######## avalon_burst_slave_flat ########
--- src/rtl/avalon_burst_slave_if.sv ---
// Avalon-MM burst bus between the fabric (master) and the SRAM front end (slave).
interface avalon_burst_slave_if #(
  parameter int ADDR_W  = 13,
  parameter int DATA_W  = 32,
  parameter int BURST_W = 10
);
  logic               read;
  logic               write;
  logic               beginbursttransfer;
  logic [BURST_W-1:0] burstcount;
  logic [ADDR_W-1:0]  address;
  logic [DATA_W-1:0]  writedata;
  logic               waitrequest;
  logic [DATA_W-1:0]  readdata;
  logic               readdatavalid;
  logic               writeresponsevalid;
  logic [1:0]         response;

  modport master (
    output read, write, beginbursttransfer, burstcount, address, writedata,
    input  waitrequest, readdata, readdatavalid, writeresponsevalid, response
  );

  modport slave (
    input  read, write, beginbursttransfer, burstcount, address, writedata,
    output waitrequest, readdata, readdatavalid, writeresponsevalid, response
  );
endinterface

--- src/rtl/avalon_burst_slave.sv ---
// Avalon-MM burst slave in front of the local SRAM: burst reads/writes, range
// checking with per-burst error responses, and a registered memory-side port.
//   state    | meaning
//   IDLE     | accepting a command, waitrequest low
//   WR_BURST | consuming write beats 1..len-1, write low stalls
//   WR_RESP  | single-cycle write response
//   RD_BURST | issuing one memory read per cycle
//   RD_DRAIN | returning the final read beat
//   ERR_RESP | read+write collision, SLAVEERROR on both strobes
module avalon_burst_slave #(
  parameter int                    ADDR_W     = 13,
  parameter int                    MEM_ADDR_W = 11,
  parameter int                    DATA_W     = 32,
  parameter int                    BURST_W    = 10,
  parameter logic [MEM_ADDR_W-1:0] MAX_ADDR   = 11'h62C
) (
  input  logic                  clk,
  input  logic                  n_rst,
  avalon_burst_slave_if.slave   bus,
  output logic [MEM_ADDR_W-1:0] mem_addr,
  output logic                  mem_wen,
  output logic                  mem_ren,
  output logic [DATA_W-1:0]     mem_wdata,
  input  logic [DATA_W-1:0]     mem_rdata
);

  typedef enum logic [2:0] {
    IDLE, WR_BURST, WR_RESP, RD_BURST, RD_DRAIN, ERR_RESP
  } state_t;

  localparam logic [BURST_W-1:0] ONE_B   = BURST_W'(1);
  localparam logic [ADDR_W:0]    ONE_A   = (ADDR_W+1)'(1);
  localparam logic [ADDR_W:0]    MAX_EXT = (ADDR_W+1)'(MAX_ADDR);

  state_t                  state_q, state_d;
  logic [BURST_W-1:0]      cnt_q, cnt_d;
  logic [BURST_W-1:0]      len_q, len_d;
  logic [MEM_ADDR_W-1:0]   base_q, base_d;
  logic                    err_q, err_d;
  logic                    rd_issue_q, rd_issue_d;
  logic                    rd_vld_q;
  logic [MEM_ADDR_W-1:0]   addr_d;
  logic                    wen_d, ren_d;
  logic [DATA_W-1:0]       wdata_d;

  logic [BURST_W-1:0]      cmd_len;
  logic [ADDR_W:0]         cmd_last;
  logic                    cmd_err;
  logic [MEM_ADDR_W-1:0]   cmd_base;

  // One extra bit on the last-address sum so a top-of-space burst cannot wrap into range
  always_comb begin
    cmd_len  = (bus.beginbursttransfer && (bus.burstcount != '0)) ? bus.burstcount : ONE_B;
    cmd_last = {1'b0, bus.address} + (ADDR_W+1)'(cmd_len) - ONE_A;
    cmd_err  = (cmd_last > MAX_EXT);
    cmd_base = bus.address[MEM_ADDR_W-1:0];
  end

  always_comb begin
    state_d    = state_q;
    cnt_d      = cnt_q;
    len_d      = len_q;
    base_d     = base_q;
    err_d      = err_q;
    rd_issue_d = 1'b0;
    addr_d     = mem_addr;
    wen_d      = 1'b0;
    ren_d      = 1'b0;
    wdata_d    = mem_wdata;

    case (state_q)
      IDLE: begin
        if (bus.read && bus.write) begin
          state_d = ERR_RESP;
        end else if (bus.write) begin
          base_d  = cmd_base;
          len_d   = cmd_len;
          err_d   = cmd_err;
          addr_d  = cmd_base;
          wen_d   = !cmd_err;
          wdata_d = bus.writedata;
          cnt_d   = ONE_B;
          state_d = (cmd_len == ONE_B) ? WR_RESP : WR_BURST;
        end else if (bus.read) begin
          base_d     = cmd_base;
          len_d      = cmd_len;
          err_d      = cmd_err;
          addr_d     = cmd_base;
          ren_d      = !cmd_err;
          rd_issue_d = 1'b1;
          cnt_d      = ONE_B;
          state_d    = RD_BURST;
        end
      end
      WR_BURST: begin
        if (bus.write) begin
          addr_d  = base_q + MEM_ADDR_W'(cnt_q);
          wen_d   = !err_q;
          wdata_d = bus.writedata;
          cnt_d   = cnt_q + ONE_B;
          if (cnt_q == len_q - ONE_B) state_d = WR_RESP;
        end
      end
      RD_BURST: begin
        // Beat timing is kept under error; only the memory strobe is masked
        if (cnt_q < len_q) begin
          addr_d     = base_q + MEM_ADDR_W'(cnt_q);
          ren_d      = !err_q;
          rd_issue_d = 1'b1;
          cnt_d      = cnt_q + ONE_B;
        end else begin
          state_d = RD_DRAIN;
        end
      end
      WR_RESP:  state_d = IDLE;
      RD_DRAIN: state_d = IDLE;
      ERR_RESP: state_d = IDLE;
      default:  state_d = IDLE;
    endcase

    if (state_d == IDLE) cnt_d = '0;
  end

  always_ff @(posedge clk or negedge n_rst) begin
    if (!n_rst) begin
      state_q    <= IDLE;
      cnt_q      <= '0;
      len_q      <= '0;
      base_q     <= '0;
      err_q      <= 1'b0;
      rd_issue_q <= 1'b0;
      rd_vld_q   <= 1'b0;
      mem_addr   <= '0;
      mem_wen    <= 1'b0;
      mem_ren    <= 1'b0;
      mem_wdata  <= '0;
    end else begin
      state_q    <= state_d;
      cnt_q      <= cnt_d;
      len_q      <= len_d;
      base_q     <= base_d;
      err_q      <= err_d;
      rd_issue_q <= rd_issue_d;
      rd_vld_q   <= rd_issue_q;
      mem_addr   <= addr_d;
      mem_wen    <= wen_d;
      mem_ren    <= ren_d;
      mem_wdata  <= wdata_d;
    end
  end

  always_comb begin
    bus.waitrequest        = !((state_q == IDLE) || (state_q == WR_BURST));
    bus.writeresponsevalid = (state_q == WR_RESP) || (state_q == ERR_RESP);
    bus.readdatavalid      = rd_vld_q || (state_q == ERR_RESP);
    bus.readdata           = (rd_vld_q && !err_q) ? mem_rdata : '0;
    bus.response           = 2'b00;
    if (state_q == ERR_RESP)                   bus.response = 2'b10;
    else if ((state_q == WR_RESP) || rd_vld_q) bus.response = err_q ? 2'b11 : 2'b00;
  end

endmodule

--- src/flat_wrapper.sv ---
// flat-port wrapper written by rule: the top's interface ports become plain ports
module avalon_burst_slave_flat 
#(
  parameter int                    ADDR_W     = 13,
  parameter int                    MEM_ADDR_W = 11,
  parameter int                    DATA_W     = 32,
  parameter int                    BURST_W    = 10,
  parameter logic [MEM_ADDR_W-1:0] MAX_ADDR   = 11'h62C
)
  (clk, n_rst, mem_addr, mem_wen, mem_ren, mem_wdata, mem_rdata, bus_read, bus_write, bus_beginbursttransfer, bus_burstcount, bus_address, bus_writedata, bus_waitrequest, bus_readdata, bus_readdatavalid, bus_writeresponsevalid, bus_response);
  avalon_burst_slave_if #(.ADDR_W(ADDR_W), .DATA_W(DATA_W), .BURST_W(BURST_W)) bus_i ();
  input  logic clk;
  input  logic n_rst;
  output logic [MEM_ADDR_W-1:0] mem_addr;
  output logic mem_wen;
  output logic mem_ren;
  output logic [DATA_W-1:0] mem_wdata;
  input  logic [DATA_W-1:0] mem_rdata;
  input wire logic [$bits(bus_i.read)-1:0] bus_read;
  input wire logic [$bits(bus_i.write)-1:0] bus_write;
  input wire logic [$bits(bus_i.beginbursttransfer)-1:0] bus_beginbursttransfer;
  input wire logic [$bits(bus_i.burstcount)-1:0] bus_burstcount;
  input wire logic [$bits(bus_i.address)-1:0] bus_address;
  input wire logic [$bits(bus_i.writedata)-1:0] bus_writedata;
  output wire logic [$bits(bus_i.waitrequest)-1:0] bus_waitrequest;
  output wire logic [$bits(bus_i.readdata)-1:0] bus_readdata;
  output wire logic [$bits(bus_i.readdatavalid)-1:0] bus_readdatavalid;
  output wire logic [$bits(bus_i.writeresponsevalid)-1:0] bus_writeresponsevalid;
  output wire logic [$bits(bus_i.response)-1:0] bus_response;
  assign bus_i.read = bus_read;
  assign bus_i.write = bus_write;
  assign bus_i.beginbursttransfer = bus_beginbursttransfer;
  assign bus_i.burstcount = bus_burstcount;
  assign bus_i.address = bus_address;
  assign bus_i.writedata = bus_writedata;
  assign bus_waitrequest = bus_i.waitrequest;
  assign bus_readdata = bus_i.readdata;
  assign bus_readdatavalid = bus_i.readdatavalid;
  assign bus_writeresponsevalid = bus_i.writeresponsevalid;
  assign bus_response = bus_i.response;
  avalon_burst_slave #(.ADDR_W(ADDR_W), .MEM_ADDR_W(MEM_ADDR_W), .DATA_W(DATA_W), .BURST_W(BURST_W), .MAX_ADDR(MAX_ADDR)) u_core (.clk(clk), .n_rst(n_rst), .bus(bus_i), .mem_addr(mem_addr), .mem_wen(mem_wen), .mem_ren(mem_ren), .mem_wdata(mem_wdata), .mem_rdata(mem_rdata));
endmodule
--- config.mk ---
export PLATFORM = sky130hd
export DESIGN_NAME = avalon_burst_slave_flat
export DESIGN_NICKNAME = d
export VERILOG_FILES = /design/src/rtl/avalon_burst_slave_if.sv /design/src/rtl/avalon_burst_slave.sv /design/src/flat_wrapper.sv
export SDC_FILE = /design/constraint.sdc
export NUM_CORES = 1
export LEC_CHECK = 0
export ABC_AREA = 1
export CORE_MARGIN = 8
export CORE_UTILIZATION = 31
export DETAILED_ROUTE_END_ITERATION = 8
export SLEW_MARGIN = 20
export SYNTH_ARGS = -nofsm -noshare
export SYNTH_HDL_FRONTEND = slang
export SYNTH_SLANG_ARGS = --single-unit
--- constraint.sdc ---
create_clock -name clk -period 2.1 [get_ports clk]
set_input_delay 0.315 -clock clk [delete_from_list [all_inputs] [get_ports clk]]
set_output_delay 0.315 -clock clk [all_outputs]
set_load 0.05 [all_outputs]
avalon_burst_slave_flat, wiring by layer:
Only two layers are drawn.
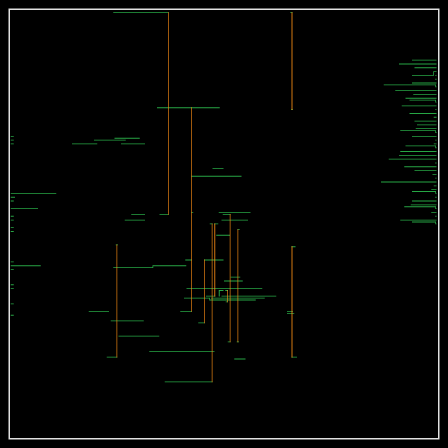
- M4: orange (wire length 454 um)
- M3: green (wire length 764 um)

==> flow.log <==
[flow] collecting metrics
[metrics] pin slew with the least headroom to its limit: around 560 ps
[metrics] fraction of layout cells with a size suffix above 1: 0.312
[metrics] run status: complete, but fails checks
[metrics] met1 layer wirelength in the final routing: ~8300 um
[metrics] final-report setup violation count: 24
[metrics] violated checks: setup timing
[metrics] setup ws final: -378 ps
[metrics] Worst setup endpoint: u_core.err_q$_DFFE_PN0P_
[metrics] die boundary height: around 150 um
[metrics] total of hold buffers inserted after clock tree synthesis: 1
[metrics] root buffer cell: sky130_fd_sc_hd__clkbuf_16
[metrics] synthesized area divided by synthesized cell count: around 7.5 sq um
[metrics] leading cell types in the layout, fill and taps excluded: sky130_fd_sc_hd__nand2_1 (131), sky130_fd_sc_hd__inv_1 (127), sky130_fd_sc_hd__clkdlybuf4s50_1 (124)
[metrics] nets in the synthesized netlist: a little over 900
[metrics] per-cell routed wire length: 15.0 um
[metrics] worst path arrival time: 2720 ps
[metrics] Power Total: roughly 14 mW
[metrics] setup TNS: -3310 ps
[metrics] most common cell after layout, fill and taps aside: sky130_fd_sc_hd__nand2_1
[metrics] diodes inserted: 0
[metrics] flip-flop and latch share of the layout cell area: 0.209
[metrics] portion of total power attributed to the clock network: 0.129
worst max-delay path, delay by kind of cell:
kind	cells	cell delay (ps)
AND/OR/NAND/NOR	12	1080
adder cells (fa/ha/maj)	2	610
AND-OR/OR-AND	2	380
buffers and inverters	5	330
kinds of logic after synthesis:
family | share of synthesized area
simple gates | 0.238
buf+inv | 0.107
compound gates | 0.0956
flops | 0.353
fa+ha+maj | 0.108
mux | 0.0620
xor+xnor | 0.0362
synthesized netlist by cell type (all sizes together):
cell,number,area share
inv,149,0.096
o22ai,8,0.0086
ha,47,0.10
mux2,32,0.062
a21boi,1,0.0013
nand4,10,0.011
nand2,158,0.10
a31oi,2,0.0022
o21bai,2,0.0026
a21o,2,0.0026
dfrtp,82,0.35
fa,2,0.0069
xor2,16,0.024
or2,1,0.0011
o21ai,55,0.050
buf,5,0.0060
a21oi,27,0.023
clkbuf,8,0.0052
o21a,1,0.0013
nor3,8,0.0078
nor2,104,0.074
o211ai,2,0.0026
nand3,44,0.040
xnor2,8,0.012
o31ai,1,0.0013

######## fir_mac4_engine ########
fir_mac4_engine, gate-type map:
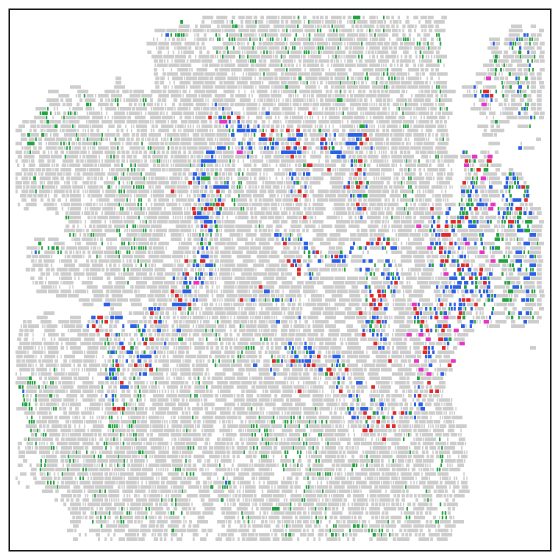
<file path="config.mk">
export PLATFORM = sky130hd
export DESIGN_NAME = fir_mac4_engine
export DESIGN_NICKNAME = d
export VERILOG_FILES = /design/src/rtl/fir_pkg.sv /design/src/rtl/fir_mac4_engine_mac4_lane.sv /design/src/rtl/fir_mac4_engine.sv
export SDC_FILE = /design/constraint.sdc
export NUM_CORES = 2
export LEC_CHECK = 0
export CORE_MARGIN = 3
export CORE_UTILIZATION = 57
export CTS_BUF_LIST = sky130_fd_sc_hd__clkbuf_16
export DETAILED_ROUTE_END_ITERATION = 10
export PLACE_DENSITY = 0.78
export REMOVE_ABC_BUFFERS = 1
export SLEW_MARGIN = 10
export SYNTH_ARGS = -nofsm -noshare
export SYNTH_HDL_FRONTEND = slang
export SYNTH_SLANG_ARGS = --single-unit
</file>
<file path="constraint.sdc">
create_clock -name clock -period 7.1 [get_ports clock]
set_input_delay 1.42 -clock clock [delete_from_list [all_inputs] [get_ports clock]]
set_output_delay 1.42 -clock clock [all_outputs]
set_load 0.01 [all_outputs]
</file>
<file path="src/rtl/fir_pkg.sv">
// Shared types and constants for the 4-lane FIR MAC engine.
// Lane widths, accumulator width, FSM encoding and output clip limits.
package fir_pkg;

    localparam int DATA_W  = 18;
    localparam int ACC_W   = 48;
    localparam int LANES   = 4;
    localparam int ADDR_W  = 12;
    localparam int WORD_W  = LANES * DATA_W;
    localparam int PROD_W  = 2 * DATA_W;
    localparam int SUM_W   = PROD_W + 2;
    localparam int SAT_MAX = 131071;
    localparam int SAT_MIN = -131072;

    typedef enum logic [1:0] {
        IDLE,
        RUN,
        FLUSH,
        OUT
    } state_e;

endpackage

</file>
<file path="src/rtl/fir_mac4_engine_mac4_lane.sv">
// Four signed lane multipliers followed by a registered adder tree.
// Two register stages: products, then their 38-bit sum.
module mac4_lane
    import fir_pkg::*;
(
    input  logic                    clock,
    input  logic                    reset,
    input  logic [WORD_W-1:0]       a_i,
    input  logic [WORD_W-1:0]       b_i,
    input  logic                    vld_i,
    output logic signed [SUM_W-1:0] sum_o,
    output logic                    vld_o
);

    logic signed [PROD_W-1:0] prod_d [LANES];
    logic signed [PROD_W-1:0] prod_q [LANES];
    logic                     prod_vld_q;
    logic signed [SUM_W-1:0]  sum_d;
    logic signed [SUM_W-1:0]  sum_q;
    logic                     sum_vld_q;

    always_comb begin
        for (int i = 0; i < LANES; i++) begin
            prod_d[i] = PROD_W'($signed(a_i[i*DATA_W +: DATA_W]))
                      * PROD_W'($signed(b_i[i*DATA_W +: DATA_W]));
        end
    end

    always_comb begin
        sum_d = '0;
        for (int i = 0; i < LANES; i++) begin
            sum_d = sum_d + SUM_W'(prod_q[i]);
        end
    end

    always_ff @(posedge clock) begin
        if (reset) begin
            for (int i = 0; i < LANES; i++) begin
                prod_q[i] <= '0;
            end
            prod_vld_q <= 1'b0;
            sum_q      <= '0;
            sum_vld_q  <= 1'b0;
        end else begin
            for (int i = 0; i < LANES; i++) begin
                prod_q[i] <= prod_d[i];
            end
            prod_vld_q <= vld_i;
            sum_q      <= sum_d;
            sum_vld_q  <= prod_vld_q;
        end
    end

    assign sum_o = sum_q;
    assign vld_o = sum_vld_q;

endmodule

</file>
<file path="src/rtl/fir_mac4_engine.sv">
// FIR engine: sweeps buffer/coef addresses, accumulates 4-lane MACs,
// then emits one rounded, saturated sample per start request.
module fir_mac4_engine
    import fir_pkg::*;
#(
    parameter int OUT_SHIFT = 17
) (
    input  logic                     clock,
    input  logic                     reset,
    input  logic                     start,
    input  logic [ADDR_W-1:0]        len_m1,
    output logic [ADDR_W-1:0]        buf_addr,
    input  logic [WORD_W-1:0]        buf_data,
    output logic [ADDR_W-1:0]        coef_addr,
    input  logic [WORD_W-1:0]        coef_data,
    output logic                     busy,
    output logic signed [DATA_W-1:0] dout,
    output logic                     dout_valid,
    output logic                     sat
);

    localparam logic signed [ACC_W-1:0] RND = ACC_W'(1) <<< (OUT_SHIFT - 1);
    localparam logic signed [ACC_W-1:0] HI  = ACC_W'(SAT_MAX);
    localparam logic signed [ACC_W-1:0] LO  = ACC_W'(SAT_MIN);

    state_e                    state_q;
    logic [ADDR_W-1:0]         len_q;
    logic [ADDR_W-1:0]         addr_q;
    logic [1:0]                flush_q;
    logic                      busy_q;
    logic signed [DATA_W-1:0]  dout_q;
    logic signed [DATA_W-1:0]  dout_d;
    logic                      dv_q;
    logic                      sat_q;
    logic                      sat_d;
    logic                      rd_vld_q;
    logic signed [ACC_W-1:0]   acc_q;
    logic signed [ACC_W-1:0]   rnd_w;
    logic signed [SUM_W-1:0]   sum_w;
    logic                      sum_vld_w;

    mac4_lane u_mac (
        .clock (clock),
        .reset (reset),
        .a_i   (buf_data),
        .b_i   (coef_data),
        .vld_i (rd_vld_q),
        .sum_o (sum_w),
        .vld_o (sum_vld_w)
    );

    // Round half up, then clip to the 18-bit signed output range.
    always_comb begin
        rnd_w  = (acc_q + RND) >>> OUT_SHIFT;
        sat_d  = 1'b0;
        dout_d = rnd_w[DATA_W-1:0];
        if (rnd_w > HI) begin
            sat_d  = 1'b1;
            dout_d = DATA_W'(SAT_MAX);
        end else if (rnd_w < LO) begin
            sat_d  = 1'b1;
            dout_d = DATA_W'(SAT_MIN);
        end
    end

    always_ff @(posedge clock) begin
        if (reset) begin
            rd_vld_q <= 1'b0;
            acc_q    <= '0;
        end else begin
            rd_vld_q <= (state_q == RUN);
            if (state_q == IDLE && start) begin
                acc_q <= '0;
            end else if (sum_vld_w) begin
                acc_q <= acc_q + ACC_W'(sum_w);
            end
        end
    end

    always_ff @(posedge clock) begin
        if (reset) begin
            state_q <= IDLE;
            len_q   <= '0;
            addr_q  <= '0;
            flush_q <= '0;
            busy_q  <= 1'b0;
            dout_q  <= '0;
            dv_q    <= 1'b0;
            sat_q   <= 1'b0;
        end else begin
            dv_q <= 1'b0;
            unique case (state_q)
                IDLE: begin
                    busy_q <= start;
                    if (start) begin
                        len_q   <= len_m1;
                        addr_q  <= '0;
                        state_q <= RUN;
                    end
                end
                RUN: begin
                    if (addr_q == len_q) begin
                        addr_q  <= '0;
                        flush_q <= '0;
                        state_q <= FLUSH;
                    end else begin
                        addr_q <= addr_q + 1'b1;
                    end
                end
                FLUSH: begin
                    flush_q <= flush_q + 2'd1;
                    if (flush_q == 2'd2) begin
                        state_q <= OUT;
                    end
                end
                OUT: begin
                    dout_q  <= dout_d;
                    sat_q   <= sat_d;
                    dv_q    <= 1'b1;
                    state_q <= IDLE;
                end
                default: state_q <= IDLE;
            endcase
        end
    end

    assign buf_addr   = addr_q;
    assign coef_addr  = addr_q;
    assign busy       = busy_q;
    assign dout       = dout_q;
    assign dout_valid = dv_q;
    assign sat        = sat_q;

endmodule
</file>
==> flow.log <==
[flow] collecting metrics
[metrics] Hold WC Path Type: flip-flop to flip-flop
[metrics] drt total wl: ~160000 um
[metrics] clock slew at reported path FFs: ~60 ps
[metrics] Initial DRT Pass Iterations: 7
[metrics] yosys stat chip area: ~63000 sq um
[metrics] GRT Overall Usage: 0.289
[metrics] Post-synth top flop: sky130_fd_sc_hd__dfxtp_1
[metrics] share of the core filled by cells before placement: 0.575
[metrics] run status: complete, no violations
[metrics] Post-CTS Setup Repair Bufs: 27
[metrics] clock tree from TritonCTS: built
[metrics] most frequent cells after synthesis: sky130_fd_sc_hd__inv_1 (1511), sky130_fd_sc_hd__fa_1 (1390), sky130_fd_sc_hd__nand2_1 (748)
[metrics] cell area after synthesis: ~63000 sq um
[metrics] startpoint-to-endpoint class of the critical path: input pin to flip-flop
[metrics] area of all sequential standard cells: about 5600 sq um
[metrics] number of instances in the synthesized netlist: between 6k and 7k
## Picture notes: 'gate-type map' of fir_mac4_engine
- mux cells: magenta (cells 29; where east)
- aoi and oai cells: blue (cells 441)
- nand cells: green (cells 894; where spread over the die)
- non-inverting ao/oa cells: red (cells 169)

## stage by stage
stage               TNS (ps)  area [sq um]  setup WS, ps  instances
CTS                    -4.08         73600         -1.90       9135
global route            -916         74700          -129       9186
finish                     0         74700           132       9186
detailed placement    -49610         71600         -1130       9049
global placement      -42490         71600         -1030       9049
floorplan               -332         61800          -149       6609
## path summary, 6_finish.rpt
kind | start | endpoint | depth (start not counted)
max | buf_data[63] | u_mac.prod_q[3][32]$_SDFF_PP0_ | 26
min | rd_vld_q$_SDFF_PP0_ | u_mac.prod_vld_q$_SDFF_PP0_ | 1
max reg2reg | u_mac.prod_q[2][6]$_SDFF_PP0_ | u_mac.sum_o[30]$_SDFF_PP0_ | 13
min reg2reg | rd_vld_q$_SDFF_PP0_ | u_mac.prod_vld_q$_SDFF_PP0_ | 1
## state kept, by name, summed over array words and instances (netlist names)
signal / flops
flush_q: 2
u_mac.sum_o: 38
len_q: 12
state_q: 2
dout_valid: 1
u_mac.prod_q: 144
busy: 1
u_mac.prod_vld_q: 1
buf_addr: 12
acc_q: 48
rd_vld_q: 1
u_mac.vld_o: 1
sat: 1
dout: 18

######## interp_filt_ctrl_flat ########
interp_filt_ctrl_flat, sequential cells colored by netlist name:
The bar under the picture is 20 um long. Other sequential cells in the stronger gray, the rest of the logic in the fainter gray.
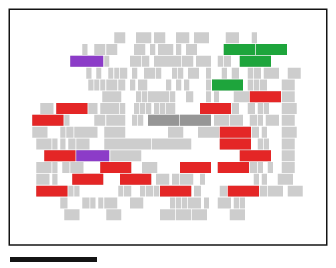
interp_filt_ctrl_flat, wiring by layer:
Only two layers are drawn.
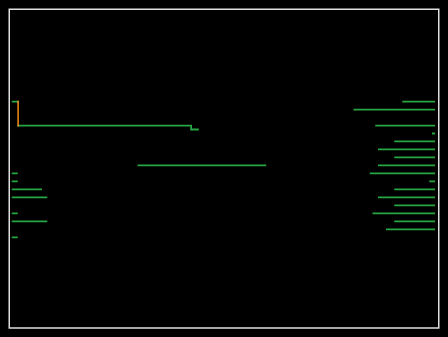
interp_filt_ctrl_flat, cells by drive strength:
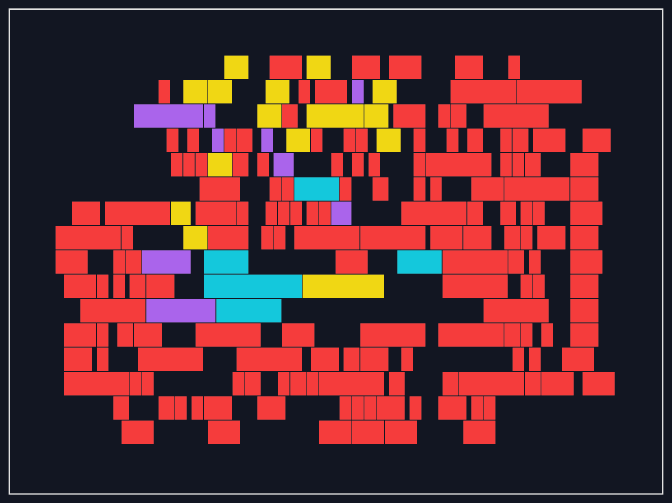
===== config.mk =====
export PLATFORM = sky130hd
export DESIGN_NAME = interp_filt_ctrl_flat
export DESIGN_NICKNAME = d
export VERILOG_FILES = /design/src/rtl/interp_filt_pkg.sv /design/src/rtl/interp_filt_ctrl_if.sv /design/src/rtl/interp_filt_settle_cnt.sv /design/src/rtl/interp_filt_ctrl.sv /design/src/flat_wrapper.sv
export SDC_FILE = /design/constraint.sdc
export NUM_CORES = 1
export LEC_CHECK = 0
export ABC_AREA = 1
export CORE_ASPECT_RATIO = 0.7
export CORE_MARGIN = 5
export CORE_UTILIZATION = 36
export DETAILED_ROUTE_END_ITERATION = 6
export GPL_TIMING_DRIVEN = 1
export MAX_ROUTING_LAYER = met4
export PLACE_DENSITY = 0.83
export SLEW_MARGIN = 10
export SYNTH_ARGS = -nofsm -noshare
export SYNTH_HDL_FRONTEND = slang
export SYNTH_HIERARCHICAL = 1
export SYNTH_SLANG_ARGS = --single-unit

===== constraint.sdc =====
create_clock -name clk -period 1.3 [get_ports clk]
set_input_delay 0.195 -clock clk [delete_from_list [all_inputs] [get_ports clk]]
set_output_delay 0.195 -clock clk [all_outputs]
set_load 0.02 [all_outputs]

===== src/rtl/interp_filt_pkg.sv =====
// Shared types and constants for the interp_filt sequencer: FSM encoding, default widths, counter sizing.
package interp_filt_pkg;

    typedef enum logic [1:0] {
        IDLE    = 2'd0,
        SETTLE  = 2'd1,
        CAPTURE = 2'd2,
        OUT     = 2'd3
    } state_e;

    localparam int IN_W_DEF     = 4;
    localparam int OUT_W_DEF    = 16;
    localparam int SAMPLE_CNT_W = 16;

    function automatic int settle_cnt_w(input int lat);
        return (lat > 0) ? $clog2(lat + 1) : 1;
    endfunction

endpackage


===== src/rtl/interp_filt_ctrl_if.sv =====
// Sample-in / result-out handshakes plus the filter A/Z pins; slave is the sequencer side.
interface interp_filt_ctrl_if #(
    parameter int IN_W  = interp_filt_pkg::IN_W_DEF,
    parameter int OUT_W = interp_filt_pkg::OUT_W_DEF
);
    logic             in_valid;
    logic             in_ready;
    logic [IN_W-1:0]  in_data;
    logic [IN_W-1:0]  filt_a;
    logic [OUT_W-1:0] filt_z;
    logic             out_valid;
    logic             out_ready;
    logic [OUT_W-1:0] out_data;

    modport slave (
        input  in_valid, in_data, filt_z, out_ready,
        output in_ready, filt_a, out_valid, out_data
    );

    modport master (
        output in_valid, in_data, filt_z, out_ready,
        input  in_ready, filt_a, out_valid, out_data
    );
endinterface


===== src/rtl/interp_filt_settle_cnt.sv =====
// Loadable down-counter timing the filter settle window; load value is FILT_LAT, one-cycle update.
module interp_filt_settle_cnt #(
    parameter int FILT_LAT = 0,
    parameter int CNT_W    = interp_filt_pkg::settle_cnt_w(FILT_LAT)
) (
    input  logic             clk,
    input  logic             rst,
    input  logic             load,
    input  logic             dec,
    output logic [CNT_W-1:0] value,
    output logic             zero
);
    logic [CNT_W-1:0] cnt_q, cnt_d;

    always_comb begin
        cnt_d = cnt_q;
        if (load) begin
            cnt_d = CNT_W'(FILT_LAT);
        end else if (dec) begin
            cnt_d = cnt_q - 1'b1;
        end
    end

    always_ff @(posedge clk) begin
        if (rst) begin
            cnt_q <= '0;
        end else begin
            cnt_q <= cnt_d;
        end
    end

    assign value = cnt_q;
    assign zero  = (cnt_q == '0);
endmodule


===== src/rtl/interp_filt_ctrl.sv =====
// Drives a sample onto filter A, waits FILT_LAT cycles, captures Z; result valid FILT_LAT+3 cycles after accept.
// Result and A held until out_ready, no sample accepted meanwhile; INTERP_FILT_CTRL_SAMPLE_CNT_EN adds sample_cnt.
module interp_filt_ctrl import interp_filt_pkg::*; #(
    parameter int IN_W     = IN_W_DEF,
    parameter int OUT_W    = OUT_W_DEF,
    parameter int FILT_LAT = 0
) (
    input  logic                    clk,
    input  logic                    rst,
    interp_filt_ctrl_if.slave       bus,
    output logic                    busy
`ifdef INTERP_FILT_CTRL_SAMPLE_CNT_EN
    ,
    output logic [SAMPLE_CNT_W-1:0] sample_cnt
`endif
);
    localparam int CNT_W = settle_cnt_w(FILT_LAT);

    state_e           state_q, state_d;
    logic [IN_W-1:0]  filt_a_q, filt_a_d;
    logic [OUT_W-1:0] out_data_q, out_data_d;
    logic             out_valid_q, out_valid_d;
    logic             in_fire, out_fire;
    logic             cnt_load, cnt_dec, cnt_zero;
    logic [CNT_W-1:0] cnt_value;

    assign in_fire  = bus.in_valid && (state_q == IDLE) && !rst;
    assign out_fire = out_valid_q && bus.out_ready;

    interp_filt_settle_cnt #(.FILT_LAT(FILT_LAT), .CNT_W(CNT_W)) u_settle_cnt (
        .clk   (clk),
        .rst   (rst),
        .load  (cnt_load),
        .dec   (cnt_dec),
        .value (cnt_value),
        .zero  (cnt_zero)
    );

    always_ff @(posedge clk) begin
        if (rst) begin
            state_q <= IDLE;
        end else begin
            state_q <= state_d;
        end
    end

    always_comb begin
        state_d = state_q;
        unique case (state_q)
            IDLE:    if (in_fire)  state_d = SETTLE;
            SETTLE:  if (cnt_zero) state_d = CAPTURE;
            CAPTURE: state_d = OUT;
            OUT:     if (out_fire) state_d = IDLE;
            default: state_d = IDLE;
        endcase
    end

    always_comb begin
        bus.in_ready = (state_q == IDLE) && !rst;
        busy         = (state_q != IDLE);
        cnt_load     = in_fire;
        cnt_dec      = (state_q == SETTLE) && (cnt_value != '0);
    end

    // A is only ever reloaded on acceptance, so it stays put through SETTLE/CAPTURE/OUT.
    always_comb begin
        filt_a_d    = in_fire ? bus.in_data : filt_a_q;
        out_data_d  = (state_q == CAPTURE) ? bus.filt_z : out_data_q;
        out_valid_d = out_valid_q;
        if (state_q == CAPTURE) begin
            out_valid_d = 1'b1;
        end else if (out_fire) begin
            out_valid_d = 1'b0;
        end
    end

    always_ff @(posedge clk) begin
        if (rst) begin
            filt_a_q    <= '0;
            out_data_q  <= '0;
            out_valid_q <= 1'b0;
        end else begin
            filt_a_q    <= filt_a_d;
            out_data_q  <= out_data_d;
            out_valid_q <= out_valid_d;
        end
    end

    assign bus.filt_a    = filt_a_q;
    assign bus.out_data  = out_data_q;
    assign bus.out_valid = out_valid_q;

`ifdef INTERP_FILT_CTRL_SAMPLE_CNT_EN
    logic [SAMPLE_CNT_W-1:0] sample_cnt_q, sample_cnt_d;

    always_comb begin
        sample_cnt_d = out_fire ? sample_cnt_q + 1'b1 : sample_cnt_q;
    end

    always_ff @(posedge clk) begin
        if (rst) begin
            sample_cnt_q <= '0;
        end else begin
            sample_cnt_q <= sample_cnt_d;
        end
    end

    assign sample_cnt = sample_cnt_q;
`endif
endmodule


===== src/flat_wrapper.sv =====
// flat-port wrapper written by rule: the top's interface ports become plain ports
module interp_filt_ctrl_flat import interp_filt_pkg::*;
#(
    parameter int IN_W     = IN_W_DEF,
    parameter int OUT_W    = OUT_W_DEF,
    parameter int FILT_LAT = 0
)
  (clk, rst, busy, bus_in_valid, bus_in_data, bus_filt_z, bus_out_ready, bus_in_ready, bus_filt_a, bus_out_valid, bus_out_data);
  interp_filt_ctrl_if #(.IN_W(IN_W), .OUT_W(OUT_W)) bus_i ();
  input  logic clk;
  input  logic rst;
  output logic busy;
  input wire logic [$bits(bus_i.in_valid)-1:0] bus_in_valid;
  input wire logic [$bits(bus_i.in_data)-1:0] bus_in_data;
  input wire logic [$bits(bus_i.filt_z)-1:0] bus_filt_z;
  input wire logic [$bits(bus_i.out_ready)-1:0] bus_out_ready;
  output wire logic [$bits(bus_i.in_ready)-1:0] bus_in_ready;
  output wire logic [$bits(bus_i.filt_a)-1:0] bus_filt_a;
  output wire logic [$bits(bus_i.out_valid)-1:0] bus_out_valid;
  output wire logic [$bits(bus_i.out_data)-1:0] bus_out_data;
  assign bus_i.in_valid = bus_in_valid;
  assign bus_i.in_data = bus_in_data;
  assign bus_i.filt_z = bus_filt_z;
  assign bus_i.out_ready = bus_out_ready;
  assign bus_in_ready = bus_i.in_ready;
  assign bus_filt_a = bus_i.filt_a;
  assign bus_out_valid = bus_i.out_valid;
  assign bus_out_data = bus_i.out_data;
  interp_filt_ctrl #(.IN_W(IN_W), .OUT_W(OUT_W), .FILT_LAT(FILT_LAT)) u_core (.clk(clk), .rst(rst), .bus(bus_i), .busy(busy));
endmodule

==> flow.log <==
[flow] collecting metrics
[metrics] run status: complete, no violations
[metrics] Inserted Clock Buffers: 3
[metrics] die boundary height: roughly 54 um
[metrics] worst hold path startpoint: u_core/bus.filt_a[3]$_SDFFE_PP0P_
[metrics] per-cell routed wire length: 10.9 um
[metrics] most frequent cells after synthesis: sky130_fd_sc_hd__nor2_1 (41), sky130_fd_sc_hd__dfxtp_1 (24), sky130_fd_sc_hd__nand2_1 (19)
[metrics] GPL Wtd Cong: between 0.7 and 0.8
[metrics] diodes inserted: 0
[metrics] Post-synth top flop: sky130_fd_sc_hd__dfxtp_1
[metrics] most common cell after layout, fill and taps aside: sky130_fd_sc_hd__nor2_1
[metrics] number of remaining DRC errors: 0
[metrics] post-route cell area: ~1600 sq um
[metrics] fraction of power consumed by combinational cells: 0.482
[metrics] final-report setup violation count: 0
[metrics] Initial DRT Pass Iterations: 4
## Picture notes: 'sequential cells colored by netlist name' of interp_filt_ctrl_flat
- `u_core/bus.filt_a`: green (flops 4; where north-east)
- `u_core/bus.out_data`: red (flops 16)
- `u_core/state_q`: purple (flops 2)
- not colored: 2

## Picture notes: 'wiring by layer' of interp_filt_ctrl_flat
- M3: green (wire length 193 um)
- M4: orange (wire length 4.10 um)

## Picture notes: 'cells by drive strength' of interp_filt_ctrl_flat
- x6 and larger: cyan (cells 5; most used clkbuf_8)
- x3 and x4: yellow (cells 15; most used buf_4)
- x1 and smaller: red (cells 159; most used nor2_1)
- x2: purple (cells 9; most used inv_2)

state kept, by name, summed over array words and instances (netlist names):
register	cells
u_core/bus.filt_a	4
u_core/bus.out_valid	1
u_core/state_q	2
u_core/bus.out_data	16
u_core/u_settle_cnt/value	1
repair_timing:
item | 4_1_cts | 5_1_grt
pin swaps | 1 | 0
gates resized | 36 | 8
setup endpoints to repair | 37 | 7
routing by layer:
| metal | global-route usage | wire, um |
|---|---|---|
| met1 | 0.162 | 1110 |
| met2 | 0.231 | 1130 |
| met3 | 0.0448 | 193 |
| met4 | 0.0184 | 4 |
| met5 | - | 0 |
per-stage QoR:
stage | util | power (mW) | hold WS, ps | setup TNS, ps
2_1_floorplan | - | 1.95 | 264 | 0
3_3_place_gp | 0.573 | 2.71 | 449 | -396
3_5_place_dp | 0.573 | 2.74 | 461 | -1040
4_1_cts | 0.590 | 3.26 | 467 | -1.76
5_1_grt | 0.595 | 3.54 | 463 | -44.6
6_report | 0.595 | 3.30 | 466 | 0
critical path, delay by kind of cell, from the launching register on:
kind | cells | cell delay (ps)
flip-flops | 1 | 330
buffers and inverters | 3 | 270
adder cells (fa/ha/maj) | 1 | 150
AND/OR/NAND/NOR | 1 | 80

######## alarm_hub_flat ########
### src/rtl/alarm_hub_if.sv
`default_nettype none
//------------------------------------------------------------------------------
// Module   : alarm_hub_if
// Brief    : req/ack handshake between alarm_hub and its downstream consumer.
//            The hub is the master: it raises req with the channel index and
//            the consumer answers with a level ack.
// Revision : 1.0 - initial release
//------------------------------------------------------------------------------
interface alarm_hub_if #(
    parameter int CH_W = 2
) ();
    logic            req;
    logic [CH_W-1:0] req_ch;
    logic            ack;

    modport master (output req, output req_ch, input ack);
    modport slave  (input req, input req_ch, output ack);
endinterface
`default_nettype wire

### src/rtl/alarm_hub.sv
`default_nettype none
//------------------------------------------------------------------------------
// Module   : alarm_hub
// Brief    : N-channel alarm conditioner. Each active-low sensor is
//            synchronised, debounced and falling-edge detected into a sticky
//            latch; latched channels are offered to a consumer one at a time,
//            lowest index first, over a req/ack handshake.
// Options  : ALARM_REPEAT_EN - free-running timer re-requests every still
//            latched channel once per REPEAT_CYCLES.
// Revision : 1.0 - initial release
//------------------------------------------------------------------------------
module alarm_hub #(
    parameter int NUM_CH          = 3,
    parameter int CH_W            = 2,
    parameter int DEBOUNCE_CYCLES = 240000,
    parameter int CNT_W           = 18,
    parameter int REPEAT_CYCLES   = 24000000
) (
    input  wire logic              clk_24m,
    input  wire logic              rst_n,
    input  wire logic [NUM_CH-1:0] sens_n,
    input  wire logic [NUM_CH-1:0] mask,
    input  wire logic [NUM_CH-1:0] clear,
    output logic      [NUM_CH-1:0] sens_level,
    output logic      [NUM_CH-1:0] alarm_latched,
    output logic                   alarm_any,
    alarm_hub_if.master            hs
);

    typedef enum logic [1:0] {
        IDLE     = 2'd0,
        REQ      = 2'd1,
        WAIT_LOW = 2'd2
    } state_t;

    localparam logic [CNT_W-1:0] c_deb_max = CNT_W'(DEBOUNCE_CYCLES - 1);

    state_t            r_state;
    state_t            w_state_next;
    logic              r_req;
    logic              w_req_next;
    logic [CH_W-1:0]   r_req_ch;
    logic [CH_W-1:0]   w_req_ch_next;
    logic              w_take;       // consumer accepted the current request
    logic              w_wrap;       // repeat period elapsed
    logic [NUM_CH-1:0] w_reported;
    logic [NUM_CH-1:0] w_pending;
    logic [CH_W-1:0]   w_low_idx;

    for (genvar i = 0; i < NUM_CH; i++) begin : g_ch
        logic [1:0]       r_sync;
        logic [CNT_W-1:0] r_cnt;
        logic             r_level;
        logic             r_level_d;
        logic             r_latched;
        logic             r_reported;
        logic             w_event;
        logic             w_take_me;

        // A new event is a registered falling edge of the stable level on an unmasked channel
        assign w_event   = r_level_d & ~r_level & ~mask[i];
        assign w_take_me = w_take && (r_req_ch == CH_W'(i));

        // Two-flop synchroniser for the asynchronous sensor input
        always_ff @(posedge clk_24m or negedge rst_n) begin
            if (!rst_n) r_sync <= 2'b11;
            else        r_sync <= {r_sync[0], sens_n[i]};
        end

        // Debounce: the stable level flips only after an unbroken run of disagreeing samples
        always_ff @(posedge clk_24m or negedge rst_n) begin
            if (!rst_n) begin
                r_cnt   <= '0;
                r_level <= 1'b1;
            end else if (r_sync[1] == r_level) begin
                r_cnt   <= '0;
            end else if (r_cnt == c_deb_max) begin
                r_level <= r_sync[1];
                r_cnt   <= '0;
            end else begin
                r_cnt   <= r_cnt + CNT_W'(1);
            end
        end

        // Edge history, sticky alarm and reported flag; an event beats a clear and re-arms the channel
        always_ff @(posedge clk_24m or negedge rst_n) begin
            if (!rst_n) begin
                r_level_d  <= 1'b1;
                r_latched  <= 1'b0;
                r_reported <= 1'b0;
            end else begin
                r_level_d <= r_level;
                if (w_event)       r_latched <= 1'b1;
                else if (clear[i]) r_latched <= 1'b0;
                if (w_event)                 r_reported <= 1'b0;
                else if (w_take_me)          r_reported <= 1'b1;
                else if (clear[i] || w_wrap) r_reported <= 1'b0;
            end
        end

        assign sens_level[i]    = r_level;
        assign alarm_latched[i] = r_latched;
        assign w_reported[i]    = r_reported;
    end

    assign w_pending = alarm_latched & ~w_reported;
    assign alarm_any = |alarm_latched;

    // Lowest-index pending channel
    always_comb begin
        w_low_idx = '0;
        for (int k = NUM_CH - 1; k >= 0; k--) begin
            if (w_pending[k]) w_low_idx = CH_W'(k);
        end
    end

    // Handshake next state; req/req_ch are registered so they stay glitch-free
    always_comb begin
        w_state_next  = r_state;
        w_req_next    = r_req;
        w_req_ch_next = r_req_ch;
        w_take        = 1'b0;
        case (r_state)
            IDLE: begin
                if (!hs.ack && |w_pending) begin
                    w_state_next  = REQ;
                    w_req_next    = 1'b1;
                    w_req_ch_next = w_low_idx;
                end
            end
            REQ: begin
                if (hs.ack) begin
                    w_state_next = WAIT_LOW;
                    w_req_next   = 1'b0;
                    w_take       = 1'b1;
                end
            end
            WAIT_LOW: begin
                if (!hs.ack) w_state_next = IDLE;
            end
            default: begin
                w_state_next = IDLE;
                w_req_next   = 1'b0;
            end
        endcase
    end

    // Handshake state and output registers
    always_ff @(posedge clk_24m or negedge rst_n) begin
        if (!rst_n) begin
            r_state  <= IDLE;
            r_req    <= 1'b0;
            r_req_ch <= '0;
        end else begin
            r_state  <= w_state_next;
            r_req    <= w_req_next;
            r_req_ch <= w_req_ch_next;
        end
    end

    assign hs.req    = r_req;
    assign hs.req_ch = r_req_ch;

`ifdef ALARM_REPEAT_EN
    localparam int c_rpt_w = (REPEAT_CYCLES > 1) ? $clog2(REPEAT_CYCLES) : 1;
    localparam logic [c_rpt_w-1:0] c_rpt_max = c_rpt_w'(REPEAT_CYCLES - 1);

    logic [c_rpt_w-1:0] r_timer;

    assign w_wrap = (r_timer == c_rpt_max);

    // Free-running repeat period timer
    always_ff @(posedge clk_24m or negedge rst_n) begin
        if (!rst_n)      r_timer <= '0;
        else if (w_wrap) r_timer <= '0;
        else             r_timer <= r_timer + c_rpt_w'(1);
    end
`else
    // No repeat timer: the period has no effect and each latch is requested once
    assign w_wrap = 1'b0 & (REPEAT_CYCLES == 0);
`endif

endmodule
`default_nettype wire

### src/flat_wrapper.sv
// flat-port wrapper written by rule: the top's interface ports become plain ports
module alarm_hub_flat 
#(
    parameter int NUM_CH          = 3,
    parameter int CH_W            = 2,
    parameter int DEBOUNCE_CYCLES = 240000,
    parameter int CNT_W           = 18,
    parameter int REPEAT_CYCLES   = 24000000
)
  (clk_24m, rst_n, sens_n, mask, clear, sens_level, alarm_latched, alarm_any, hs_req, hs_req_ch, hs_ack);
  alarm_hub_if #(.CH_W(CH_W)) hs_i ();
  input  wire logic clk_24m;
  input  wire logic rst_n;
  input  wire logic [NUM_CH-1:0] sens_n;
  input  wire logic [NUM_CH-1:0] mask;
  input  wire logic [NUM_CH-1:0] clear;
  output logic      [NUM_CH-1:0] sens_level;
  output logic      [NUM_CH-1:0] alarm_latched;
  output logic alarm_any;
  output wire logic [$bits(hs_i.req)-1:0] hs_req;
  output wire logic [$bits(hs_i.req_ch)-1:0] hs_req_ch;
  input wire logic [$bits(hs_i.ack)-1:0] hs_ack;
  assign hs_req = hs_i.req;
  assign hs_req_ch = hs_i.req_ch;
  assign hs_i.ack = hs_ack;
  alarm_hub #(.NUM_CH(NUM_CH), .CH_W(CH_W), .DEBOUNCE_CYCLES(DEBOUNCE_CYCLES), .CNT_W(CNT_W), .REPEAT_CYCLES(REPEAT_CYCLES)) u_core (.clk_24m(clk_24m), .rst_n(rst_n), .sens_n(sens_n), .mask(mask), .clear(clear), .sens_level(sens_level), .alarm_latched(alarm_latched), .alarm_any(alarm_any), .hs(hs_i));
endmodule
### config.mk
export PLATFORM = sky130hd
export DESIGN_NAME = alarm_hub_flat
export DESIGN_NICKNAME = d
export VERILOG_FILES = /design/src/rtl/alarm_hub_if.sv /design/src/rtl/alarm_hub.sv /design/src/flat_wrapper.sv
export SDC_FILE = /design/constraint.sdc
export NUM_CORES = 1
export LEC_CHECK = 0
export CORE_ASPECT_RATIO = 1.75
export CORE_MARGIN = 3
export CORE_UTILIZATION = 45
export DETAILED_ROUTE_END_ITERATION = 10
export SYNTH_ARGS = -nofsm -noshare
export SYNTH_HDL_FRONTEND = slang
export SYNTH_SLANG_ARGS = --single-unit
### constraint.sdc
create_clock -name clk_24m -period 4.5 [get_ports clk_24m]
set_input_delay 0.9 -clock clk_24m [delete_from_list [all_inputs] [get_ports clk_24m]]
set_output_delay 0.9 -clock clk_24m [all_outputs]
set_load 0.01 [all_outputs]
alarm_hub_flat, cells by drive strength:
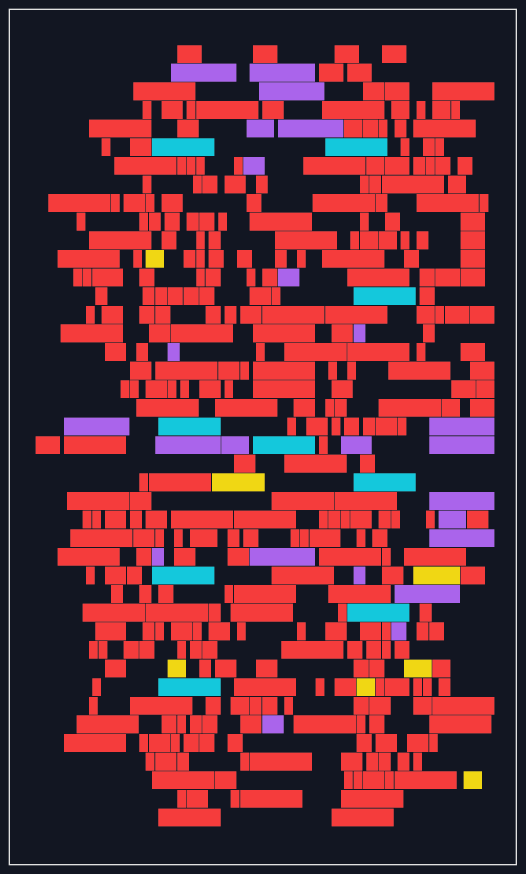
- x3 and x4: yellow (cells 7; most used clkinvlp_4)
- x2: purple (cells 24; most used dfstp_2)
- x6 and larger: cyan (cells 9; most used clkbuf_16)
- x1 and smaller: red (cells 339; most used dfrtp_1)

alarm_hub_flat, sequential cells colored by netlist name:
The bar under the picture is 20 um long. Other sequential cells in the stronger gray, the rest of the logic in the fainter gray.
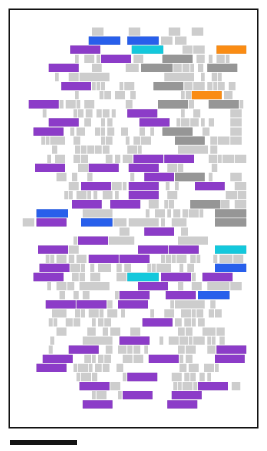
- `u_core.hs.req_ch`: orange (flops 2)
- `u_core.g_ch.r_sync`: blue (flops 6)
- `u_core.g_ch.r_level`: cyan (flops 3)
- `u_core.g_ch.r_cnt`: purple (flops 54)

==> flow.log <==
[flow] collecting metrics
[metrics] per-cell routed wire length: 13.8 um
[metrics] cell area after synthesis: between 3000 and 4000 sq um
[metrics] distinct cell type count after synthesis: around 43
[metrics] num ports: 22
[metrics] number of flip-flops under the largest register name: ~54
[metrics] number of clock buffers in the layout: 9
[metrics] number of instances in the synthesized netlist: roughly 350
[metrics] Fillers: between 700 and 800
[metrics] fraction of the cycle the final worst path needs: 0.551
[metrics] met1 layer usage reported by global route: 0.197
[metrics] number of remaining DRC errors: 0
[metrics] DRC marker count from the first detailed-route iteration: 157
[metrics] highest fanout seen on the critical path: 5
[metrics] Worst R2R End: u_core.g_ch[0].r_cnt[2]$_DFF_PN0_
[metrics] fin. max-slew vios: 0
[metrics] RSZ-0062 raised after global routing: false
[metrics] post-synthesis async set-or-reset flop share: 1.00
[metrics] Initial DRT Pass Iterations: 4
[metrics] clock tree from TritonCTS: built
[metrics] Final HPWL DP: 4490 um
[metrics] flip-flop and latch share of the layout cell area: 0.470
[metrics] logic share of the area: 0.376
[metrics] total number of clock tree sinks: around 77
[metrics] internal power: between 1 and 1.5 mW
[metrics] yosys cell count: about 350
[metrics] Resize count post-CTS: 0
[metrics] run status: complete, no violations
==> cells by family after synthesis <==
family                   Yosys count  share of synthesized area
multiplexers                       3                    0.00931
AND/OR/NAND/NOR                  174                      0.243
AND-OR/OR-AND                     23                     0.0497
XOR/XNOR                          48                      0.116
adder cells (fa/ha/maj)            3                     0.0103
flip-flops                        77                      0.535
buffers and inverters             26                     0.0366
==> critical path: cells and delay by family (launching register included) <==
family                 cells  cell delay [ps]
buffers and inverters      1              480
AND/OR/NAND/NOR            1              370
flip-flops                 1              410
==> stage by stage <==
step | cell area (sq um) | power [mW] | util | worst slack [ps]
floorplan | 3630 | 0.746 | - | 2650
global placement | 3860 | 0.773 | 0.500 | 2360
detailed placement | 3860 | 0.774 | 0.500 | 2360
CTS | 4130 | 1.42 | 0.535 | 2000
global route | 4130 | 1.46 | 0.535 | 1950
finish | 4130 | 1.41 | 0.535 | 2020
==> power by group through the flow <==
stage | logic (mW) | clock network, mW | registers [mW]
finish | 0.0477 | 0.645 | 0.713
global route | 0.0556 | 0.695 | 0.714
floorplan | 0.0232 | 0 | 0.723
CTS | 0.0497 | 0.662 | 0.713
global placement | 0.0490 | 0 | 0.724
detailed placement | 0.0495 | 0 | 0.725

######## select_encode_seq ########
select_encode_seq, sequential cells colored by netlist name:
The bar under the picture is 20 um long. Other sequential cells in the stronger gray, the rest of the logic in the fainter gray.
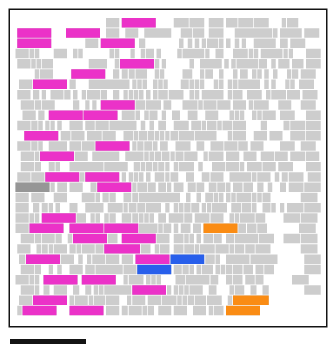
===== src/rtl/select_encode_seq.sv =====
// Select-and-encode unit with an operand micro-sequencer.
// Holds the instruction register and decodes its ra/rb/rc fields into
// one-hot register-file enables. The enables come either from the
// control unit's manual gra/grb/grc selects (combinational, IDLE only)
// or from a small Moore sequencer started by a one-cycle strobe.
// c_sign carries the sign-extended C immediate at all times.
module select_encode_seq #(
  parameter int DATA_W   = 32,
  parameter int NUM_REGS = 16,
  parameter int RSEL_W   = 4,
  parameter int OPC_W    = 5,
  parameter int IMM_W    = 19
) (
  input  logic                clk,
  input  logic                rst_n,
  input  logic [DATA_W-1:0]   ir_in,
  input  logic                ir_load,
  input  logic                gra,
  input  logic                grb,
  input  logic                grc,
  input  logic                r_in,
  input  logic                r_out,
  input  logic                ba_out,
  input  logic                start,
  input  logic [1:0]          mode,
  input  logic                hold,
  output logic [NUM_REGS-1:0] reg_in_en,
  output logic [NUM_REGS-1:0] reg_out_en,
  output logic                ba_sel,
  output logic                c_out_en,
  output logic [DATA_W-1:0]   c_sign,
  output logic [OPC_W-1:0]    opcode,
  output logic                busy,
  output logic                done,
  output logic                bad_reg
);

  // Field positions: opcode at the top, then ra, rb, rc going downwards.
  localparam int RA_LSB = DATA_W - OPC_W - RSEL_W;
  localparam int RB_LSB = RA_LSB - RSEL_W;
  localparam int RC_LSB = RB_LSB - RSEL_W;

  localparam logic [2:0] S_IDLE  = 3'd0;
  localparam logic [2:0] S_RD_B  = 3'd1;
  localparam logic [2:0] S_RD_C  = 3'd2;
  localparam logic [2:0] S_C_OUT = 3'd3;
  localparam logic [2:0] S_RD_A  = 3'd4;
  localparam logic [2:0] S_WR_A  = 3'd5;
  localparam logic [2:0] S_FIN   = 3'd6;

  logic [DATA_W-1:0] ir_r;
  logic [2:0]        state_r;
  logic [2:0]        state_nx_s;
  logic [1:0]        mode_r;
  logic [RSEL_W-1:0] ra_s;
  logic [RSEL_W-1:0] rb_s;
  logic [RSEL_W-1:0] rc_s;
  logic [RSEL_W-1:0] man_field_s;
  logic              man_valid_s;
  logic [RSEL_W-1:0] act_field_s;
  logic              act_valid_s;

  // One-hot decode of a register field; values beyond the register file
  // decode to all zeros so no register is ever touched by them.
  function automatic logic [NUM_REGS-1:0] onehot(input logic [RSEL_W-1:0] f);
    logic [NUM_REGS-1:0] v;
    v = '0;
    for (int i = 0; i < NUM_REGS; i++) begin
      if (f == RSEL_W'(i)) begin
        v[i] = 1'b1;
      end else begin
        v[i] = 1'b0;
      end
    end
    return v;
  endfunction

  assign ra_s   = ir_r[RA_LSB +: RSEL_W];
  assign rb_s   = ir_r[RB_LSB +: RSEL_W];
  assign rc_s   = ir_r[RC_LSB +: RSEL_W];
  assign opcode = ir_r[DATA_W-1 -: OPC_W];
  assign c_sign = {{(DATA_W-IMM_W){ir_r[IMM_W-1]}}, ir_r[IMM_W-1:0]};
  assign busy   = (state_r != S_IDLE);

  // Manual field priority: ra over rb over rc.
  assign man_valid_s = gra | grb | grc;
  assign man_field_s = gra ? ra_s : (grb ? rb_s : rc_s);

  // Instruction register: only reloadable while the sequencer is idle.
  always_ff @(posedge clk or negedge rst_n) begin
    if (!rst_n) begin
      ir_r <= '0;
    end else if (ir_load && (state_r == S_IDLE)) begin
      ir_r <= ir_in;
    end else begin
      ir_r <= ir_r;
    end
  end

  // Sequencer state and the sequence type captured at start.
  always_ff @(posedge clk or negedge rst_n) begin
    if (!rst_n) begin
      state_r <= S_IDLE;
      mode_r  <= 2'd0;
    end else begin
      state_r <= state_nx_s;
      if ((state_r == S_IDLE) && start) begin
        mode_r <= mode;
      end else begin
        mode_r <= mode_r;
      end
    end
  end

  // Next-state logic; hold freezes every working state except FIN.
  always_comb begin
    state_nx_s = state_r;
    case (state_r)
      S_IDLE: begin
        if (start) begin
          case (mode)
            2'd0:    state_nx_s = S_RD_B;
            2'd1:    state_nx_s = S_RD_B;
            2'd2:    state_nx_s = S_RD_A;
            2'd3:    state_nx_s = S_WR_A;
            default: state_nx_s = S_IDLE;
          endcase
        end else begin
          state_nx_s = S_IDLE;
        end
      end
      S_RD_B: begin
        if (hold) begin
          state_nx_s = S_RD_B;
        end else if (mode_r == 2'd1) begin
          state_nx_s = S_C_OUT;
        end else begin
          state_nx_s = S_RD_C;
        end
      end
      S_RD_C:  state_nx_s = hold ? S_RD_C : S_WR_A;
      S_C_OUT: state_nx_s = hold ? S_C_OUT : S_WR_A;
      S_RD_A:  state_nx_s = hold ? S_RD_A : S_FIN;
      S_WR_A:  state_nx_s = hold ? S_WR_A : S_FIN;
      S_FIN:   state_nx_s = S_IDLE;
      default: state_nx_s = S_IDLE;
    endcase
  end

  // Output decode: manual selects in IDLE, pure state decode otherwise.
  always_comb begin
    reg_in_en   = '0;
    reg_out_en  = '0;
    ba_sel      = 1'b0;
    c_out_en    = 1'b0;
    done        = 1'b0;
    act_valid_s = 1'b0;
    act_field_s = ra_s;
    case (state_r)
      S_IDLE: begin
        ba_sel = ba_out;
        if (man_valid_s) begin
          reg_in_en   = onehot(man_field_s) & {NUM_REGS{r_in}};
          reg_out_en  = onehot(man_field_s) & {NUM_REGS{r_out | ba_out}};
          act_valid_s = 1'b1;
          act_field_s = man_field_s;
        end else begin
          act_valid_s = 1'b0;
        end
      end
      S_RD_B: begin
        reg_out_en  = onehot(rb_s);
        ba_sel      = (mode_r == 2'd1);
        act_valid_s = 1'b1;
        act_field_s = rb_s;
      end
      S_RD_C: begin
        reg_out_en  = onehot(rc_s);
        act_valid_s = 1'b1;
        act_field_s = rc_s;
      end
      S_C_OUT: c_out_en = 1'b1;
      S_RD_A: begin
        reg_out_en  = onehot(ra_s);
        act_valid_s = 1'b1;
        act_field_s = ra_s;
      end
      S_WR_A: begin
        reg_in_en   = onehot(ra_s);
        act_valid_s = 1'b1;
        act_field_s = ra_s;
      end
      S_FIN:   done = 1'b1;
      default: done = 1'b0;
    endcase
  end

  // Sticky flag: an out-of-range field was selected at some point.
  always_ff @(posedge clk or negedge rst_n) begin
    if (!rst_n) begin
      bad_reg <= 1'b0;
    end else if (act_valid_s && (onehot(act_field_s) == '0)) begin
      bad_reg <= 1'b1;
    end else begin
      bad_reg <= bad_reg;
    end
  end

endmodule


===== config.mk =====
export PLATFORM = sky130hd
export DESIGN_NAME = select_encode_seq
export DESIGN_NICKNAME = d
export VERILOG_FILES = /design/src/rtl/select_encode_seq.sv
export SDC_FILE = /design/constraint.sdc
export NUM_CORES = 1
export LEC_CHECK = 0
export ABC_AREA = 1
export CORE_UTILIZATION = 44
export CTS_CLUSTER_SIZE = 20
export DETAILED_ROUTE_END_ITERATION = 8
export PLACE_DENSITY = 0.82
export SLEW_MARGIN = 25
export SYNTH_ARGS = -nofsm -noshare
export SYNTH_HDL_FRONTEND = slang
export SYNTH_SLANG_ARGS = --single-unit

===== constraint.sdc =====
create_clock -name clk -period 2.15 [get_ports clk]
set_input_delay 0.5375 -clock clk [delete_from_list [all_inputs] [get_ports clk]]
set_output_delay 0.5375 -clock clk [all_outputs]
set_load 0.03 [all_outputs]

==> flow.log <==
[flow] collecting metrics
[metrics] run status: complete, but fails checks
[metrics] violated checks: setup timing
[metrics] Port-buffer cells: about 120
[metrics] final-report setup violation count: 32
[metrics] antenna-violating nets left: 0
[metrics] post-route cell area: between 5000 and 6000 sq um
[metrics] GPL Wtd Cong: between 0.9 and 1
[metrics] flip-flop and latch share of the layout cell area: 0.188
[metrics] setup ws final: -194 ps
[metrics] type of origin of the critical path: flip-flop
[metrics] worst setup skew after layout: between 10 and 15 ps
[metrics] ordered cell list for the critical path: inv_4, nand3_4, inv_6, nand2_8, nor2_4, nand3_1, nand3_2, buf_6
[metrics] share of final layout cell area taken by clock buffers and inverters: 0.0272
[metrics] nets in the synthesized netlist: roughly 510
[metrics] Avg Vias per Cell: 5.43
[metrics] H-tree depth: 2
[metrics] post-synthesis async set-or-reset flop share: 1.00
[metrics] multi-input logic area: between 1500 and 2000 sq um
[metrics] Resize count post-CTS: around 130
[metrics] clock slew at reported path FFs: about 90 ps
[metrics] number of clock buffers in the layout: 5
[metrics] Initial DRT Pass Iterations: 5
[metrics] core box area: approximately 6400 sq um
[metrics] buffers from clock root to sink, at most: 2
[metrics] slowest library cell on the worst path: sky130_fd_sc_hd__dfrtp_2
[metrics] met1 layer wirelength in the final routing: between 4000 and 5000 um
## Picture notes: 'sequential cells colored by netlist name' of select_encode_seq
- `ir_r`: magenta (flops 32)
- `mode_r`: blue (flops 2)
- `state_r`: orange (flops 3)

where the power goes:
group | internal [mW] | total (mW) | leakage, nW | switching, mW
Clock | 0.465 | 0.748 | 0.0683 | 0.283
Sequential | 1.04 | 1.31 | 0.451 | 0.262
Combinational | 2.14 | 5.38 | 1.97 | 3.24
logic make-up after synthesis:
family | synth area share
simple gates | 0.450
buf+inv | 0.160
flops | 0.325
compound gates | 0.0654
per-layer routing:
metal,vias to the layer above,global-route usage
met5,-,0
met4,0,0.0786
met3,42,0.0593
met2,227,0.508
met1,1658,0.343
li1,1687,-
worst paths after layout:
check / to / slack [ps] / from / cells after the start
setup / recovery: reg_out_en[6] / -190 / state_r[1]$_DFF_PN0_ / 8
min in group clk: bad_reg$_DFFE_PN0P_ / 380 / bad_reg$_DFFE_PN0P_ / 0
max in group asynchronous: state_r[1]$_DFF_PN0_ / 1220 / rst_n / 1
setup reg to reg: ir_r[21]$_DFFE_PN0P_ / 360 / state_r[1]$_DFF_PN0_ / 10
hold / removal: ir_r[17]$_DFFE_PN0P_ / 340 / rst_n / 1
hold reg to reg: bad_reg$_DFFE_PN0P_ / 380 / bad_reg$_DFFE_PN0P_ / 0

######## gray_tracker_flat ########
gray_tracker_flat, cells by drive strength:
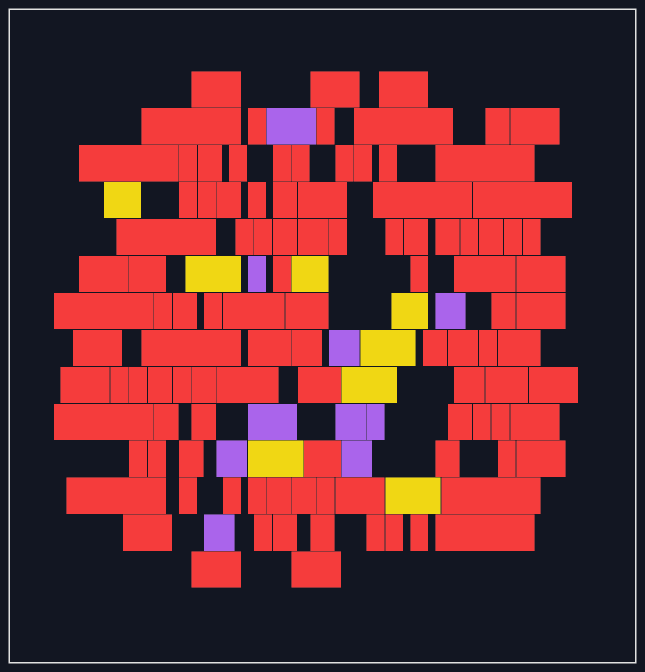
gray_tracker_flat, wiring by layer:
Only two layers are drawn.
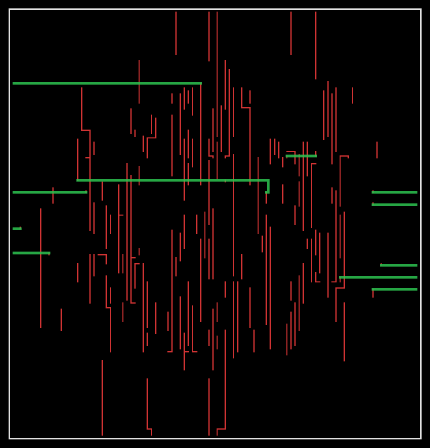
gray_tracker_flat, gate-type map:
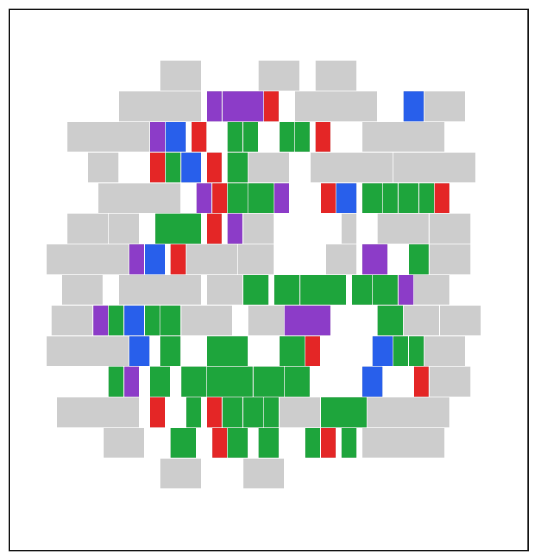
===== src/rtl/gray_tracker_if.sv =====
// Sample/status bundle between a Gray-code sample source and gray_tracker.
interface gray_tracker_if #(
    parameter int WIDTH = 3,
    parameter int CNT_W = 4
);
    logic             Valid;
    logic [WIDTH-1:0] Gray;
    logic             Clear;
    logic [WIDTH-1:0] Bin;
    logic             Bin_Valid;
    logic             Step_Err;
    logic             Err_Sticky;
    logic [CNT_W-1:0] Wrap_Cnt;
    logic             Overflow;

    modport master (
        output Valid, Gray, Clear,
        input  Bin, Bin_Valid, Step_Err, Err_Sticky, Wrap_Cnt, Overflow
    );

    modport slave (
        input  Valid, Gray, Clear,
        output Bin, Bin_Valid, Step_Err, Err_Sticky, Wrap_Cnt, Overflow
    );
endinterface


===== src/rtl/gray_tracker.sv =====
// Gray-code sample tracker: decodes samples, checks single-step advances, counts wraps.
// Define GRAY_DIR_DOWN_EN to also accept single downward steps.
module gray_tracker #(
    parameter int WIDTH = 3,
    parameter int CNT_W = 4
) (
    input logic          Clk,
    input logic          Reset,
    gray_tracker_if.slave bus
);
    localparam logic [1:0] ST_EMPTY  = 2'd0;
    localparam logic [1:0] ST_LOCKED = 2'd1;
    localparam logic [1:0] ST_FAULT  = 2'd2;

    localparam logic [WIDTH-1:0] MAX = '1;

    function automatic logic [WIDTH-1:0] gray2bin(input logic [WIDTH-1:0] g);
        logic [WIDTH-1:0] b;
        b[WIDTH-1] = g[WIDTH-1];
        for (int i = WIDTH - 2; i >= 0; i--) begin
            b[i] = b[i+1] ^ g[i];
        end
        return b;
    endfunction

    function automatic logic [CNT_W-1:0] sat_inc(input logic [CNT_W-1:0] c);
        return (c == '1) ? c : CNT_W'(c + 1'b1);
    endfunction

`ifdef GRAY_DIR_DOWN_EN
    function automatic logic [CNT_W-1:0] sat_dec(input logic [CNT_W-1:0] c);
        return (c == '0) ? c : CNT_W'(c - 1'b1);
    endfunction
`endif

    logic [1:0]       state;
    logic [WIDTH-1:0] bin_p1;
    logic             bin_vld_p1;
    logic             step_err_p1;
    logic             err_sticky;
    logic [CNT_W-1:0] wrap_cnt;
    logic             overflow;

    logic [WIDTH-1:0] d_p0;
    logic [WIDTH-1:0] p_inc;
    assign d_p0  = gray2bin(bus.Gray);
    assign p_inc = WIDTH'(bin_p1 + 1'b1);
`ifdef GRAY_DIR_DOWN_EN
    logic [WIDTH-1:0] p_dec;
    assign p_dec = WIDTH'(bin_p1 - 1'b1);
`endif

    // Stage p0 -> p1: classify the decoded sample against the last accepted value
    always_ff @(posedge Clk) begin
        if (Reset) begin
            state       <= ST_EMPTY;
            bin_p1      <= '0;
            bin_vld_p1  <= 1'b0;
            step_err_p1 <= 1'b0;
            err_sticky  <= 1'b0;
            wrap_cnt    <= '0;
            overflow    <= 1'b0;
        end else begin
            step_err_p1 <= 1'b0;
            if (bus.Clear) begin
                state      <= ST_EMPTY;
                err_sticky <= 1'b0;
                bin_vld_p1 <= 1'b0;
            end else if (bus.Valid) begin
                case (state)
                    ST_EMPTY: begin
                        bin_p1     <= d_p0;
                        bin_vld_p1 <= 1'b1;
                        state      <= ST_LOCKED;
                    end
                    ST_LOCKED: begin
                        if (d_p0 == p_inc) begin
                            bin_p1 <= d_p0;
                            if (bin_p1 == MAX) begin
                                wrap_cnt <= sat_inc(wrap_cnt);
                                overflow <= 1'b1;
                            end
                        end else if (d_p0 == bin_p1) begin
                            // Repeated sample: the source simply has not advanced.
                            bin_p1 <= bin_p1;
`ifdef GRAY_DIR_DOWN_EN
                        end else if (d_p0 == p_dec) begin
                            bin_p1 <= d_p0;
                            if (bin_p1 == '0) begin
                                wrap_cnt <= sat_dec(wrap_cnt);
                            end
`endif
                        end else begin
                            step_err_p1 <= 1'b1;
                            err_sticky  <= 1'b1;
                            state       <= ST_FAULT;
                        end
                    end
                    default: begin
                        state <= state;
                    end
                endcase
            end
        end
    end

    assign bus.Bin        = bin_p1;
    assign bus.Bin_Valid  = bin_vld_p1;
    assign bus.Step_Err   = step_err_p1;
    assign bus.Err_Sticky = err_sticky;
    assign bus.Wrap_Cnt   = wrap_cnt;
    assign bus.Overflow   = overflow;
endmodule


===== src/flat_wrapper.sv =====
// flat-port wrapper written by rule: the top's interface ports become plain ports
module gray_tracker_flat 
#(
    parameter int WIDTH = 3,
    parameter int CNT_W = 4
)
  (Clk, Reset, bus_Valid, bus_Gray, bus_Clear, bus_Bin, bus_Bin_Valid, bus_Step_Err, bus_Err_Sticky, bus_Wrap_Cnt, bus_Overflow);
  gray_tracker_if #(.WIDTH(WIDTH), .CNT_W(CNT_W)) bus_i ();
  input logic Clk;
  input logic Reset;
  input wire logic [$bits(bus_i.Valid)-1:0] bus_Valid;
  input wire logic [$bits(bus_i.Gray)-1:0] bus_Gray;
  input wire logic [$bits(bus_i.Clear)-1:0] bus_Clear;
  output wire logic [$bits(bus_i.Bin)-1:0] bus_Bin;
  output wire logic [$bits(bus_i.Bin_Valid)-1:0] bus_Bin_Valid;
  output wire logic [$bits(bus_i.Step_Err)-1:0] bus_Step_Err;
  output wire logic [$bits(bus_i.Err_Sticky)-1:0] bus_Err_Sticky;
  output wire logic [$bits(bus_i.Wrap_Cnt)-1:0] bus_Wrap_Cnt;
  output wire logic [$bits(bus_i.Overflow)-1:0] bus_Overflow;
  assign bus_i.Valid = bus_Valid;
  assign bus_i.Gray = bus_Gray;
  assign bus_i.Clear = bus_Clear;
  assign bus_Bin = bus_i.Bin;
  assign bus_Bin_Valid = bus_i.Bin_Valid;
  assign bus_Step_Err = bus_i.Step_Err;
  assign bus_Err_Sticky = bus_i.Err_Sticky;
  assign bus_Wrap_Cnt = bus_i.Wrap_Cnt;
  assign bus_Overflow = bus_i.Overflow;
  gray_tracker #(.WIDTH(WIDTH), .CNT_W(CNT_W)) u_core (.Clk(Clk), .Reset(Reset), .bus(bus_i));
endmodule

===== config.mk =====
export PLATFORM = sky130hd
export DESIGN_NAME = gray_tracker_flat
export DESIGN_NICKNAME = d
export VERILOG_FILES = /design/src/rtl/gray_tracker_if.sv /design/src/rtl/gray_tracker.sv /design/src/flat_wrapper.sv
export SDC_FILE = /design/constraint.sdc
export NUM_CORES = 1
export LEC_CHECK = 0
export ABC_AREA = 1
export CAP_MARGIN = 20
export CORE_AREA = 3 3 43 45
export DETAILED_ROUTE_END_ITERATION = 7
export DIE_AREA = 0 0 46 48
export GPL_TIMING_DRIVEN = 0
export PLACE_DENSITY = 0.78
export SKIP_LAST_GASP = 1
export SYNTH_ARGS = -nofsm -noshare
export SYNTH_HDL_FRONTEND = slang
export SYNTH_SLANG_ARGS = --single-unit

===== constraint.sdc =====
create_clock -name Clk -period 2.95 [get_ports Clk]
set_clock_uncertainty 0.05 [all_clocks]
set_input_delay 0.295 -clock Clk [delete_from_list [all_inputs] [get_ports Clk]]
set_output_delay 0.295 -clock Clk [all_outputs]
set_load 0.005 [all_outputs]

==> flow.log <==
[flow] collecting metrics
[metrics] setup ws final: 1230 ps
[metrics] number of remaining DRC errors: 0
[metrics] GPL Wtd Cong: around 0.8
[metrics] worst-case reg-to-reg path depth: 7
[metrics] number of instances in the synthesized netlist: between 100 and 150
[metrics] run status: complete, no violations
[metrics] Reg-to-Reg Start: u_core.bus.Bin[0]$_SDFFE_PP0P_
[metrics] first-pass GRT wire length: about 2400 um
[metrics] Worst IR Drop VDD: about 0.28 mV
[metrics] fin nets: roughly 140
[metrics] pin slew with the least headroom to its limit: around 340 ps
[metrics] number of flops mapped to enable cells by yosys: 0
[metrics] delay contributed by the slowest stage of the critical path: ~360 ps
[metrics] Port-buffer cells: 17
[metrics] Stages on worst setup path: 7
[metrics] sequential cell area fraction in the yosys report: 0.343
[metrics] yosys stat chip area: roughly 760 sq um
[metrics] power consumed by sequential cells: 186 uW
[metrics] reported clock group power: 105 uW
About 'cells by drive strength' of gray_tracker_flat:
- x1 and smaller: red (cells 106; most used clkdlybuf4s50_1)
- x2: purple (cells 10; most used nand2_2)
- x3 and x4: yellow (cells 8; most used nand2_4)

About 'wiring by layer' of gray_tracker_flat:
- M3: green (wire length 86.7 um)
- M2: red (wire length 669 um)

About 'gate-type map' of gray_tracker_flat:
- inv cells: red (cells 16)
- aoi and oai cells: blue (cells 9)
- nand cells: green (cells 44)
- nor cells: purple (cells 12)

cell families (layout without fill, tap and decap cells):
kind of cell | count (synthesis) | after routing | synth area share
simple gates | 56 | 56 | 0.402
buf+inv | 16 | 37 | 0.0791
flops | 13 | 13 | 0.343
xor+xnor | 5 | 5 | 0.0577
fa+ha+maj | 3 | 3 | 0.0494
compound gates | 10 | 10 | 0.0692
flip-flops by register name, indices dropped and copies added, names as in the netlist:
signal                 count
u_core.state               2
u_core.bus.Err_Sticky      1
u_core.bus.Bin             3
u_core.bus.Wrap_Cnt        4
u_core.bus.Bin_Valid       1
u_core.bus.Step_Err        1
u_core.bus.Overflow        1
layer usage:
layer | share of wire | wire (um) | vias to the layer above | GRT usage
li1 | - | - | 374 | -
met1 | 0.47 | 662 | 310 | 0.182
met2 | 0.47 | 669 | 14 | 0.245
met3 | 0.061 | 86 | 0 | 0.0714
met4 | 0 | 0 | 0 | 0.0341
met5 | 0 | 0 | - | 0
cell type report:
class	instances	share of cell area
Clock buffer	4	0.0269
Inverter	16	0.0615
Multi-Input combinational cell	74	0.450
Sequential cell	13	0.267
Tap cell	16	0.0205
Timing Repair Buffer	17	0.174

######## stream_mux_rr ########
stream_mux_rr, wiring by layer:
Only two layers are drawn.
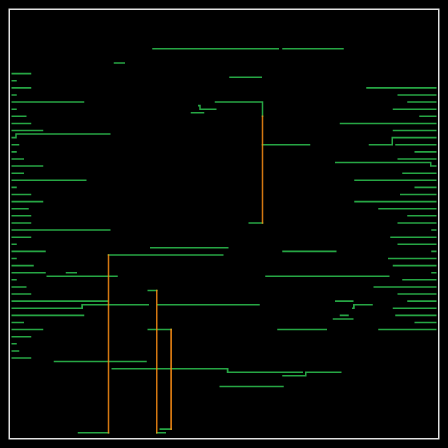
stream_mux_rr, gate-type map:
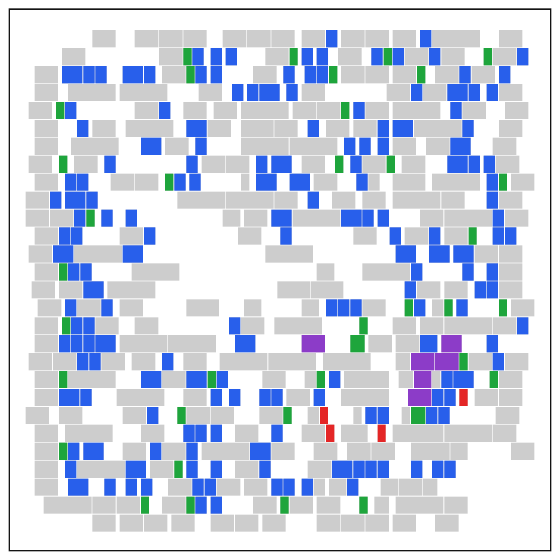
File: src/rtl/cpu_pkg.sv
// Shared CPU datapath definitions: default bus width and
// index-width helpers used by stream plumbing blocks.
package cpu_pkg;

    localparam int BUS_W = 32;

    // Index width that never collapses to zero bits.
    function automatic int clog2_min1(input int n);
        int w;
        w = $clog2(n);
        return (w < 1) ? 1 : w;
    endfunction

endpackage

File: src/rtl/rr_arbiter.sv
// Round-robin arbiter: rotates requests so ptr lands at bit 0,
// picks the lowest set bit, then rotates the grant back.
module rr_arbiter
    import cpu_pkg::*;
#(
    parameter int NUM_IN = 4,
    parameter int PTR_W  = clog2_min1(NUM_IN)
) (
    input  logic [NUM_IN-1:0] req,
    input  logic [PTR_W-1:0]  ptr,
    output logic [NUM_IN-1:0] gnt
);

    localparam logic [NUM_IN-1:0] ONE =
        {{(NUM_IN-1){1'b0}}, 1'b1};

    logic [2*NUM_IN-1:0] dbl_req;
    logic [2*NUM_IN-1:0] rot_full;
    logic [2*NUM_IN-1:0] dbl_gnt;
    logic [2*NUM_IN-1:0] unrot_full;
    logic [NUM_IN-1:0]   rot_req;
    logic [NUM_IN-1:0]   rot_gnt;
    logic                unused_bits;

    always_comb begin
        dbl_req    = {req, req};
        rot_full   = dbl_req >> ptr;
        rot_req    = rot_full[NUM_IN-1:0];
        // Isolate the lowest set bit: first requester at/after ptr.
        rot_gnt    = rot_req & (~rot_req + ONE);
        dbl_gnt    = {rot_gnt, rot_gnt};
        unrot_full = dbl_gnt << ptr;
        gnt        = unrot_full[2*NUM_IN-1:NUM_IN];
    end

    assign unused_bits = ^{rot_full[2*NUM_IN-1:NUM_IN],
                           unrot_full[NUM_IN-1:0]};

endmodule

File: src/rtl/stream_mux_rr.sv
// N:1 valid/ready stream mux with a one-entry output register;
// source picked by round-robin or by an external select.
module stream_mux_rr
    import cpu_pkg::*;
#(
    parameter int WIDTH   = BUS_W,
    parameter int NUM_IN  = 4,
    parameter int SEL_W   = clog2_min1(NUM_IN),
    parameter int RR_MODE = 1
) (
    input  logic                    clk,
    input  logic                    resetn,
    input  logic [NUM_IN-1:0]       in_valid,
    input  logic [NUM_IN*WIDTH-1:0] in_data,
    output logic [NUM_IN-1:0]       in_ready,
    input  logic [SEL_W-1:0]        sel,
    output logic                    out_valid,
    output logic [WIDTH-1:0]        out_data,
    output logic [SEL_W-1:0]        out_src,
    input  logic                    out_ready
);

    logic [SEL_W-1:0]  ptr;
    logic [SEL_W-1:0]  ptr_next;
    logic [NUM_IN-1:0] grant;
    logic [SEL_W-1:0]  gidx;
    logic [WIDTH-1:0]  gdata;
    logic              load_en;
    logic              take;

    assign load_en = !out_valid || out_ready;

    generate
        if (RR_MODE != 0) begin : g_rr
            logic unused_sel;
            assign unused_sel = ^sel;

            rr_arbiter #(
                .NUM_IN (NUM_IN),
                .PTR_W  (SEL_W)
            ) u_arb (
                .req (in_valid),
                .ptr (ptr),
                .gnt (grant)
            );
        end else begin : g_ext
            logic unused_ptr;
            assign unused_ptr = ^ptr;

            // Out-of-range sel matches no channel, so nothing is granted.
            for (genvar i = 0; i < NUM_IN; i++) begin : g_sel
                assign grant[i] = in_valid[i] && (sel == SEL_W'(i));
            end
        end
    endgenerate

    always_comb begin
        gidx  = '0;
        gdata = '0;
        for (int i = 0; i < NUM_IN; i++) begin
            if (grant[i]) begin
                gidx  = SEL_W'(i);
                gdata = in_data[i*WIDTH +: WIDTH];
            end
        end
    end

    assign in_ready = (resetn && load_en) ? grant : '0;
    assign take     = |in_ready;

    // Explicit wrap keeps non-power-of-two channel counts in range.
    assign ptr_next = (gidx == SEL_W'(NUM_IN - 1)) ? '0
                                                   : gidx + 1'b1;

    always_ff @(posedge clk) begin
        if (!resetn) begin
            out_valid <= 1'b0;
            out_data  <= '0;
            out_src   <= '0;
            ptr       <= '0;
        end else if (take) begin
            out_valid <= 1'b1;
            out_data  <= gdata;
            out_src   <= gidx;
            ptr       <= ptr_next;
        end else if (out_ready) begin
            out_valid <= 1'b0;
        end
    end

endmodule

File: config.mk
export PLATFORM = sky130hd
export DESIGN_NAME = stream_mux_rr
export DESIGN_NICKNAME = d
export VERILOG_FILES = /design/src/rtl/cpu_pkg.sv /design/src/rtl/rr_arbiter.sv /design/src/rtl/stream_mux_rr.sv
export SDC_FILE = /design/constraint.sdc
export NUM_CORES = 1
export LEC_CHECK = 0
export CAP_MARGIN = 20
export CORE_MARGIN = 2
export CORE_UTILIZATION = 36
export DETAILED_ROUTE_END_ITERATION = 7
export GPL_ROUTABILITY_DRIVEN = 0
export MAX_ROUTING_LAYER = met4
export PLACE_DENSITY = 0.83
export SLEW_MARGIN = 20
export SYNTH_ARGS = -nofsm -noshare
export SYNTH_HDL_FRONTEND = slang
export SYNTH_HIERARCHICAL = 1
export SYNTH_SLANG_ARGS = --single-unit
File: constraint.sdc
create_clock -name clk -period 4.06 [get_ports clk]
set_clock_uncertainty 0.1 [all_clocks]
set_input_delay 0.406 -clock clk [delete_from_list [all_inputs] [get_ports clk]]
set_output_delay 0.406 -clock clk [all_outputs]
set_load 0.01 [all_outputs]
==> flow.log <==
[flow] collecting metrics
[metrics] run status: complete, no violations
[metrics] mux share: 0
[metrics] flop2flop setup slack: 1270 ps
[metrics] Comb. pwr: ~600 uW
[metrics] leading power group: combinational logic
[metrics] multi-input logic area: 1310 sq um
[metrics] Post-synth top flop: sky130_fd_sc_hd__dfxtp_1
[metrics] Fillers: a little under 500
[metrics] Final HPWL DP: 6260 um
[metrics] capturing element type of the critical path: primary output
[metrics] Hold WC Path Type: flip-flop to flip-flop
[metrics] die boundary height: 81.9 um
[metrics] per-cell routed wire length: approximately 16 um
[metrics] total number of vias: 2891
[metrics] Well Taps: between 70 and 80
[metrics] yosys stat chip area: roughly 2200 sq um
[metrics] Post-Synth Adder-Cell Area: 0
[metrics] number of antenna violations at the first check in global routing: 0
[metrics] cell taking the most area after synthesis: sky130_fd_sc_hd__dfxtp_1
[metrics] highest fanout seen on the critical path: 24
[metrics] DRC marker count from the first detailed-route iteration: roughly 110
[metrics] max-capacitance violation count: 0
[metrics] share of the core filled by cells before placement: 0.371
[metrics] Hold WS: 367 ps
[metrics] nets in the synthesized netlist: between 400 and 500
[metrics] reported clock group power: roughly 250 uW
## Picture notes: 'wiring by layer' of stream_mux_rr
- M3: green (wire length 795 um)
- M4: orange (wire length 101 um)

## Picture notes: 'gate-type map' of stream_mux_rr
- non-inverting ao/oa cells: purple (cells 6)
- nand cells: green (cells 37; where spread over the die)
- inv cells: red (cells 4)
- aoi and oai cells: blue (cells 173; where spread over the die)

## per-layer routing
layer,GRT usage,up-vias
li1,-,1420
met1,0.285,1325
met2,0.459,137
met3,0.0582,9
met4,0.0750,0
met5,-,-
## worst max-delay path, stage by stage
cell,delay [ps]
sky130_fd_sc_hd__clkdlybuf4s50_1,500
sky130_fd_sc_hd__a211oi_1,260
sky130_fd_sc_hd__o31a_2,520
sky130_fd_sc_hd__inv_1,120
sky130_fd_sc_hd__nor3_1,200
sky130_fd_sc_hd__clkdlybuf4s50_1,570
## worst max path at each step
stage | cells past startpoint | endpoint | startpoint | slack, ps
2_1_floorplan | 6 | in_ready[2] | ptr[0]$_SDFFE_PN0P_ | 2080
4_1_cts | 6 | in_ready[2] | in_valid[1] | 1000
5_1_grt | 6 | in_ready[2] | in_valid[1] | 900
3_3_place_gp | 8 | out_data[21]$_SDFFE_PN0P_ | in_valid[1] | 870
6_report | 6 | in_ready[2] | in_valid[1] | 970
3_5_place_dp | 8 | out_data[18]$_SDFFE_PN0P_ | in_valid[1] | 790
## sequential cells by signal, indices dropped and copies added (netlist names)
signal / count
ptr: 2
out_src: 2
out_data: 32
out_valid: 1

######## mips_bus_arbiter ########
mips_bus_arbiter, wiring by layer:
Only two layers are drawn.
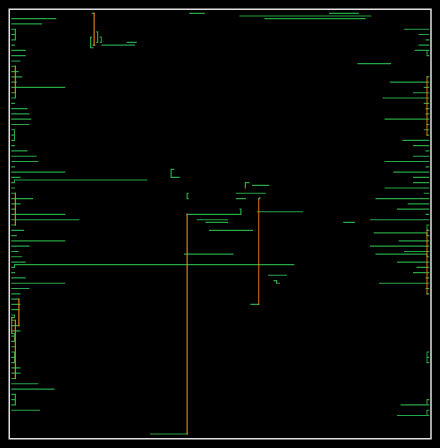
mips_bus_arbiter, routing congestion map:
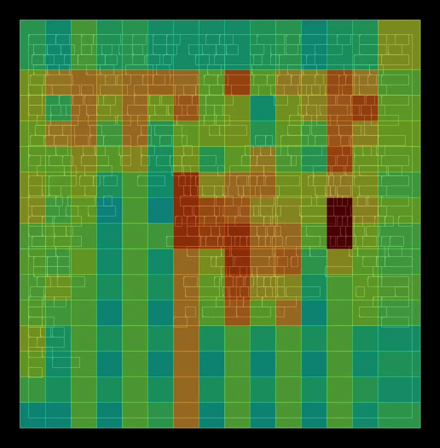
mips_bus_arbiter, gate-type map:
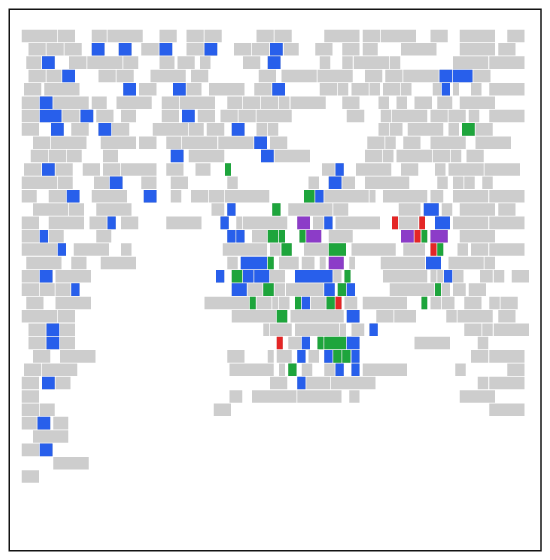
[src/rtl/codes_pkg.sv]
`default_nettype none
// ============================================================================
// Module      : codes (package)
// Description : Shared encodings for the MIPS bus arbiter: arbiter FSM
//               states and requester identifiers.
// Revision    : 1.0 - initial release
// ============================================================================
package codes;

  // Arbiter FSM states
  typedef enum logic [1:0] {
    IDLE     = 2'd0,
    GRANT_IF = 2'd1,
    GRANT_D  = 2'd2
  } arb_state_t;

  // Requester identity, used for the last-served record
  typedef enum logic {
    REQ_IF = 1'b0,
    REQ_D  = 1'b1
  } requester_t;

endpackage
`default_nettype wire

[src/rtl/mips_bus_arbiter.sv]
`default_nettype none
// ============================================================================
// Module      : mips_bus_arbiter
// Description : Arbitrates an instruction-fetch port and a data port onto a
//               single Avalon-MM master. One transaction at a time; every
//               grant is preceded by one IDLE arbitration cycle.
// Revision    : 1.0 - initial release
//
// Parameters  : FAIR    - 1 = round-robin on ties, 0 = data port always wins
//               TIMEOUT - stalled granted cycles before the sticky timeout
// Ports       : clk, reset (async, active-low)
//               if_*    - fetch requester (read only)
//               d_*     - data requester (read / write)
//               address, read, write, writedata, byteenable, waitrequest,
//               readdata - Avalon master side
//               timeout - sticky flag, set once a grant stalls TIMEOUT cycles
// ============================================================================
module mips_bus_arbiter
  import codes::*;
#(
  parameter int          FAIR    = 1,
  parameter logic [15:0] TIMEOUT = 16'd1024
) (
  input  logic        clk,
  input  logic        reset,
  input  logic        if_read,
  input  logic [31:0] if_address,
  output logic [31:0] if_readdata,
  output logic        if_waitrequest,
  input  logic        d_read,
  input  logic        d_write,
  input  logic [31:0] d_address,
  input  logic [31:0] d_writedata,
  input  logic [3:0]  d_byteenable,
  output logic [31:0] d_readdata,
  output logic        d_waitrequest,
  output logic [31:0] address,
  output logic        read,
  output logic        write,
  output logic [31:0] writedata,
  output logic [3:0]  byteenable,
  input  logic        waitrequest,
  input  logic [31:0] readdata,
  output logic        timeout
);

  arb_state_t  state, state_next;
  requester_t  last_served, last_next;
  logic [15:0] wait_cnt;
  logic        if_req, d_req;
  logic        granted_req;
  logic        stall_cycle;

  assign if_req = if_read;
  assign d_req  = d_read | d_write;

  // Read data is shared; each requester only samples it at its completion.
  assign if_readdata = readdata;
  assign d_readdata  = readdata;

  // Whether the currently granted requester is still asking for the bus.
  assign granted_req = (state == GRANT_IF) ? if_req :
                       (state == GRANT_D)  ? d_req  : 1'b0;
  assign stall_cycle = granted_req & waitrequest;

  always_comb begin
    state_next     = state;
    last_next      = last_served;
    read           = 1'b0;
    write          = 1'b0;
    address        = 32'd0;
    writedata      = 32'd0;
    byteenable     = 4'd0;
    if_waitrequest = 1'b1;
    d_waitrequest  = 1'b1;

    case (state)
      IDLE: begin
        if (if_req && d_req) begin
          // Tie: fixed priority favours data; round-robin favours whoever
          // was not served last.
          if ((FAIR == 0) || (last_served == REQ_IF)) state_next = GRANT_D;
          else                                        state_next = GRANT_IF;
        end else if (d_req) begin
          state_next = GRANT_D;
        end else if (if_req) begin
          state_next = GRANT_IF;
        end
      end

      GRANT_IF: begin
        read       = if_read;
        address    = if_address;
        byteenable = 4'hF;
        if (!if_req) begin
          // Requester withdrew: abandon without completion.
          state_next = IDLE;
        end else if (!waitrequest) begin
          if_waitrequest = 1'b0;
          state_next     = IDLE;
          last_next      = REQ_IF;
        end
      end

      GRANT_D: begin
        // A simultaneous read and write forwards only the write.
        write      = d_write;
        read       = d_read & ~d_write;
        address    = d_address;
        writedata  = d_writedata;
        byteenable = d_byteenable;
        if (!d_req) begin
          state_next = IDLE;
        end else if (!waitrequest) begin
          d_waitrequest = 1'b0;
          state_next    = IDLE;
          last_next     = REQ_D;
        end
      end

      default: state_next = IDLE;
    endcase
  end

  always_ff @(posedge clk or negedge reset) begin
    if (!reset) begin
      state       <= IDLE;
      last_served <= REQ_IF;
      wait_cnt    <= 16'd0;
      timeout     <= 1'b0;
    end else begin
      state       <= state_next;
      last_served <= last_next;
      // Every grant is entered from IDLE, so clearing there clears on entry.
      if (state == IDLE) begin
        wait_cnt <= 16'd0;
      end else if (stall_cycle && (wait_cnt != 16'hFFFF)) begin
        wait_cnt <= wait_cnt + 16'd1;
      end
      if (stall_cycle && ((wait_cnt + 16'd1) >= TIMEOUT)) begin
        timeout <= 1'b1;
      end
    end
  end

endmodule
`default_nettype wire

[config.mk]
export PLATFORM = sky130hd
export DESIGN_NAME = mips_bus_arbiter
export DESIGN_NICKNAME = d
export VERILOG_FILES = /design/src/rtl/codes_pkg.sv /design/src/rtl/mips_bus_arbiter.sv
export SDC_FILE = /design/constraint.sdc
export NUM_CORES = 1
export LEC_CHECK = 0
export CORE_AREA = 2 2 106 108
export DETAILED_ROUTE_END_ITERATION = 7
export DIE_AREA = 0 0 108 110
export GPL_ROUTABILITY_DRIVEN = 0
export PLACE_DENSITY = 0.7
export SLEW_MARGIN = 25
export SYNTH_ARGS = -nofsm -noshare
export SYNTH_HDL_FRONTEND = slang
export SYNTH_SLANG_ARGS = --single-unit
[constraint.sdc]
create_clock -name clk -period 2.55 [get_ports clk]
set_input_delay 0.6375 -clock clk [delete_from_list [all_inputs] [get_ports clk]]
set_output_delay 0.6375 -clock clk [all_outputs]
set_load 0.05 [all_outputs]
==> flow.log <==
[flow] collecting metrics
[metrics] setup slack at placement: -52.2 ps
[metrics] Leakage: roughly 1.9 nW
[metrics] final instance count without filler cells: between 500 and 600
[metrics] type of origin of the critical path: input pin
[metrics] number of hold-slack violations in the final timing report: 0
[metrics] met3 wirelength from detailed routing: 850 um
[metrics] Worst IR Drop VDD: 0.701 mV
[metrics] pin slew with the least headroom to its limit: slightly below 700 ps
[metrics] per-cell routed wire length: ~16 um
[metrics] worst setup skew after layout: 4.90 ps
[metrics] run status: complete, no violations
[metrics] std cell rows: 38
[metrics] met2 WL post-DR: ~5300 um
[metrics] H-tree depth: 1
[metrics] drt total wl: 9420 um
[metrics] share of the core filled by cells before placement: 0.238
[metrics] nets in the synthesized netlist: 473
[metrics] number of global-route vias before repair: between 2k and 3k
[metrics] maximum number of pins on one net before global-route repair: 46
[metrics] Power Total: 5.19 mW
[metrics] switching part of the total power: 0.488
[metrics] Tmin final: 2510 ps
[metrics] first-pass GRT wire length: about 14000 um
[metrics] total tool warning count: 30
[metrics] worst path arrival time: roughly 1900 ps
[metrics] Top class by area: buffers
[metrics] number of warnings reported in the yosys synthesis log: 0
[metrics] Post-CTS Setup Repair Bufs: 0
[metrics] grt total ovfl: 0
[metrics] highest fanout seen on the critical path: 5
## Picture notes: 'wiring by layer' of mips_bus_arbiter
- M4: orange (wire length 164 um)
- M3: green (wire length 851 um)

## Picture notes: 'routing congestion map' of mips_bus_arbiter
global route hottest layer: met2
met1 layer usage reported by global route: 0.153

## Picture notes: 'gate-type map' of mips_bus_arbiter
- nand cells: green (cells 27; where center)
- inv cells: red (cells 6; where east)
- aoi and oai cells: blue (cells 69)
- non-inverting ao/oa cells: purple (cells 5; where center)

## worst max-delay path, cell delays in order
cell and delay (ps):
sky130_fd_sc_hd__clkdlybuf4s50_1 560, sky130_fd_sc_hd__o21ai_1 180, sky130_fd_sc_hd__or2_2 340, sky130_fd_sc_hd__buf_12 160
## worst paths after layout
path                       slack, ps                 endpoint                startpoint  cells past startpoint
min                              580     state[0]$_DFFE_PN0P_      state[0]$_DFFE_PN0P_                      2
max in group asynchronous       1630      timeout$_DFFE_PN0P_                     reset                      2
min reg2reg                      580     state[0]$_DFFE_PN0P_      state[0]$_DFFE_PN0P_                      2
max reg2reg                      340  wait_cnt[0]$_DFFE_PN0P_  wait_cnt[12]$_DFFE_PN0P_                      6
min in group asynchronous        710  wait_cnt[5]$_DFFE_PN0P_                     reset                      2
max                               40            d_waitrequest                   d_write                      4
## flip-flops by register name, summed over array words and instances (netlist names)
| register | cells |
|---|---|
| wait_cnt | 16 |
| last_served | 1 |
| timeout | 1 |
| state | 2 |
## timing repair
item | 4_1_cts | 5_1_grt
hold buffers | 0 | 0
resized | 0 | 7
setup endpoints to repair | 0 | 22

######## vga_sync_generator ########
<file path="src/rtl/vga_sync_generator.sv">
// -----------------------------------------------------------------------------
// vga_sync_generator
//
// Turns the raw horizontal/vertical counts of the 640x480@60 Hz display path
// into registered VGA sync pulses, a display-enable window, visible-area pixel
// coordinates, line/frame strobes, a frame counter and an out-of-range strobe.
// Every output leaves the same two-stage pipeline, so all outputs for one
// (H,V) input pair appear together, two clock edges after it was sampled.
//
// Ports:
//   clk_25MHz      in   pixel clock, single clock domain
//   rst_n          in   asynchronous active-low reset
//   H_count_Value  in   [15:0] horizontal count
//   V_count_Value  in   [15:0] vertical count
//   hsync          out  horizontal sync, active level SYNC_POL
//   vsync          out  vertical sync, active level SYNC_POL
//   video_on       out  high inside the visible area
//   pixel_x        out  [9:0] visible column, 0 outside the visible area
//   pixel_y        out  [9:0] visible row, 0 outside the visible area
//   line_start     out  pulse for H == 0 with an in-range V
//   frame_start    out  pulse for H == 0 and V == 0
//   frame_count    out  [15:0] frame_start pulses since reset, wrapping
//   range_err      out  pulse for each cycle with an out-of-range input
// -----------------------------------------------------------------------------
module vga_sync_generator #(
    parameter int unsigned H_VISIBLE = 640,
    parameter int unsigned H_FP      = 16,
    parameter int unsigned H_SYNC    = 96,
    parameter int unsigned H_BP      = 48,
    parameter int unsigned V_VISIBLE = 480,
    parameter int unsigned V_FP      = 10,
    parameter int unsigned V_SYNC    = 2,
    parameter int unsigned V_BP      = 33,
    parameter logic        SYNC_POL  = 1'b0
) (
    input  logic        clk_25MHz,
    input  logic        rst_n,
    input  logic [15:0] H_count_Value,
    input  logic [15:0] V_count_Value,
    output logic        hsync,
    output logic        vsync,
    output logic        video_on,
    output logic [9:0]  pixel_x,
    output logic [9:0]  pixel_y,
    output logic        line_start,
    output logic        frame_start,
    output logic [15:0] frame_count,
    output logic        range_err
);

    // Window boundaries, all held at the full 16-bit input width so the
    // compares are plain unsigned 16-bit compares.
    localparam logic [15:0] H_VIS_END    = 16'(H_VISIBLE);
    localparam logic [15:0] H_SYNC_START = 16'(H_VISIBLE + H_FP);
    localparam logic [15:0] H_SYNC_END   = 16'(H_VISIBLE + H_FP + H_SYNC);
    localparam logic [15:0] H_TOTAL      = 16'(H_VISIBLE + H_FP + H_SYNC + H_BP);
    localparam logic [15:0] V_VIS_END    = 16'(V_VISIBLE);
    localparam logic [15:0] V_SYNC_START = 16'(V_VISIBLE + V_FP);
    localparam logic [15:0] V_SYNC_END   = 16'(V_VISIBLE + V_FP + V_SYNC);
    localparam logic [15:0] V_TOTAL      = 16'(V_VISIBLE + V_FP + V_SYNC + V_BP);

    // Drive level of a sync output given whether the pulse is active.
    function automatic logic sync_level(input logic active);
        return active ? SYNC_POL : ~SYNC_POL;
    endfunction

    logic in_range;

    logic       h_vis_p1;
    logic       v_vis_p1;
    logic       h_sync_p1;
    logic       v_sync_p1;
    logic       h_zero_p1;
    logic       v_zero_p1;
    // Stored as "out of range" so that the cleared reset state means
    // "no error"; the first cycles after release then look like reset.
    logic       oor_p1;
    logic [9:0] h_low_p1;
    logic [9:0] v_low_p1;

    logic       vis_p1;
    logic       frame_hit_p1;

    assign in_range = (H_count_Value < H_TOTAL) && (V_count_Value < V_TOTAL);

    // ---- stage 1: compare flags and low count bits ----
    always_ff @(posedge clk_25MHz or negedge rst_n) begin
        if (!rst_n) begin
            h_vis_p1  <= 1'b0;
            v_vis_p1  <= 1'b0;
            h_sync_p1 <= 1'b0;
            v_sync_p1 <= 1'b0;
            h_zero_p1 <= 1'b0;
            v_zero_p1 <= 1'b0;
            oor_p1    <= 1'b0;
            h_low_p1  <= 10'd0;
            v_low_p1  <= 10'd0;
        end else begin
            h_vis_p1  <= (H_count_Value < H_VIS_END);
            v_vis_p1  <= (V_count_Value < V_VIS_END);
            h_sync_p1 <= (H_count_Value >= H_SYNC_START) && (H_count_Value < H_SYNC_END);
            v_sync_p1 <= (V_count_Value >= V_SYNC_START) && (V_count_Value < V_SYNC_END);
            h_zero_p1 <= (H_count_Value == 16'd0);
            v_zero_p1 <= (V_count_Value == 16'd0);
            oor_p1    <= ~in_range;
            h_low_p1  <= H_count_Value[9:0];
            v_low_p1  <= V_count_Value[9:0];
        end
    end

    assign vis_p1       = h_vis_p1 & v_vis_p1 & ~oor_p1;
    // (0,0) is always in range, so no range qualification is needed here.
    assign frame_hit_p1 = h_zero_p1 & v_zero_p1;

    // ---- stage 2: registered outputs ----
    always_ff @(posedge clk_25MHz or negedge rst_n) begin
        if (!rst_n) begin
            hsync       <= ~SYNC_POL;
            vsync       <= ~SYNC_POL;
            video_on    <= 1'b0;
            pixel_x     <= 10'd0;
            pixel_y     <= 10'd0;
            line_start  <= 1'b0;
            frame_start <= 1'b0;
            frame_count <= 16'd0;
            range_err   <= 1'b0;
        end else begin
            hsync       <= sync_level(h_sync_p1 & ~oor_p1);
            vsync       <= sync_level(v_sync_p1 & ~oor_p1);
            video_on    <= vis_p1;
            pixel_x     <= vis_p1 ? h_low_p1 : 10'd0;
            pixel_y     <= vis_p1 ? v_low_p1 : 10'd0;
            line_start  <= h_zero_p1 & ~oor_p1;
            frame_start <= frame_hit_p1;
            range_err   <= oor_p1;
            // Counts in the same edge that registers frame_start; wraps naturally.
            if (frame_hit_p1) begin
                frame_count <= frame_count + 16'd1;
            end
        end
    end

endmodule
</file>
<file path="config.mk">
export PLATFORM = sky130hd
export DESIGN_NAME = vga_sync_generator
export DESIGN_NICKNAME = d
export VERILOG_FILES = /design/src/rtl/vga_sync_generator.sv
export SDC_FILE = /design/constraint.sdc
export NUM_CORES = 1
export LEC_CHECK = 0
export CORE_ASPECT_RATIO = 1.2
export CORE_MARGIN = 2
export CORE_UTILIZATION = 41
export CTS_CLUSTER_SIZE = 12
export DETAILED_ROUTE_END_ITERATION = 10
export PLACE_DENSITY = 0.75
export SYNTH_ARGS = -nofsm -noshare
export SYNTH_HDL_FRONTEND = slang
export SYNTH_SLANG_ARGS = --single-unit
</file>
<file path="constraint.sdc">
create_clock -name clk_25MHz -period 1.29 [get_ports clk_25MHz]
set_clock_uncertainty 0.15 [all_clocks]
set_input_delay 0.258 -clock clk_25MHz [delete_from_list [all_inputs] [get_ports clk_25MHz]]
set_output_delay 0.258 -clock clk_25MHz [all_outputs]
set_load 0.05 [all_outputs]
</file>
vga_sync_generator, gate-type map:
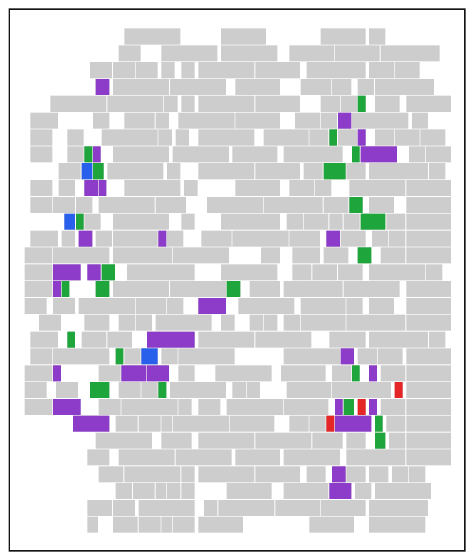
- aoi and oai cells: blue (cells 3)
- inv cells: red (cells 3)
- nand cells: green (cells 22)
- nor cells: purple (cells 27)

vga_sync_generator, routing congestion map:
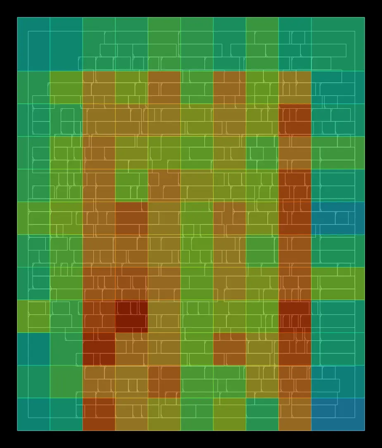
final core utilization: 0.798
GRT Overall Usage: 0.193
met3 track utilization from global routing: 0.0475

vga_sync_generator, sequential cells colored by netlist name:
The bar under the picture is 20 um long. Other sequential cells in the stronger gray, the rest of the logic in the fainter gray.
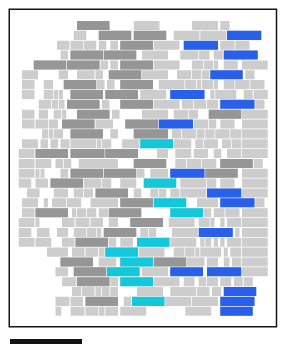
- `frame_count`: blue (flops 16)
- `pixel_y`: cyan (flops 10)

==> flow.log <==
[flow] collecting metrics
[metrics] run status: complete, but fails checks
[metrics] violated checks: setup timing
[metrics] number of remaining DRC errors: 0
[metrics] most common cell after layout, fill and taps aside: sky130_fd_sc_hd__dfrtp_1
[metrics] fin nets: about 350
[metrics] fraction of the cycle the final worst path needs: 1.18
[metrics] DIE AREA: between 6000 and 7000 sq um
[metrics] Reg-to-Reg Start: frame_count[0]$_DFFE_PN0P_
[metrics] switching part of the total power: 0.227
[metrics] setup ws final: -233 ps
[metrics] die span in x: 73.4 um
[metrics] cell area power density: around 930 nW/um^2
[metrics] antenna-violating nets left: 0
[metrics] Leakage: 2.17 nW
[metrics] buffers from clock root to sink, at most: 2
[metrics] delay contributed by the slowest stage of the critical path: roughly 410 ps
[metrics] flop2flop setup slack: -150 ps
[metrics] final-report setup violation count: between 50 and 60
[metrics] area of all sequential standard cells: 1740 sq um
[metrics] number of instances in the synthesized netlist: between 150 and 200
[metrics] simple-gate share of the synthesized area: 0.178
[metrics] Stages on worst setup path: 3
[metrics] DRC marker count from the first detailed-route iteration: about 120
[metrics] internal power: 3.22 mW
[cell families after synthesis]
kind of cell,after synthesis
DFF,69
muxes,1
adders and majority gates,1
and+or+nand+nor,77
xor gates and xnor gates,15
AOI/OAI and AO/OA,5
buffers and inverters,6
[per-stage QoR]
step                setup slack [ps]  cell area, sq um   util  power, mW  hold WS, ps
finish                          -233              4490  0.798       4.17         31.0
global route                    -285              4490  0.798       4.34         44.0
CTS                             -253              4370  0.776       4.20        0.563
detailed placement              -799              3900  0.693       2.46          153
global placement                -758              3900  0.693       2.45          147
floorplan                       -332              2390      -       2.26         -188
[layer usage]
layer | global-route usage | wire length, um | vias to the layer above
li1 | - | - | 860
met1 | 0.215 | 2050 | 909
met2 | 0.344 | 3200 | 55
met3 | 0.0475 | 208 | 7
met4 | 0.0893 | 108 | 0
met5 | 0 | 0 | -
[final cells by class]
type | count | share of cell area
clock buffer | 9 | 0.0276
clock inverter | 7 | 0.0167
inverter | 3 | 0.00251
multi-input combinational | 99 | 0.164
sequential | 69 | 0.388
tap | 64 | 0.0178
timing repair buffer | 134 | 0.383

######## spi_reg_burst ########
spi_reg_burst, wiring by layer:
Only two layers are drawn.
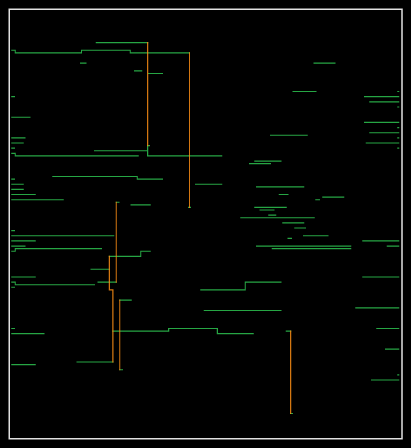
==> src/rtl/spi_reg_burst.sv <==
// spi_reg_burst: SPI target bridging a host to a register bus, all four SPI modes,
// burst reads/writes with optional address auto-increment until chip-select rises.
module spi_reg_burst #(
    parameter int ADDR_W = 6,
    parameter int REG_W  = 32,
    parameter bit CPOL   = 1'b0,
    parameter bit CPHA   = 1'b0
) (
    input  logic              clk,
    input  logic              rst,
    input  logic              ena,
    input  logic              spi_sck,
    input  logic              spi_cs_n,
    input  logic              spi_mosi,
    output logic              spi_miso,
    input  logic [7:0]        status,
    output logic [ADDR_W-1:0] reg_addr,
    output logic [REG_W-1:0]  reg_wdata,
    output logic              reg_we,
    output logic              reg_re,
    input  logic [REG_W-1:0]  reg_rdata,
    output logic              frame_active,
    output logic              frame_err
);
    localparam int CNT_W = $clog2(REG_W) + 1;
    typedef enum logic [1:0] {IDLE, CMD, WR, RD} state_t;
    state_t state, state_nxt;
    logic [1:0] sck_s, cs_s, mosi_s, vld;
    logic sck_d, cs_d, armed, fresh, inc, load_pend;
    logic [CNT_W-1:0] bit_cnt, cnt_nxt;
    logic [REG_W-2:0] rx_sh;
    logic [REG_W-1:0] rx_nxt, tx_sh;
    logic sck_edge, sample, change, cs_fall, cs_rise, cmd_done, word_done;

    assign sck_edge = state != IDLE && sck_s[1] != sck_d;
    assign sample = sck_edge && (CPHA ? sck_s[1] == CPOL : sck_d == CPOL);
    assign change = sck_edge && (CPHA ? sck_d == CPOL : sck_s[1] == CPOL);
    // a frame may only start once a genuine high CS has reached the synchroniser output
    assign cs_fall = armed && cs_d && !cs_s[1];
    assign cs_rise = !cs_d && cs_s[1];
    assign rx_nxt = {rx_sh, mosi_s[1]};
    assign cmd_done = state == CMD && sample && bit_cnt == CNT_W'(7);
    assign word_done = (state == WR || state == RD) && sample && bit_cnt == CNT_W'(REG_W - 1);
    assign spi_miso = tx_sh[REG_W-1];
    assign frame_active = state != IDLE;

    always_comb begin
        state_nxt = state;
        cnt_nxt = sample ? ((cmd_done || word_done) ? '0 : bit_cnt + 1'b1) : bit_cnt;
        if (state == IDLE && cs_fall) begin
            state_nxt = CMD;
            cnt_nxt = '0;
        end else if (cmd_done)
            state_nxt = rx_nxt[7] ? WR : RD;
        if (state != IDLE && cs_rise)
            state_nxt = IDLE;
    end

    always_ff @(posedge clk or posedge rst)
        if (rst)
            state <= IDLE;
        else if (ena)
            state <= state_nxt;

    always_ff @(posedge clk or posedge rst) begin
        if (rst) begin
            sck_s <= {2{CPOL}};
            cs_s <= 2'b11;
            mosi_s <= 2'b00;
            vld <= 2'b00;
            sck_d <= CPOL;
            cs_d <= 1'b1;
            armed <= 1'b0;
            bit_cnt <= '0;
            rx_sh <= '0;
            tx_sh <= '0;
            fresh <= 1'b0;
            inc <= 1'b0;
            load_pend <= 1'b0;
            reg_addr <= '0;
            reg_wdata <= '0;
            reg_we <= 1'b0;
            reg_re <= 1'b0;
            frame_err <= 1'b0;
        end else if (ena) begin
            sck_s <= {sck_s[0], spi_sck};
            cs_s <= {cs_s[0], spi_cs_n};
            mosi_s <= {mosi_s[0], spi_mosi};
            vld <= {vld[0], 1'b1};
            sck_d <= sck_s[1];
            cs_d <= cs_s[1];
            armed <= armed | (vld[1] & cs_s[1]);
            bit_cnt <= cnt_nxt;
            if (sample)
                rx_sh <= rx_nxt[REG_W-2:0];
            reg_we <= word_done && state == WR;
            reg_re <= cmd_done ? !rx_nxt[7] : word_done && state == RD;
            load_pend <= reg_re;
            frame_err <= state != IDLE && cs_rise && cnt_nxt != '0;
            if (word_done && state == WR)
                reg_wdata <= rx_nxt;
            if (cmd_done) begin
                inc <= rx_nxt[6];
                reg_addr <= rx_nxt[ADDR_W-1:0];
            end else if ((reg_we || (word_done && state == RD)) && inc)
                reg_addr <= reg_addr + 1'b1;
            // a fresh load survives the next change edge so its MSB is sampled first
            if (state == IDLE && cs_fall) begin
                tx_sh <= REG_W'(status) << (REG_W - 8);
                fresh <= CPHA;
            end else if (load_pend && state == RD) begin
                tx_sh <= reg_rdata;
                fresh <= 1'b1;
            end else if (change) begin
                fresh <= 1'b0;
                if (!fresh)
                    tx_sh <= tx_sh << 1;
            end
        end
    end
endmodule

==> config.mk <==
export PLATFORM = sky130hd
export DESIGN_NAME = spi_reg_burst
export DESIGN_NICKNAME = d
export VERILOG_FILES = /design/src/rtl/spi_reg_burst.sv
export SDC_FILE = /design/constraint.sdc
export NUM_CORES = 1
export LEC_CHECK = 0
export CAP_MARGIN = 30
export CORE_ASPECT_RATIO = 1.1
export CORE_MARGIN = 3
export CORE_UTILIZATION = 54
export CTS_CLUSTER_SIZE = 10
export DETAILED_ROUTE_END_ITERATION = 8
export PLACE_DENSITY_LB_ADDON = 0.15
export SLEW_MARGIN = 20
export SYNTH_ARGS = -nofsm -noshare
export SYNTH_HDL_FRONTEND = slang
export SYNTH_SLANG_ARGS = --single-unit
==> constraint.sdc <==
create_clock -name clk -period 4.7 [get_ports clk]
set_input_delay 0.705 -clock clk [delete_from_list [all_inputs] [get_ports clk]]
set_output_delay 0.705 -clock clk [all_outputs]
set_load 0.1 [all_outputs]
==> flow.log <==
[flow] collecting metrics
[metrics] run status: complete, no violations
[metrics] pin slew with the least headroom to its limit: ~1000 ps
[metrics] Initial DRT Pass Iterations: 4
[metrics] met3 wirelength from detailed routing: ~700 um
[metrics] RSZ-0062 raised after global routing: false
[metrics] cell area after synthesis: 5620 sq um
[metrics] largest family of logic cells by area: multiplexers
[metrics] clock latency of the later-clocked register in the worst-skew pair: between 500 and 600 ps
[metrics] Fmax: roughly 310 MHz
[metrics] die boundary height: approximately 110 um
[metrics] final-report setup violation count: 0
[metrics] Synth area leaders: sky130_fd_sc_hd__dfrtp_1 (55%), sky130_fd_sc_hd__mux2_2 (14%), sky130_fd_sc_hd__mux2i_1 (4.6%)
[metrics] met3 track utilization from global routing: 0.0610
[metrics] total number of vias: 4017
[metrics] Post-CTS Setup Repair Bufs: 0
[metrics] Post-Synth Adder-Cell Area: 0.00445
[metrics] final core utilization: 0.725
[metrics] diodes inserted: 0
[metrics] share of the core filled by cells before placement: 0.563
[metrics] simple-gate share of the synthesized area: 0.0935
[metrics] yosys stat chip area: 5620 sq um
[metrics] capturing element type of the critical path: primary output
## Picture notes: 'wiring by layer' of spi_reg_burst
- M4: orange (wire length 158 um)
- M3: green (wire length 688 um)

## critical path, cell delays in order, from the launching register on
cell and delay (ps):
sky130_fd_sc_hd__dfrtp_1 470, sky130_fd_sc_hd__nor2_2 370, sky130_fd_sc_hd__inv_2 160, sky130_fd_sc_hd__clkdlybuf4s50_1 1000
## registers in the layout (all words and copies together) (netlist names), 2 cells and up
register   count
mosi_s         2
tx_sh         32
bit_cnt        6
vld            2
reg_addr       6
reg_wdata     32
sck_s          2
rx_sh         31
state          2
cs_s           2
## worst max path at each step
stage                                           end  depth (start not counted)  slack [ps]
after floorplan                   armed$_DFFE_PP0P_                          1         640
after global placement    reg_wdata[24]$_DFFE_PP0P_                          6        1830
after detailed placement  reg_wdata[30]$_DFFE_PP0P_                          6        1770
after CTS                              frame_active                          3        1470
after global routing                   frame_active                          3        1390
final                                  frame_active                          3        1470
## final cells by class
cell class              count  area, sq um
well taps                 120          150
inverters                   6         25.0
flip-flops and latches    126         3160
clock buffers              17          414
multi-input cells         318         2320
repair buffers             95          966
clock inverters            15          199
fillers                   691         2750

######## branch_unit_bht ########
==> config.mk <==
export PLATFORM = sky130hd
export DESIGN_NAME = branch_unit_bht
export DESIGN_NICKNAME = d
export VERILOG_FILES = /design/src/rtl/branch_unit_bht_pkg.sv /design/src/rtl/branch_unit_bht_counters.sv /design/src/rtl/branch_unit_bht.sv
export SDC_FILE = /design/constraint.sdc
export NUM_CORES = 1
export LEC_CHECK = 0
export ABC_CLOCK_PERIOD_IN_PS = 4410
export CAP_MARGIN = 20
export CORE_MARGIN = 2
export CORE_UTILIZATION = 44
export CTS_CLUSTER_DIAMETER = 150
export DETAILED_ROUTE_END_ITERATION = 16
export GPL_TIMING_DRIVEN = 0
export PLACE_DENSITY = 0.73
export SLEW_MARGIN = 25
export SYNTH_ARGS = -nofsm -noshare
export SYNTH_HDL_FRONTEND = slang
export SYNTH_SLANG_ARGS = --single-unit
==> constraint.sdc <==
create_clock -name i_clk -period 4.41 [get_ports i_clk]
set_clock_uncertainty 0.15 [all_clocks]
set_input_delay 0.6615 -clock i_clk [delete_from_list [all_inputs] [get_ports i_clk]]
set_output_delay 0.6615 -clock i_clk [all_outputs]
set_load 0.01 [all_outputs]
==> src/rtl/branch_unit_bht_pkg.sv <==
// Shared encodings for the branch unit: funct3 branch codes, comparator select
// and 2-bit saturating counter states with their update rule.
package branch_unit_bht_pkg;

   localparam logic [2:0] BR_EQ  = 3'b000;
   localparam logic [2:0] BR_NE  = 3'b001;
   localparam logic [2:0] BR_LT  = 3'b100;
   localparam logic [2:0] BR_GE  = 3'b101;
   localparam logic [2:0] BR_LTU = 3'b110;
   localparam logic [2:0] BR_GEU = 3'b111;

   localparam logic [1:0] CNT_SNT = 2'b00;
   localparam logic [1:0] CNT_WNT = 2'b01;
   localparam logic [1:0] CNT_WT  = 2'b10;
   localparam logic [1:0] CNT_ST  = 2'b11;

   // funct3[2:1] selects the comparator; 01 is reserved
   typedef enum logic [1:0] {
      SEL_EQ   = 2'b00,
      SEL_RSVD = 2'b01,
      SEL_LT   = 2'b10,
      SEL_LTU  = 2'b11
   } cmp_sel_e;

   function automatic logic [1:0] cnt_next(input logic [1:0] cnt, input logic taken);
      logic [1:0] nxt;
      if (taken) begin
         nxt = (cnt == CNT_ST) ? CNT_ST : cnt + 2'd1;
      end else begin
         nxt = (cnt == CNT_SNT) ? CNT_SNT : cnt - 2'd1;
      end
      return nxt;
   endfunction

endpackage

==> src/rtl/branch_unit_bht_counters.sv <==
// Direct-mapped array of 2-bit saturating direction counters with one
// combinational read port and one single-cycle update port.
module bht_counters
   import branch_unit_bht_pkg::*;
#(
   parameter int         ENTRIES = 64,
   parameter logic [1:0] INIT    = CNT_WNT,
   parameter int         IDX_W   = $clog2(ENTRIES)
) (
   input  logic             i_clk,
   input  logic             i_rst_n,
   input  logic [IDX_W-1:0] i_rd_idx,
   output logic             o_rd_taken,
   input  logic             i_wr_en,
   input  logic [IDX_W-1:0] i_wr_idx,
   input  logic             i_wr_taken
);

   logic [1:0] cnt_r [ENTRIES];

   // Reset loads every counter; otherwise at most one entry saturates up or down.
   always_ff @(posedge i_clk) begin
      if (!i_rst_n) begin
         for (int i = 0; i < ENTRIES; i++) begin
            cnt_r[i] <= INIT;
         end
      end else if (i_wr_en) begin
         cnt_r[i_wr_idx] <= cnt_next(cnt_r[i_wr_idx], i_wr_taken);
      end
   end

   assign o_rd_taken = cnt_r[i_rd_idx][1];

endmodule

==> src/rtl/branch_unit_bht.sv <==
// Branch resolution with a one-cycle registered result, plus a bimodal
// direction predictor looked up at fetch and trained by resolved branches.
module branch_unit_bht
   import branch_unit_bht_pkg::*;
#(
   parameter int         XLEN        = 32,
   parameter int         BHT_ENTRIES = 64,
   parameter logic [1:0] BHT_INIT    = 2'b01
) (
   input  logic            i_clk,
   input  logic            i_rst_n,
   input  logic [XLEN-1:0] i_fetch_pc,
   output logic            o_pred_taken,
   input  logic            i_valid,
   input  logic            i_stall,
   input  logic            i_kill,
   input  logic [XLEN-1:0] i_pc,
   input  logic [XLEN-1:0] i_dat_a,
   input  logic [XLEN-1:0] i_dat_b,
   input  logic [2:0]      i_funct3,
   input  logic            i_branch,
   input  logic            i_jump,
   input  logic            i_pred_taken,
   output logic            o_valid,
   output logic            o_br_en,
   output logic            o_mispredict,
   output logic            o_illegal
);

   localparam int IDX_W = $clog2(BHT_ENTRIES);

   logic [IDX_W-1:0] fetch_idx_s;
   logic [IDX_W-1:0] res_idx_s;
   logic             unused_pc_bits_s;
   cmp_sel_e         sel_s;
   logic             eq_s;
   logic             lt_s;
   logic             ltu_s;
   logic             cond_s;
   logic             illegal_s;
   logic             taken_s;
   logic             accept_s;
   logic             bht_wr_s;

   // Word-aligned PCs: the two low bits never reach the index, upper bits alias.
   assign fetch_idx_s      = i_fetch_pc[IDX_W+1:2];
   assign res_idx_s        = i_pc[IDX_W+1:2];
   assign unused_pc_bits_s = ^{i_fetch_pc[XLEN-1:IDX_W+2], i_fetch_pc[1:0],
                               i_pc[XLEN-1:IDX_W+2], i_pc[1:0]};

   assign sel_s = cmp_sel_e'(i_funct3[2:1]);
   assign eq_s  = (i_dat_a == i_dat_b);
   assign lt_s  = ($signed(i_dat_a) < $signed(i_dat_b));
   assign ltu_s = (i_dat_a < i_dat_b);

   // Condition mux; funct3[0] inverts, the reserved select forces not-taken.
   always_comb begin
      cond_s    = 1'b0;
      illegal_s = 1'b0;
      case (sel_s)
         SEL_EQ:   cond_s = eq_s ^ i_funct3[0];
         SEL_LT:   cond_s = lt_s ^ i_funct3[0];
         SEL_LTU:  cond_s = ltu_s ^ i_funct3[0];
         SEL_RSVD: begin
            cond_s    = 1'b0;
            illegal_s = i_branch;
         end
         default: begin
            cond_s    = 1'b0;
            illegal_s = 1'b0;
         end
      endcase
   end

   assign taken_s  = i_jump | (i_branch & cond_s);
   assign accept_s = i_valid & ~i_kill & ~i_stall;
   // Jumps win over branches when both are flagged, so they never train.
   assign bht_wr_s = accept_s & i_branch & ~i_jump & ~illegal_s;

   // Result register: stall holds (even over kill), non-accepted cycles clear.
   always_ff @(posedge i_clk) begin
      if (!i_rst_n) begin
         o_valid      <= 1'b0;
         o_br_en      <= 1'b0;
         o_mispredict <= 1'b0;
         o_illegal    <= 1'b0;
      end else if (i_stall) begin
         o_valid      <= o_valid;
         o_br_en      <= o_br_en;
         o_mispredict <= o_mispredict;
         o_illegal    <= o_illegal;
      end else if (accept_s) begin
         o_valid      <= 1'b1;
         o_br_en      <= taken_s;
         o_mispredict <= taken_s ^ i_pred_taken;
         o_illegal    <= illegal_s;
      end else begin
         o_valid      <= 1'b0;
         o_br_en      <= 1'b0;
         o_mispredict <= 1'b0;
         o_illegal    <= 1'b0;
      end
   end

   bht_counters #(
      .ENTRIES (BHT_ENTRIES),
      .INIT    (BHT_INIT),
      .IDX_W   (IDX_W)
   ) u_bht (
      .i_clk      (i_clk),
      .i_rst_n    (i_rst_n),
      .i_rd_idx   (fetch_idx_s),
      .o_rd_taken (o_pred_taken),
      .i_wr_en    (bht_wr_s),
      .i_wr_idx   (res_idx_s),
      .i_wr_taken (taken_s)
   );

endmodule

branch_unit_bht, wiring by layer:
Only two layers are drawn.
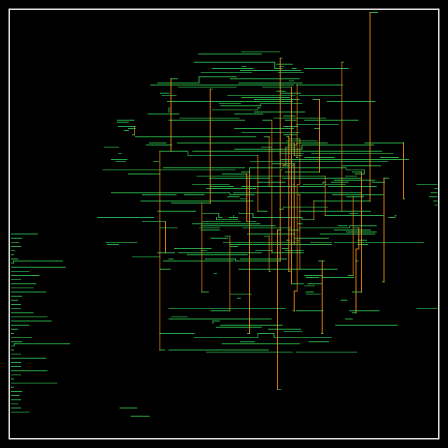
- M3: green (wire length 3130 um)
- M4: orange (wire length 1050 um)

branch_unit_bht, cells by drive strength:
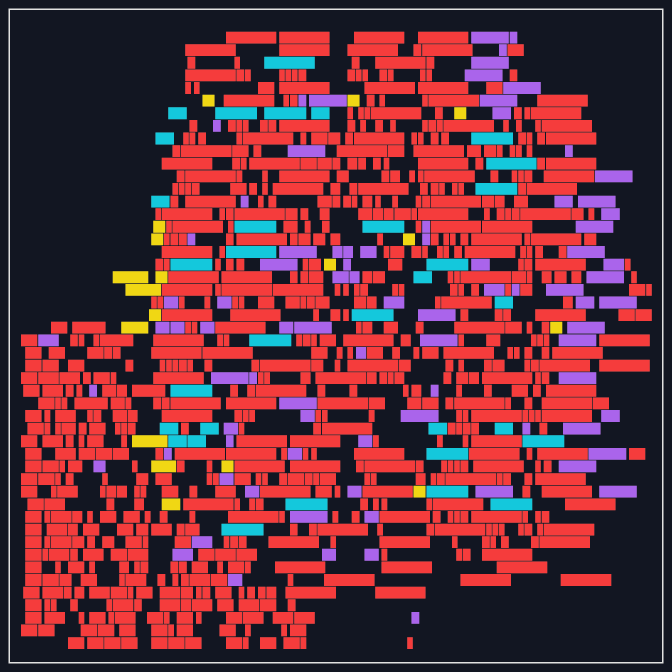
- x3 and x4: yellow (cells 18; most used buf_4)
- x1 and smaller: red (cells 767; most used nand2_1)
- x6 and larger: cyan (cells 32; most used clkbuf_16)
- x2: purple (cells 85; most used mux4_2)

==> flow.log <==
[flow] collecting metrics
[metrics] DRC marker count from the first detailed-route iteration: 1019
[metrics] Top class by area: sequential cells
[metrics] worst-case reg-to-reg path depth: 10
[metrics] Post-Synth Adder-Cell Area: 0.0488
[metrics] highest fanout seen on the critical path: 10
[metrics] number of instances in the synthesized netlist: 781
[metrics] reported clock group power: between 1 and 1.5 mW
[metrics] Port-buffer cells: just over 80
[metrics] Hold WC Path Type: flip-flop to flip-flop
[metrics] area fraction in xor and xnor cells: 0
[metrics] startpoint-to-endpoint class of the critical path: input pin to primary output
[metrics] endpoint of the worst hold-timing path: o_br_en$_SDFFE_PN0N_
[metrics] Post-synth top flop: sky130_fd_sc_hd__edfxtp_1
[metrics] Synth area leaders: sky130_fd_sc_hd__edfxtp_1 (47%), sky130_fd_sc_hd__mux4_2 (8.5%), sky130_fd_sc_hd__nand2_1 (7.1%)
[metrics] Yosys top cell area share: 0.468
[metrics] leading cell types in the layout, fill and taps excluded: sky130_fd_sc_hd__nand2_1 (155), sky130_fd_sc_hd__edfxtp_1 (128), sky130_fd_sc_hd__clkdlybuf4s50_1 (83)
[metrics] met3 track utilization from global routing: 0.0717
[metrics] multi-input logic area: 3840 sq um
[metrics] Well Taps: approximately 230
[metrics] run status: complete, no violations
[metrics] setup slack at placement: -693 ps
[metrics] distinct cell type count after synthesis: roughly 54
[cell families after synthesis]
family / after synthesis
fa+ha+maj: 32
mux: 59
flops: 132
compound gates: 156
simple gates: 300
buf+inv: 102
[worst max path at each step]
stage	startpoint	to	slack (ps)	depth (start not counted)
final	i_fetch_pc[3]	o_pred_taken	50	6
after CTS	i_stall	u_bht.cnt_r[20][0]$_SDFFCE_PN1P_	-90	9
after floorplan	i_fetch_pc[2]	o_pred_taken	500	5
after global routing	i_dat_b[24]	u_bht.cnt_r[40][1]$_SDFFCE_PN0P_	2	13
after detailed placement	i_fetch_pc[2]	o_pred_taken	-690	6
after global placement	i_stall	u_bht.cnt_r[24][0]$_SDFFCE_PN1P_	-770	9
[through the flow]
stage | total power, mW | util | setup TNS (ps)
after floorplan | 1.77 | - | 0
after global placement | 1.99 | 0.514 | -75780
after detailed placement | 1.99 | 0.515 | -70370
after CTS | 3.38 | 0.550 | -670
after global routing | 3.48 | 0.552 | 0
final | 3.39 | 0.552 | 0
[flip-flops by register name (all words and copies together), names as in the netlist]
name          flops
o_br_en           1
u_bht.cnt_r     128
o_valid           1
o_illegal         1
o_mispredict      1


==> screenshots <==
Sequential cells colored by netlist name.
Plate I
The bar under the picture is 50 um long. Other sequential cells in the stronger gray, the rest of the logic in the fainter gray.
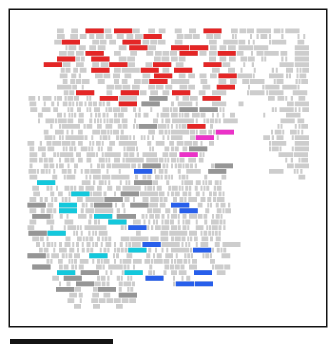
Plate II
The bar under the picture is 100 um long. Other sequential cells in the stronger gray, the rest of the logic in the fainter gray.
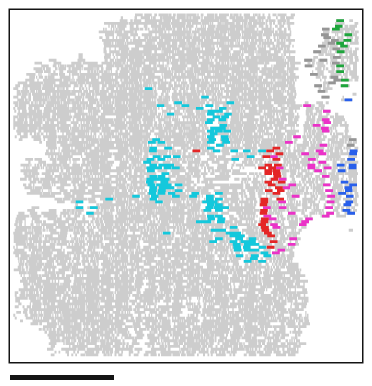
Plate III
The bar under the picture is 10 um long. Other sequential cells in the stronger gray, the rest of the logic in the fainter gray.
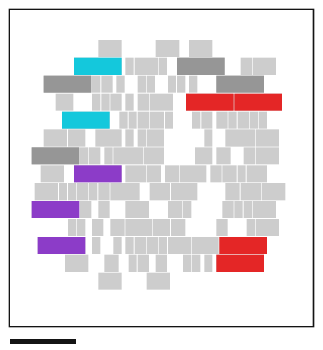
Plate IV
The bar under the picture is 20 um long. Other sequential cells in the stronger gray, the rest of the logic in the fainter gray.
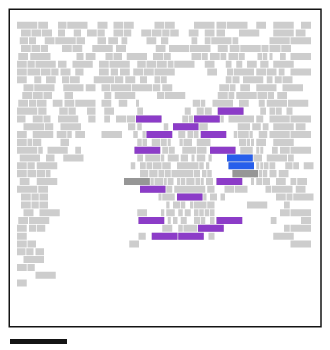
Plate V
The bar under the picture is 20 um long. Other sequential cells in the stronger gray, the rest of the logic in the fainter gray.
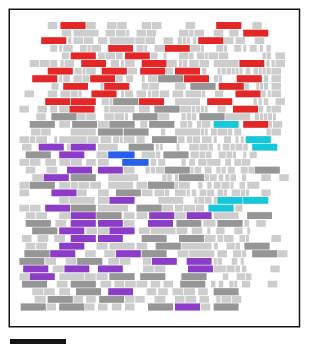
Plate VI
The bar under the picture is 20 um long. Other sequential cells in the stronger gray, the rest of the logic in the fainter gray.
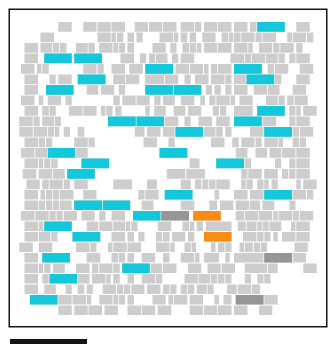
The one with the fewest cells is Plate III.
The one with the fewest sequential cells is Plate III.
| picture | from |
|---|---|
| Plate V | spi_reg_burst |
| Plate III | gray_tracker_flat |
| Plate I | avalon_burst_slave_flat |
| Plate VI | stream_mux_rr |
| Plate II | fir_mac4_engine |
| Plate IV | mips_bus_arbiter |


==> gallery <==
Routing congestion map.
panel A
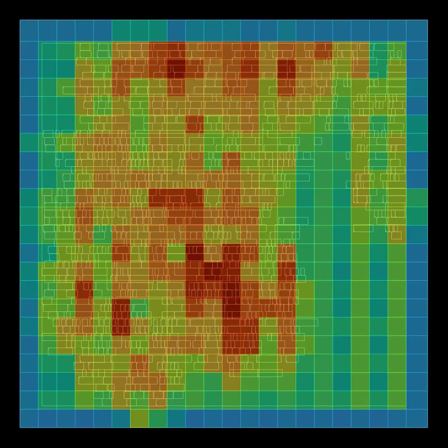
panel B
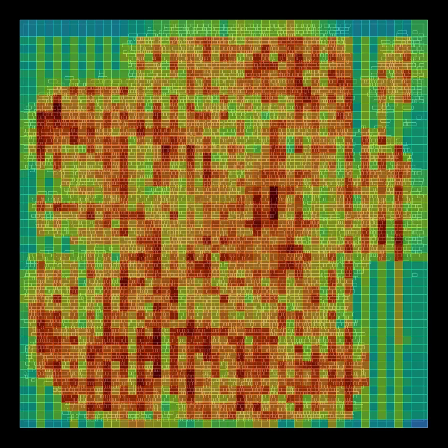
panel C
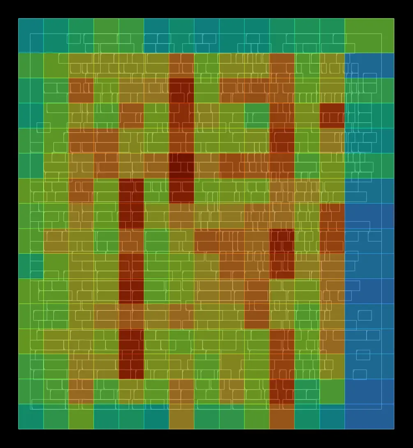
panel D
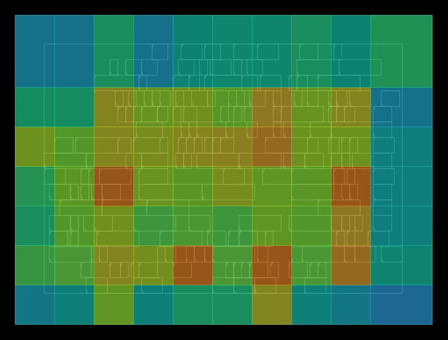
panel E
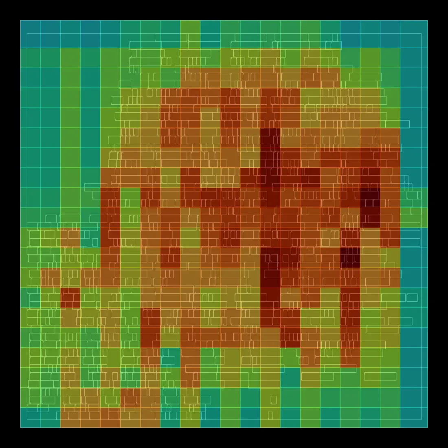
panel F
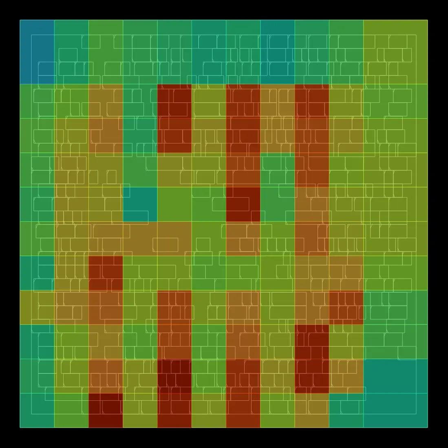
- least wire per cell: panel D
- most wire per cell: panel E
interp_filt_ctrl_flat: panel D
branch_unit_bht: panel E
avalon_burst_slave_flat: panel A
stream_mux_rr: panel F
spi_reg_burst: panel C
fir_mac4_engine: panel B

Power and IR drop assume default switching activity.
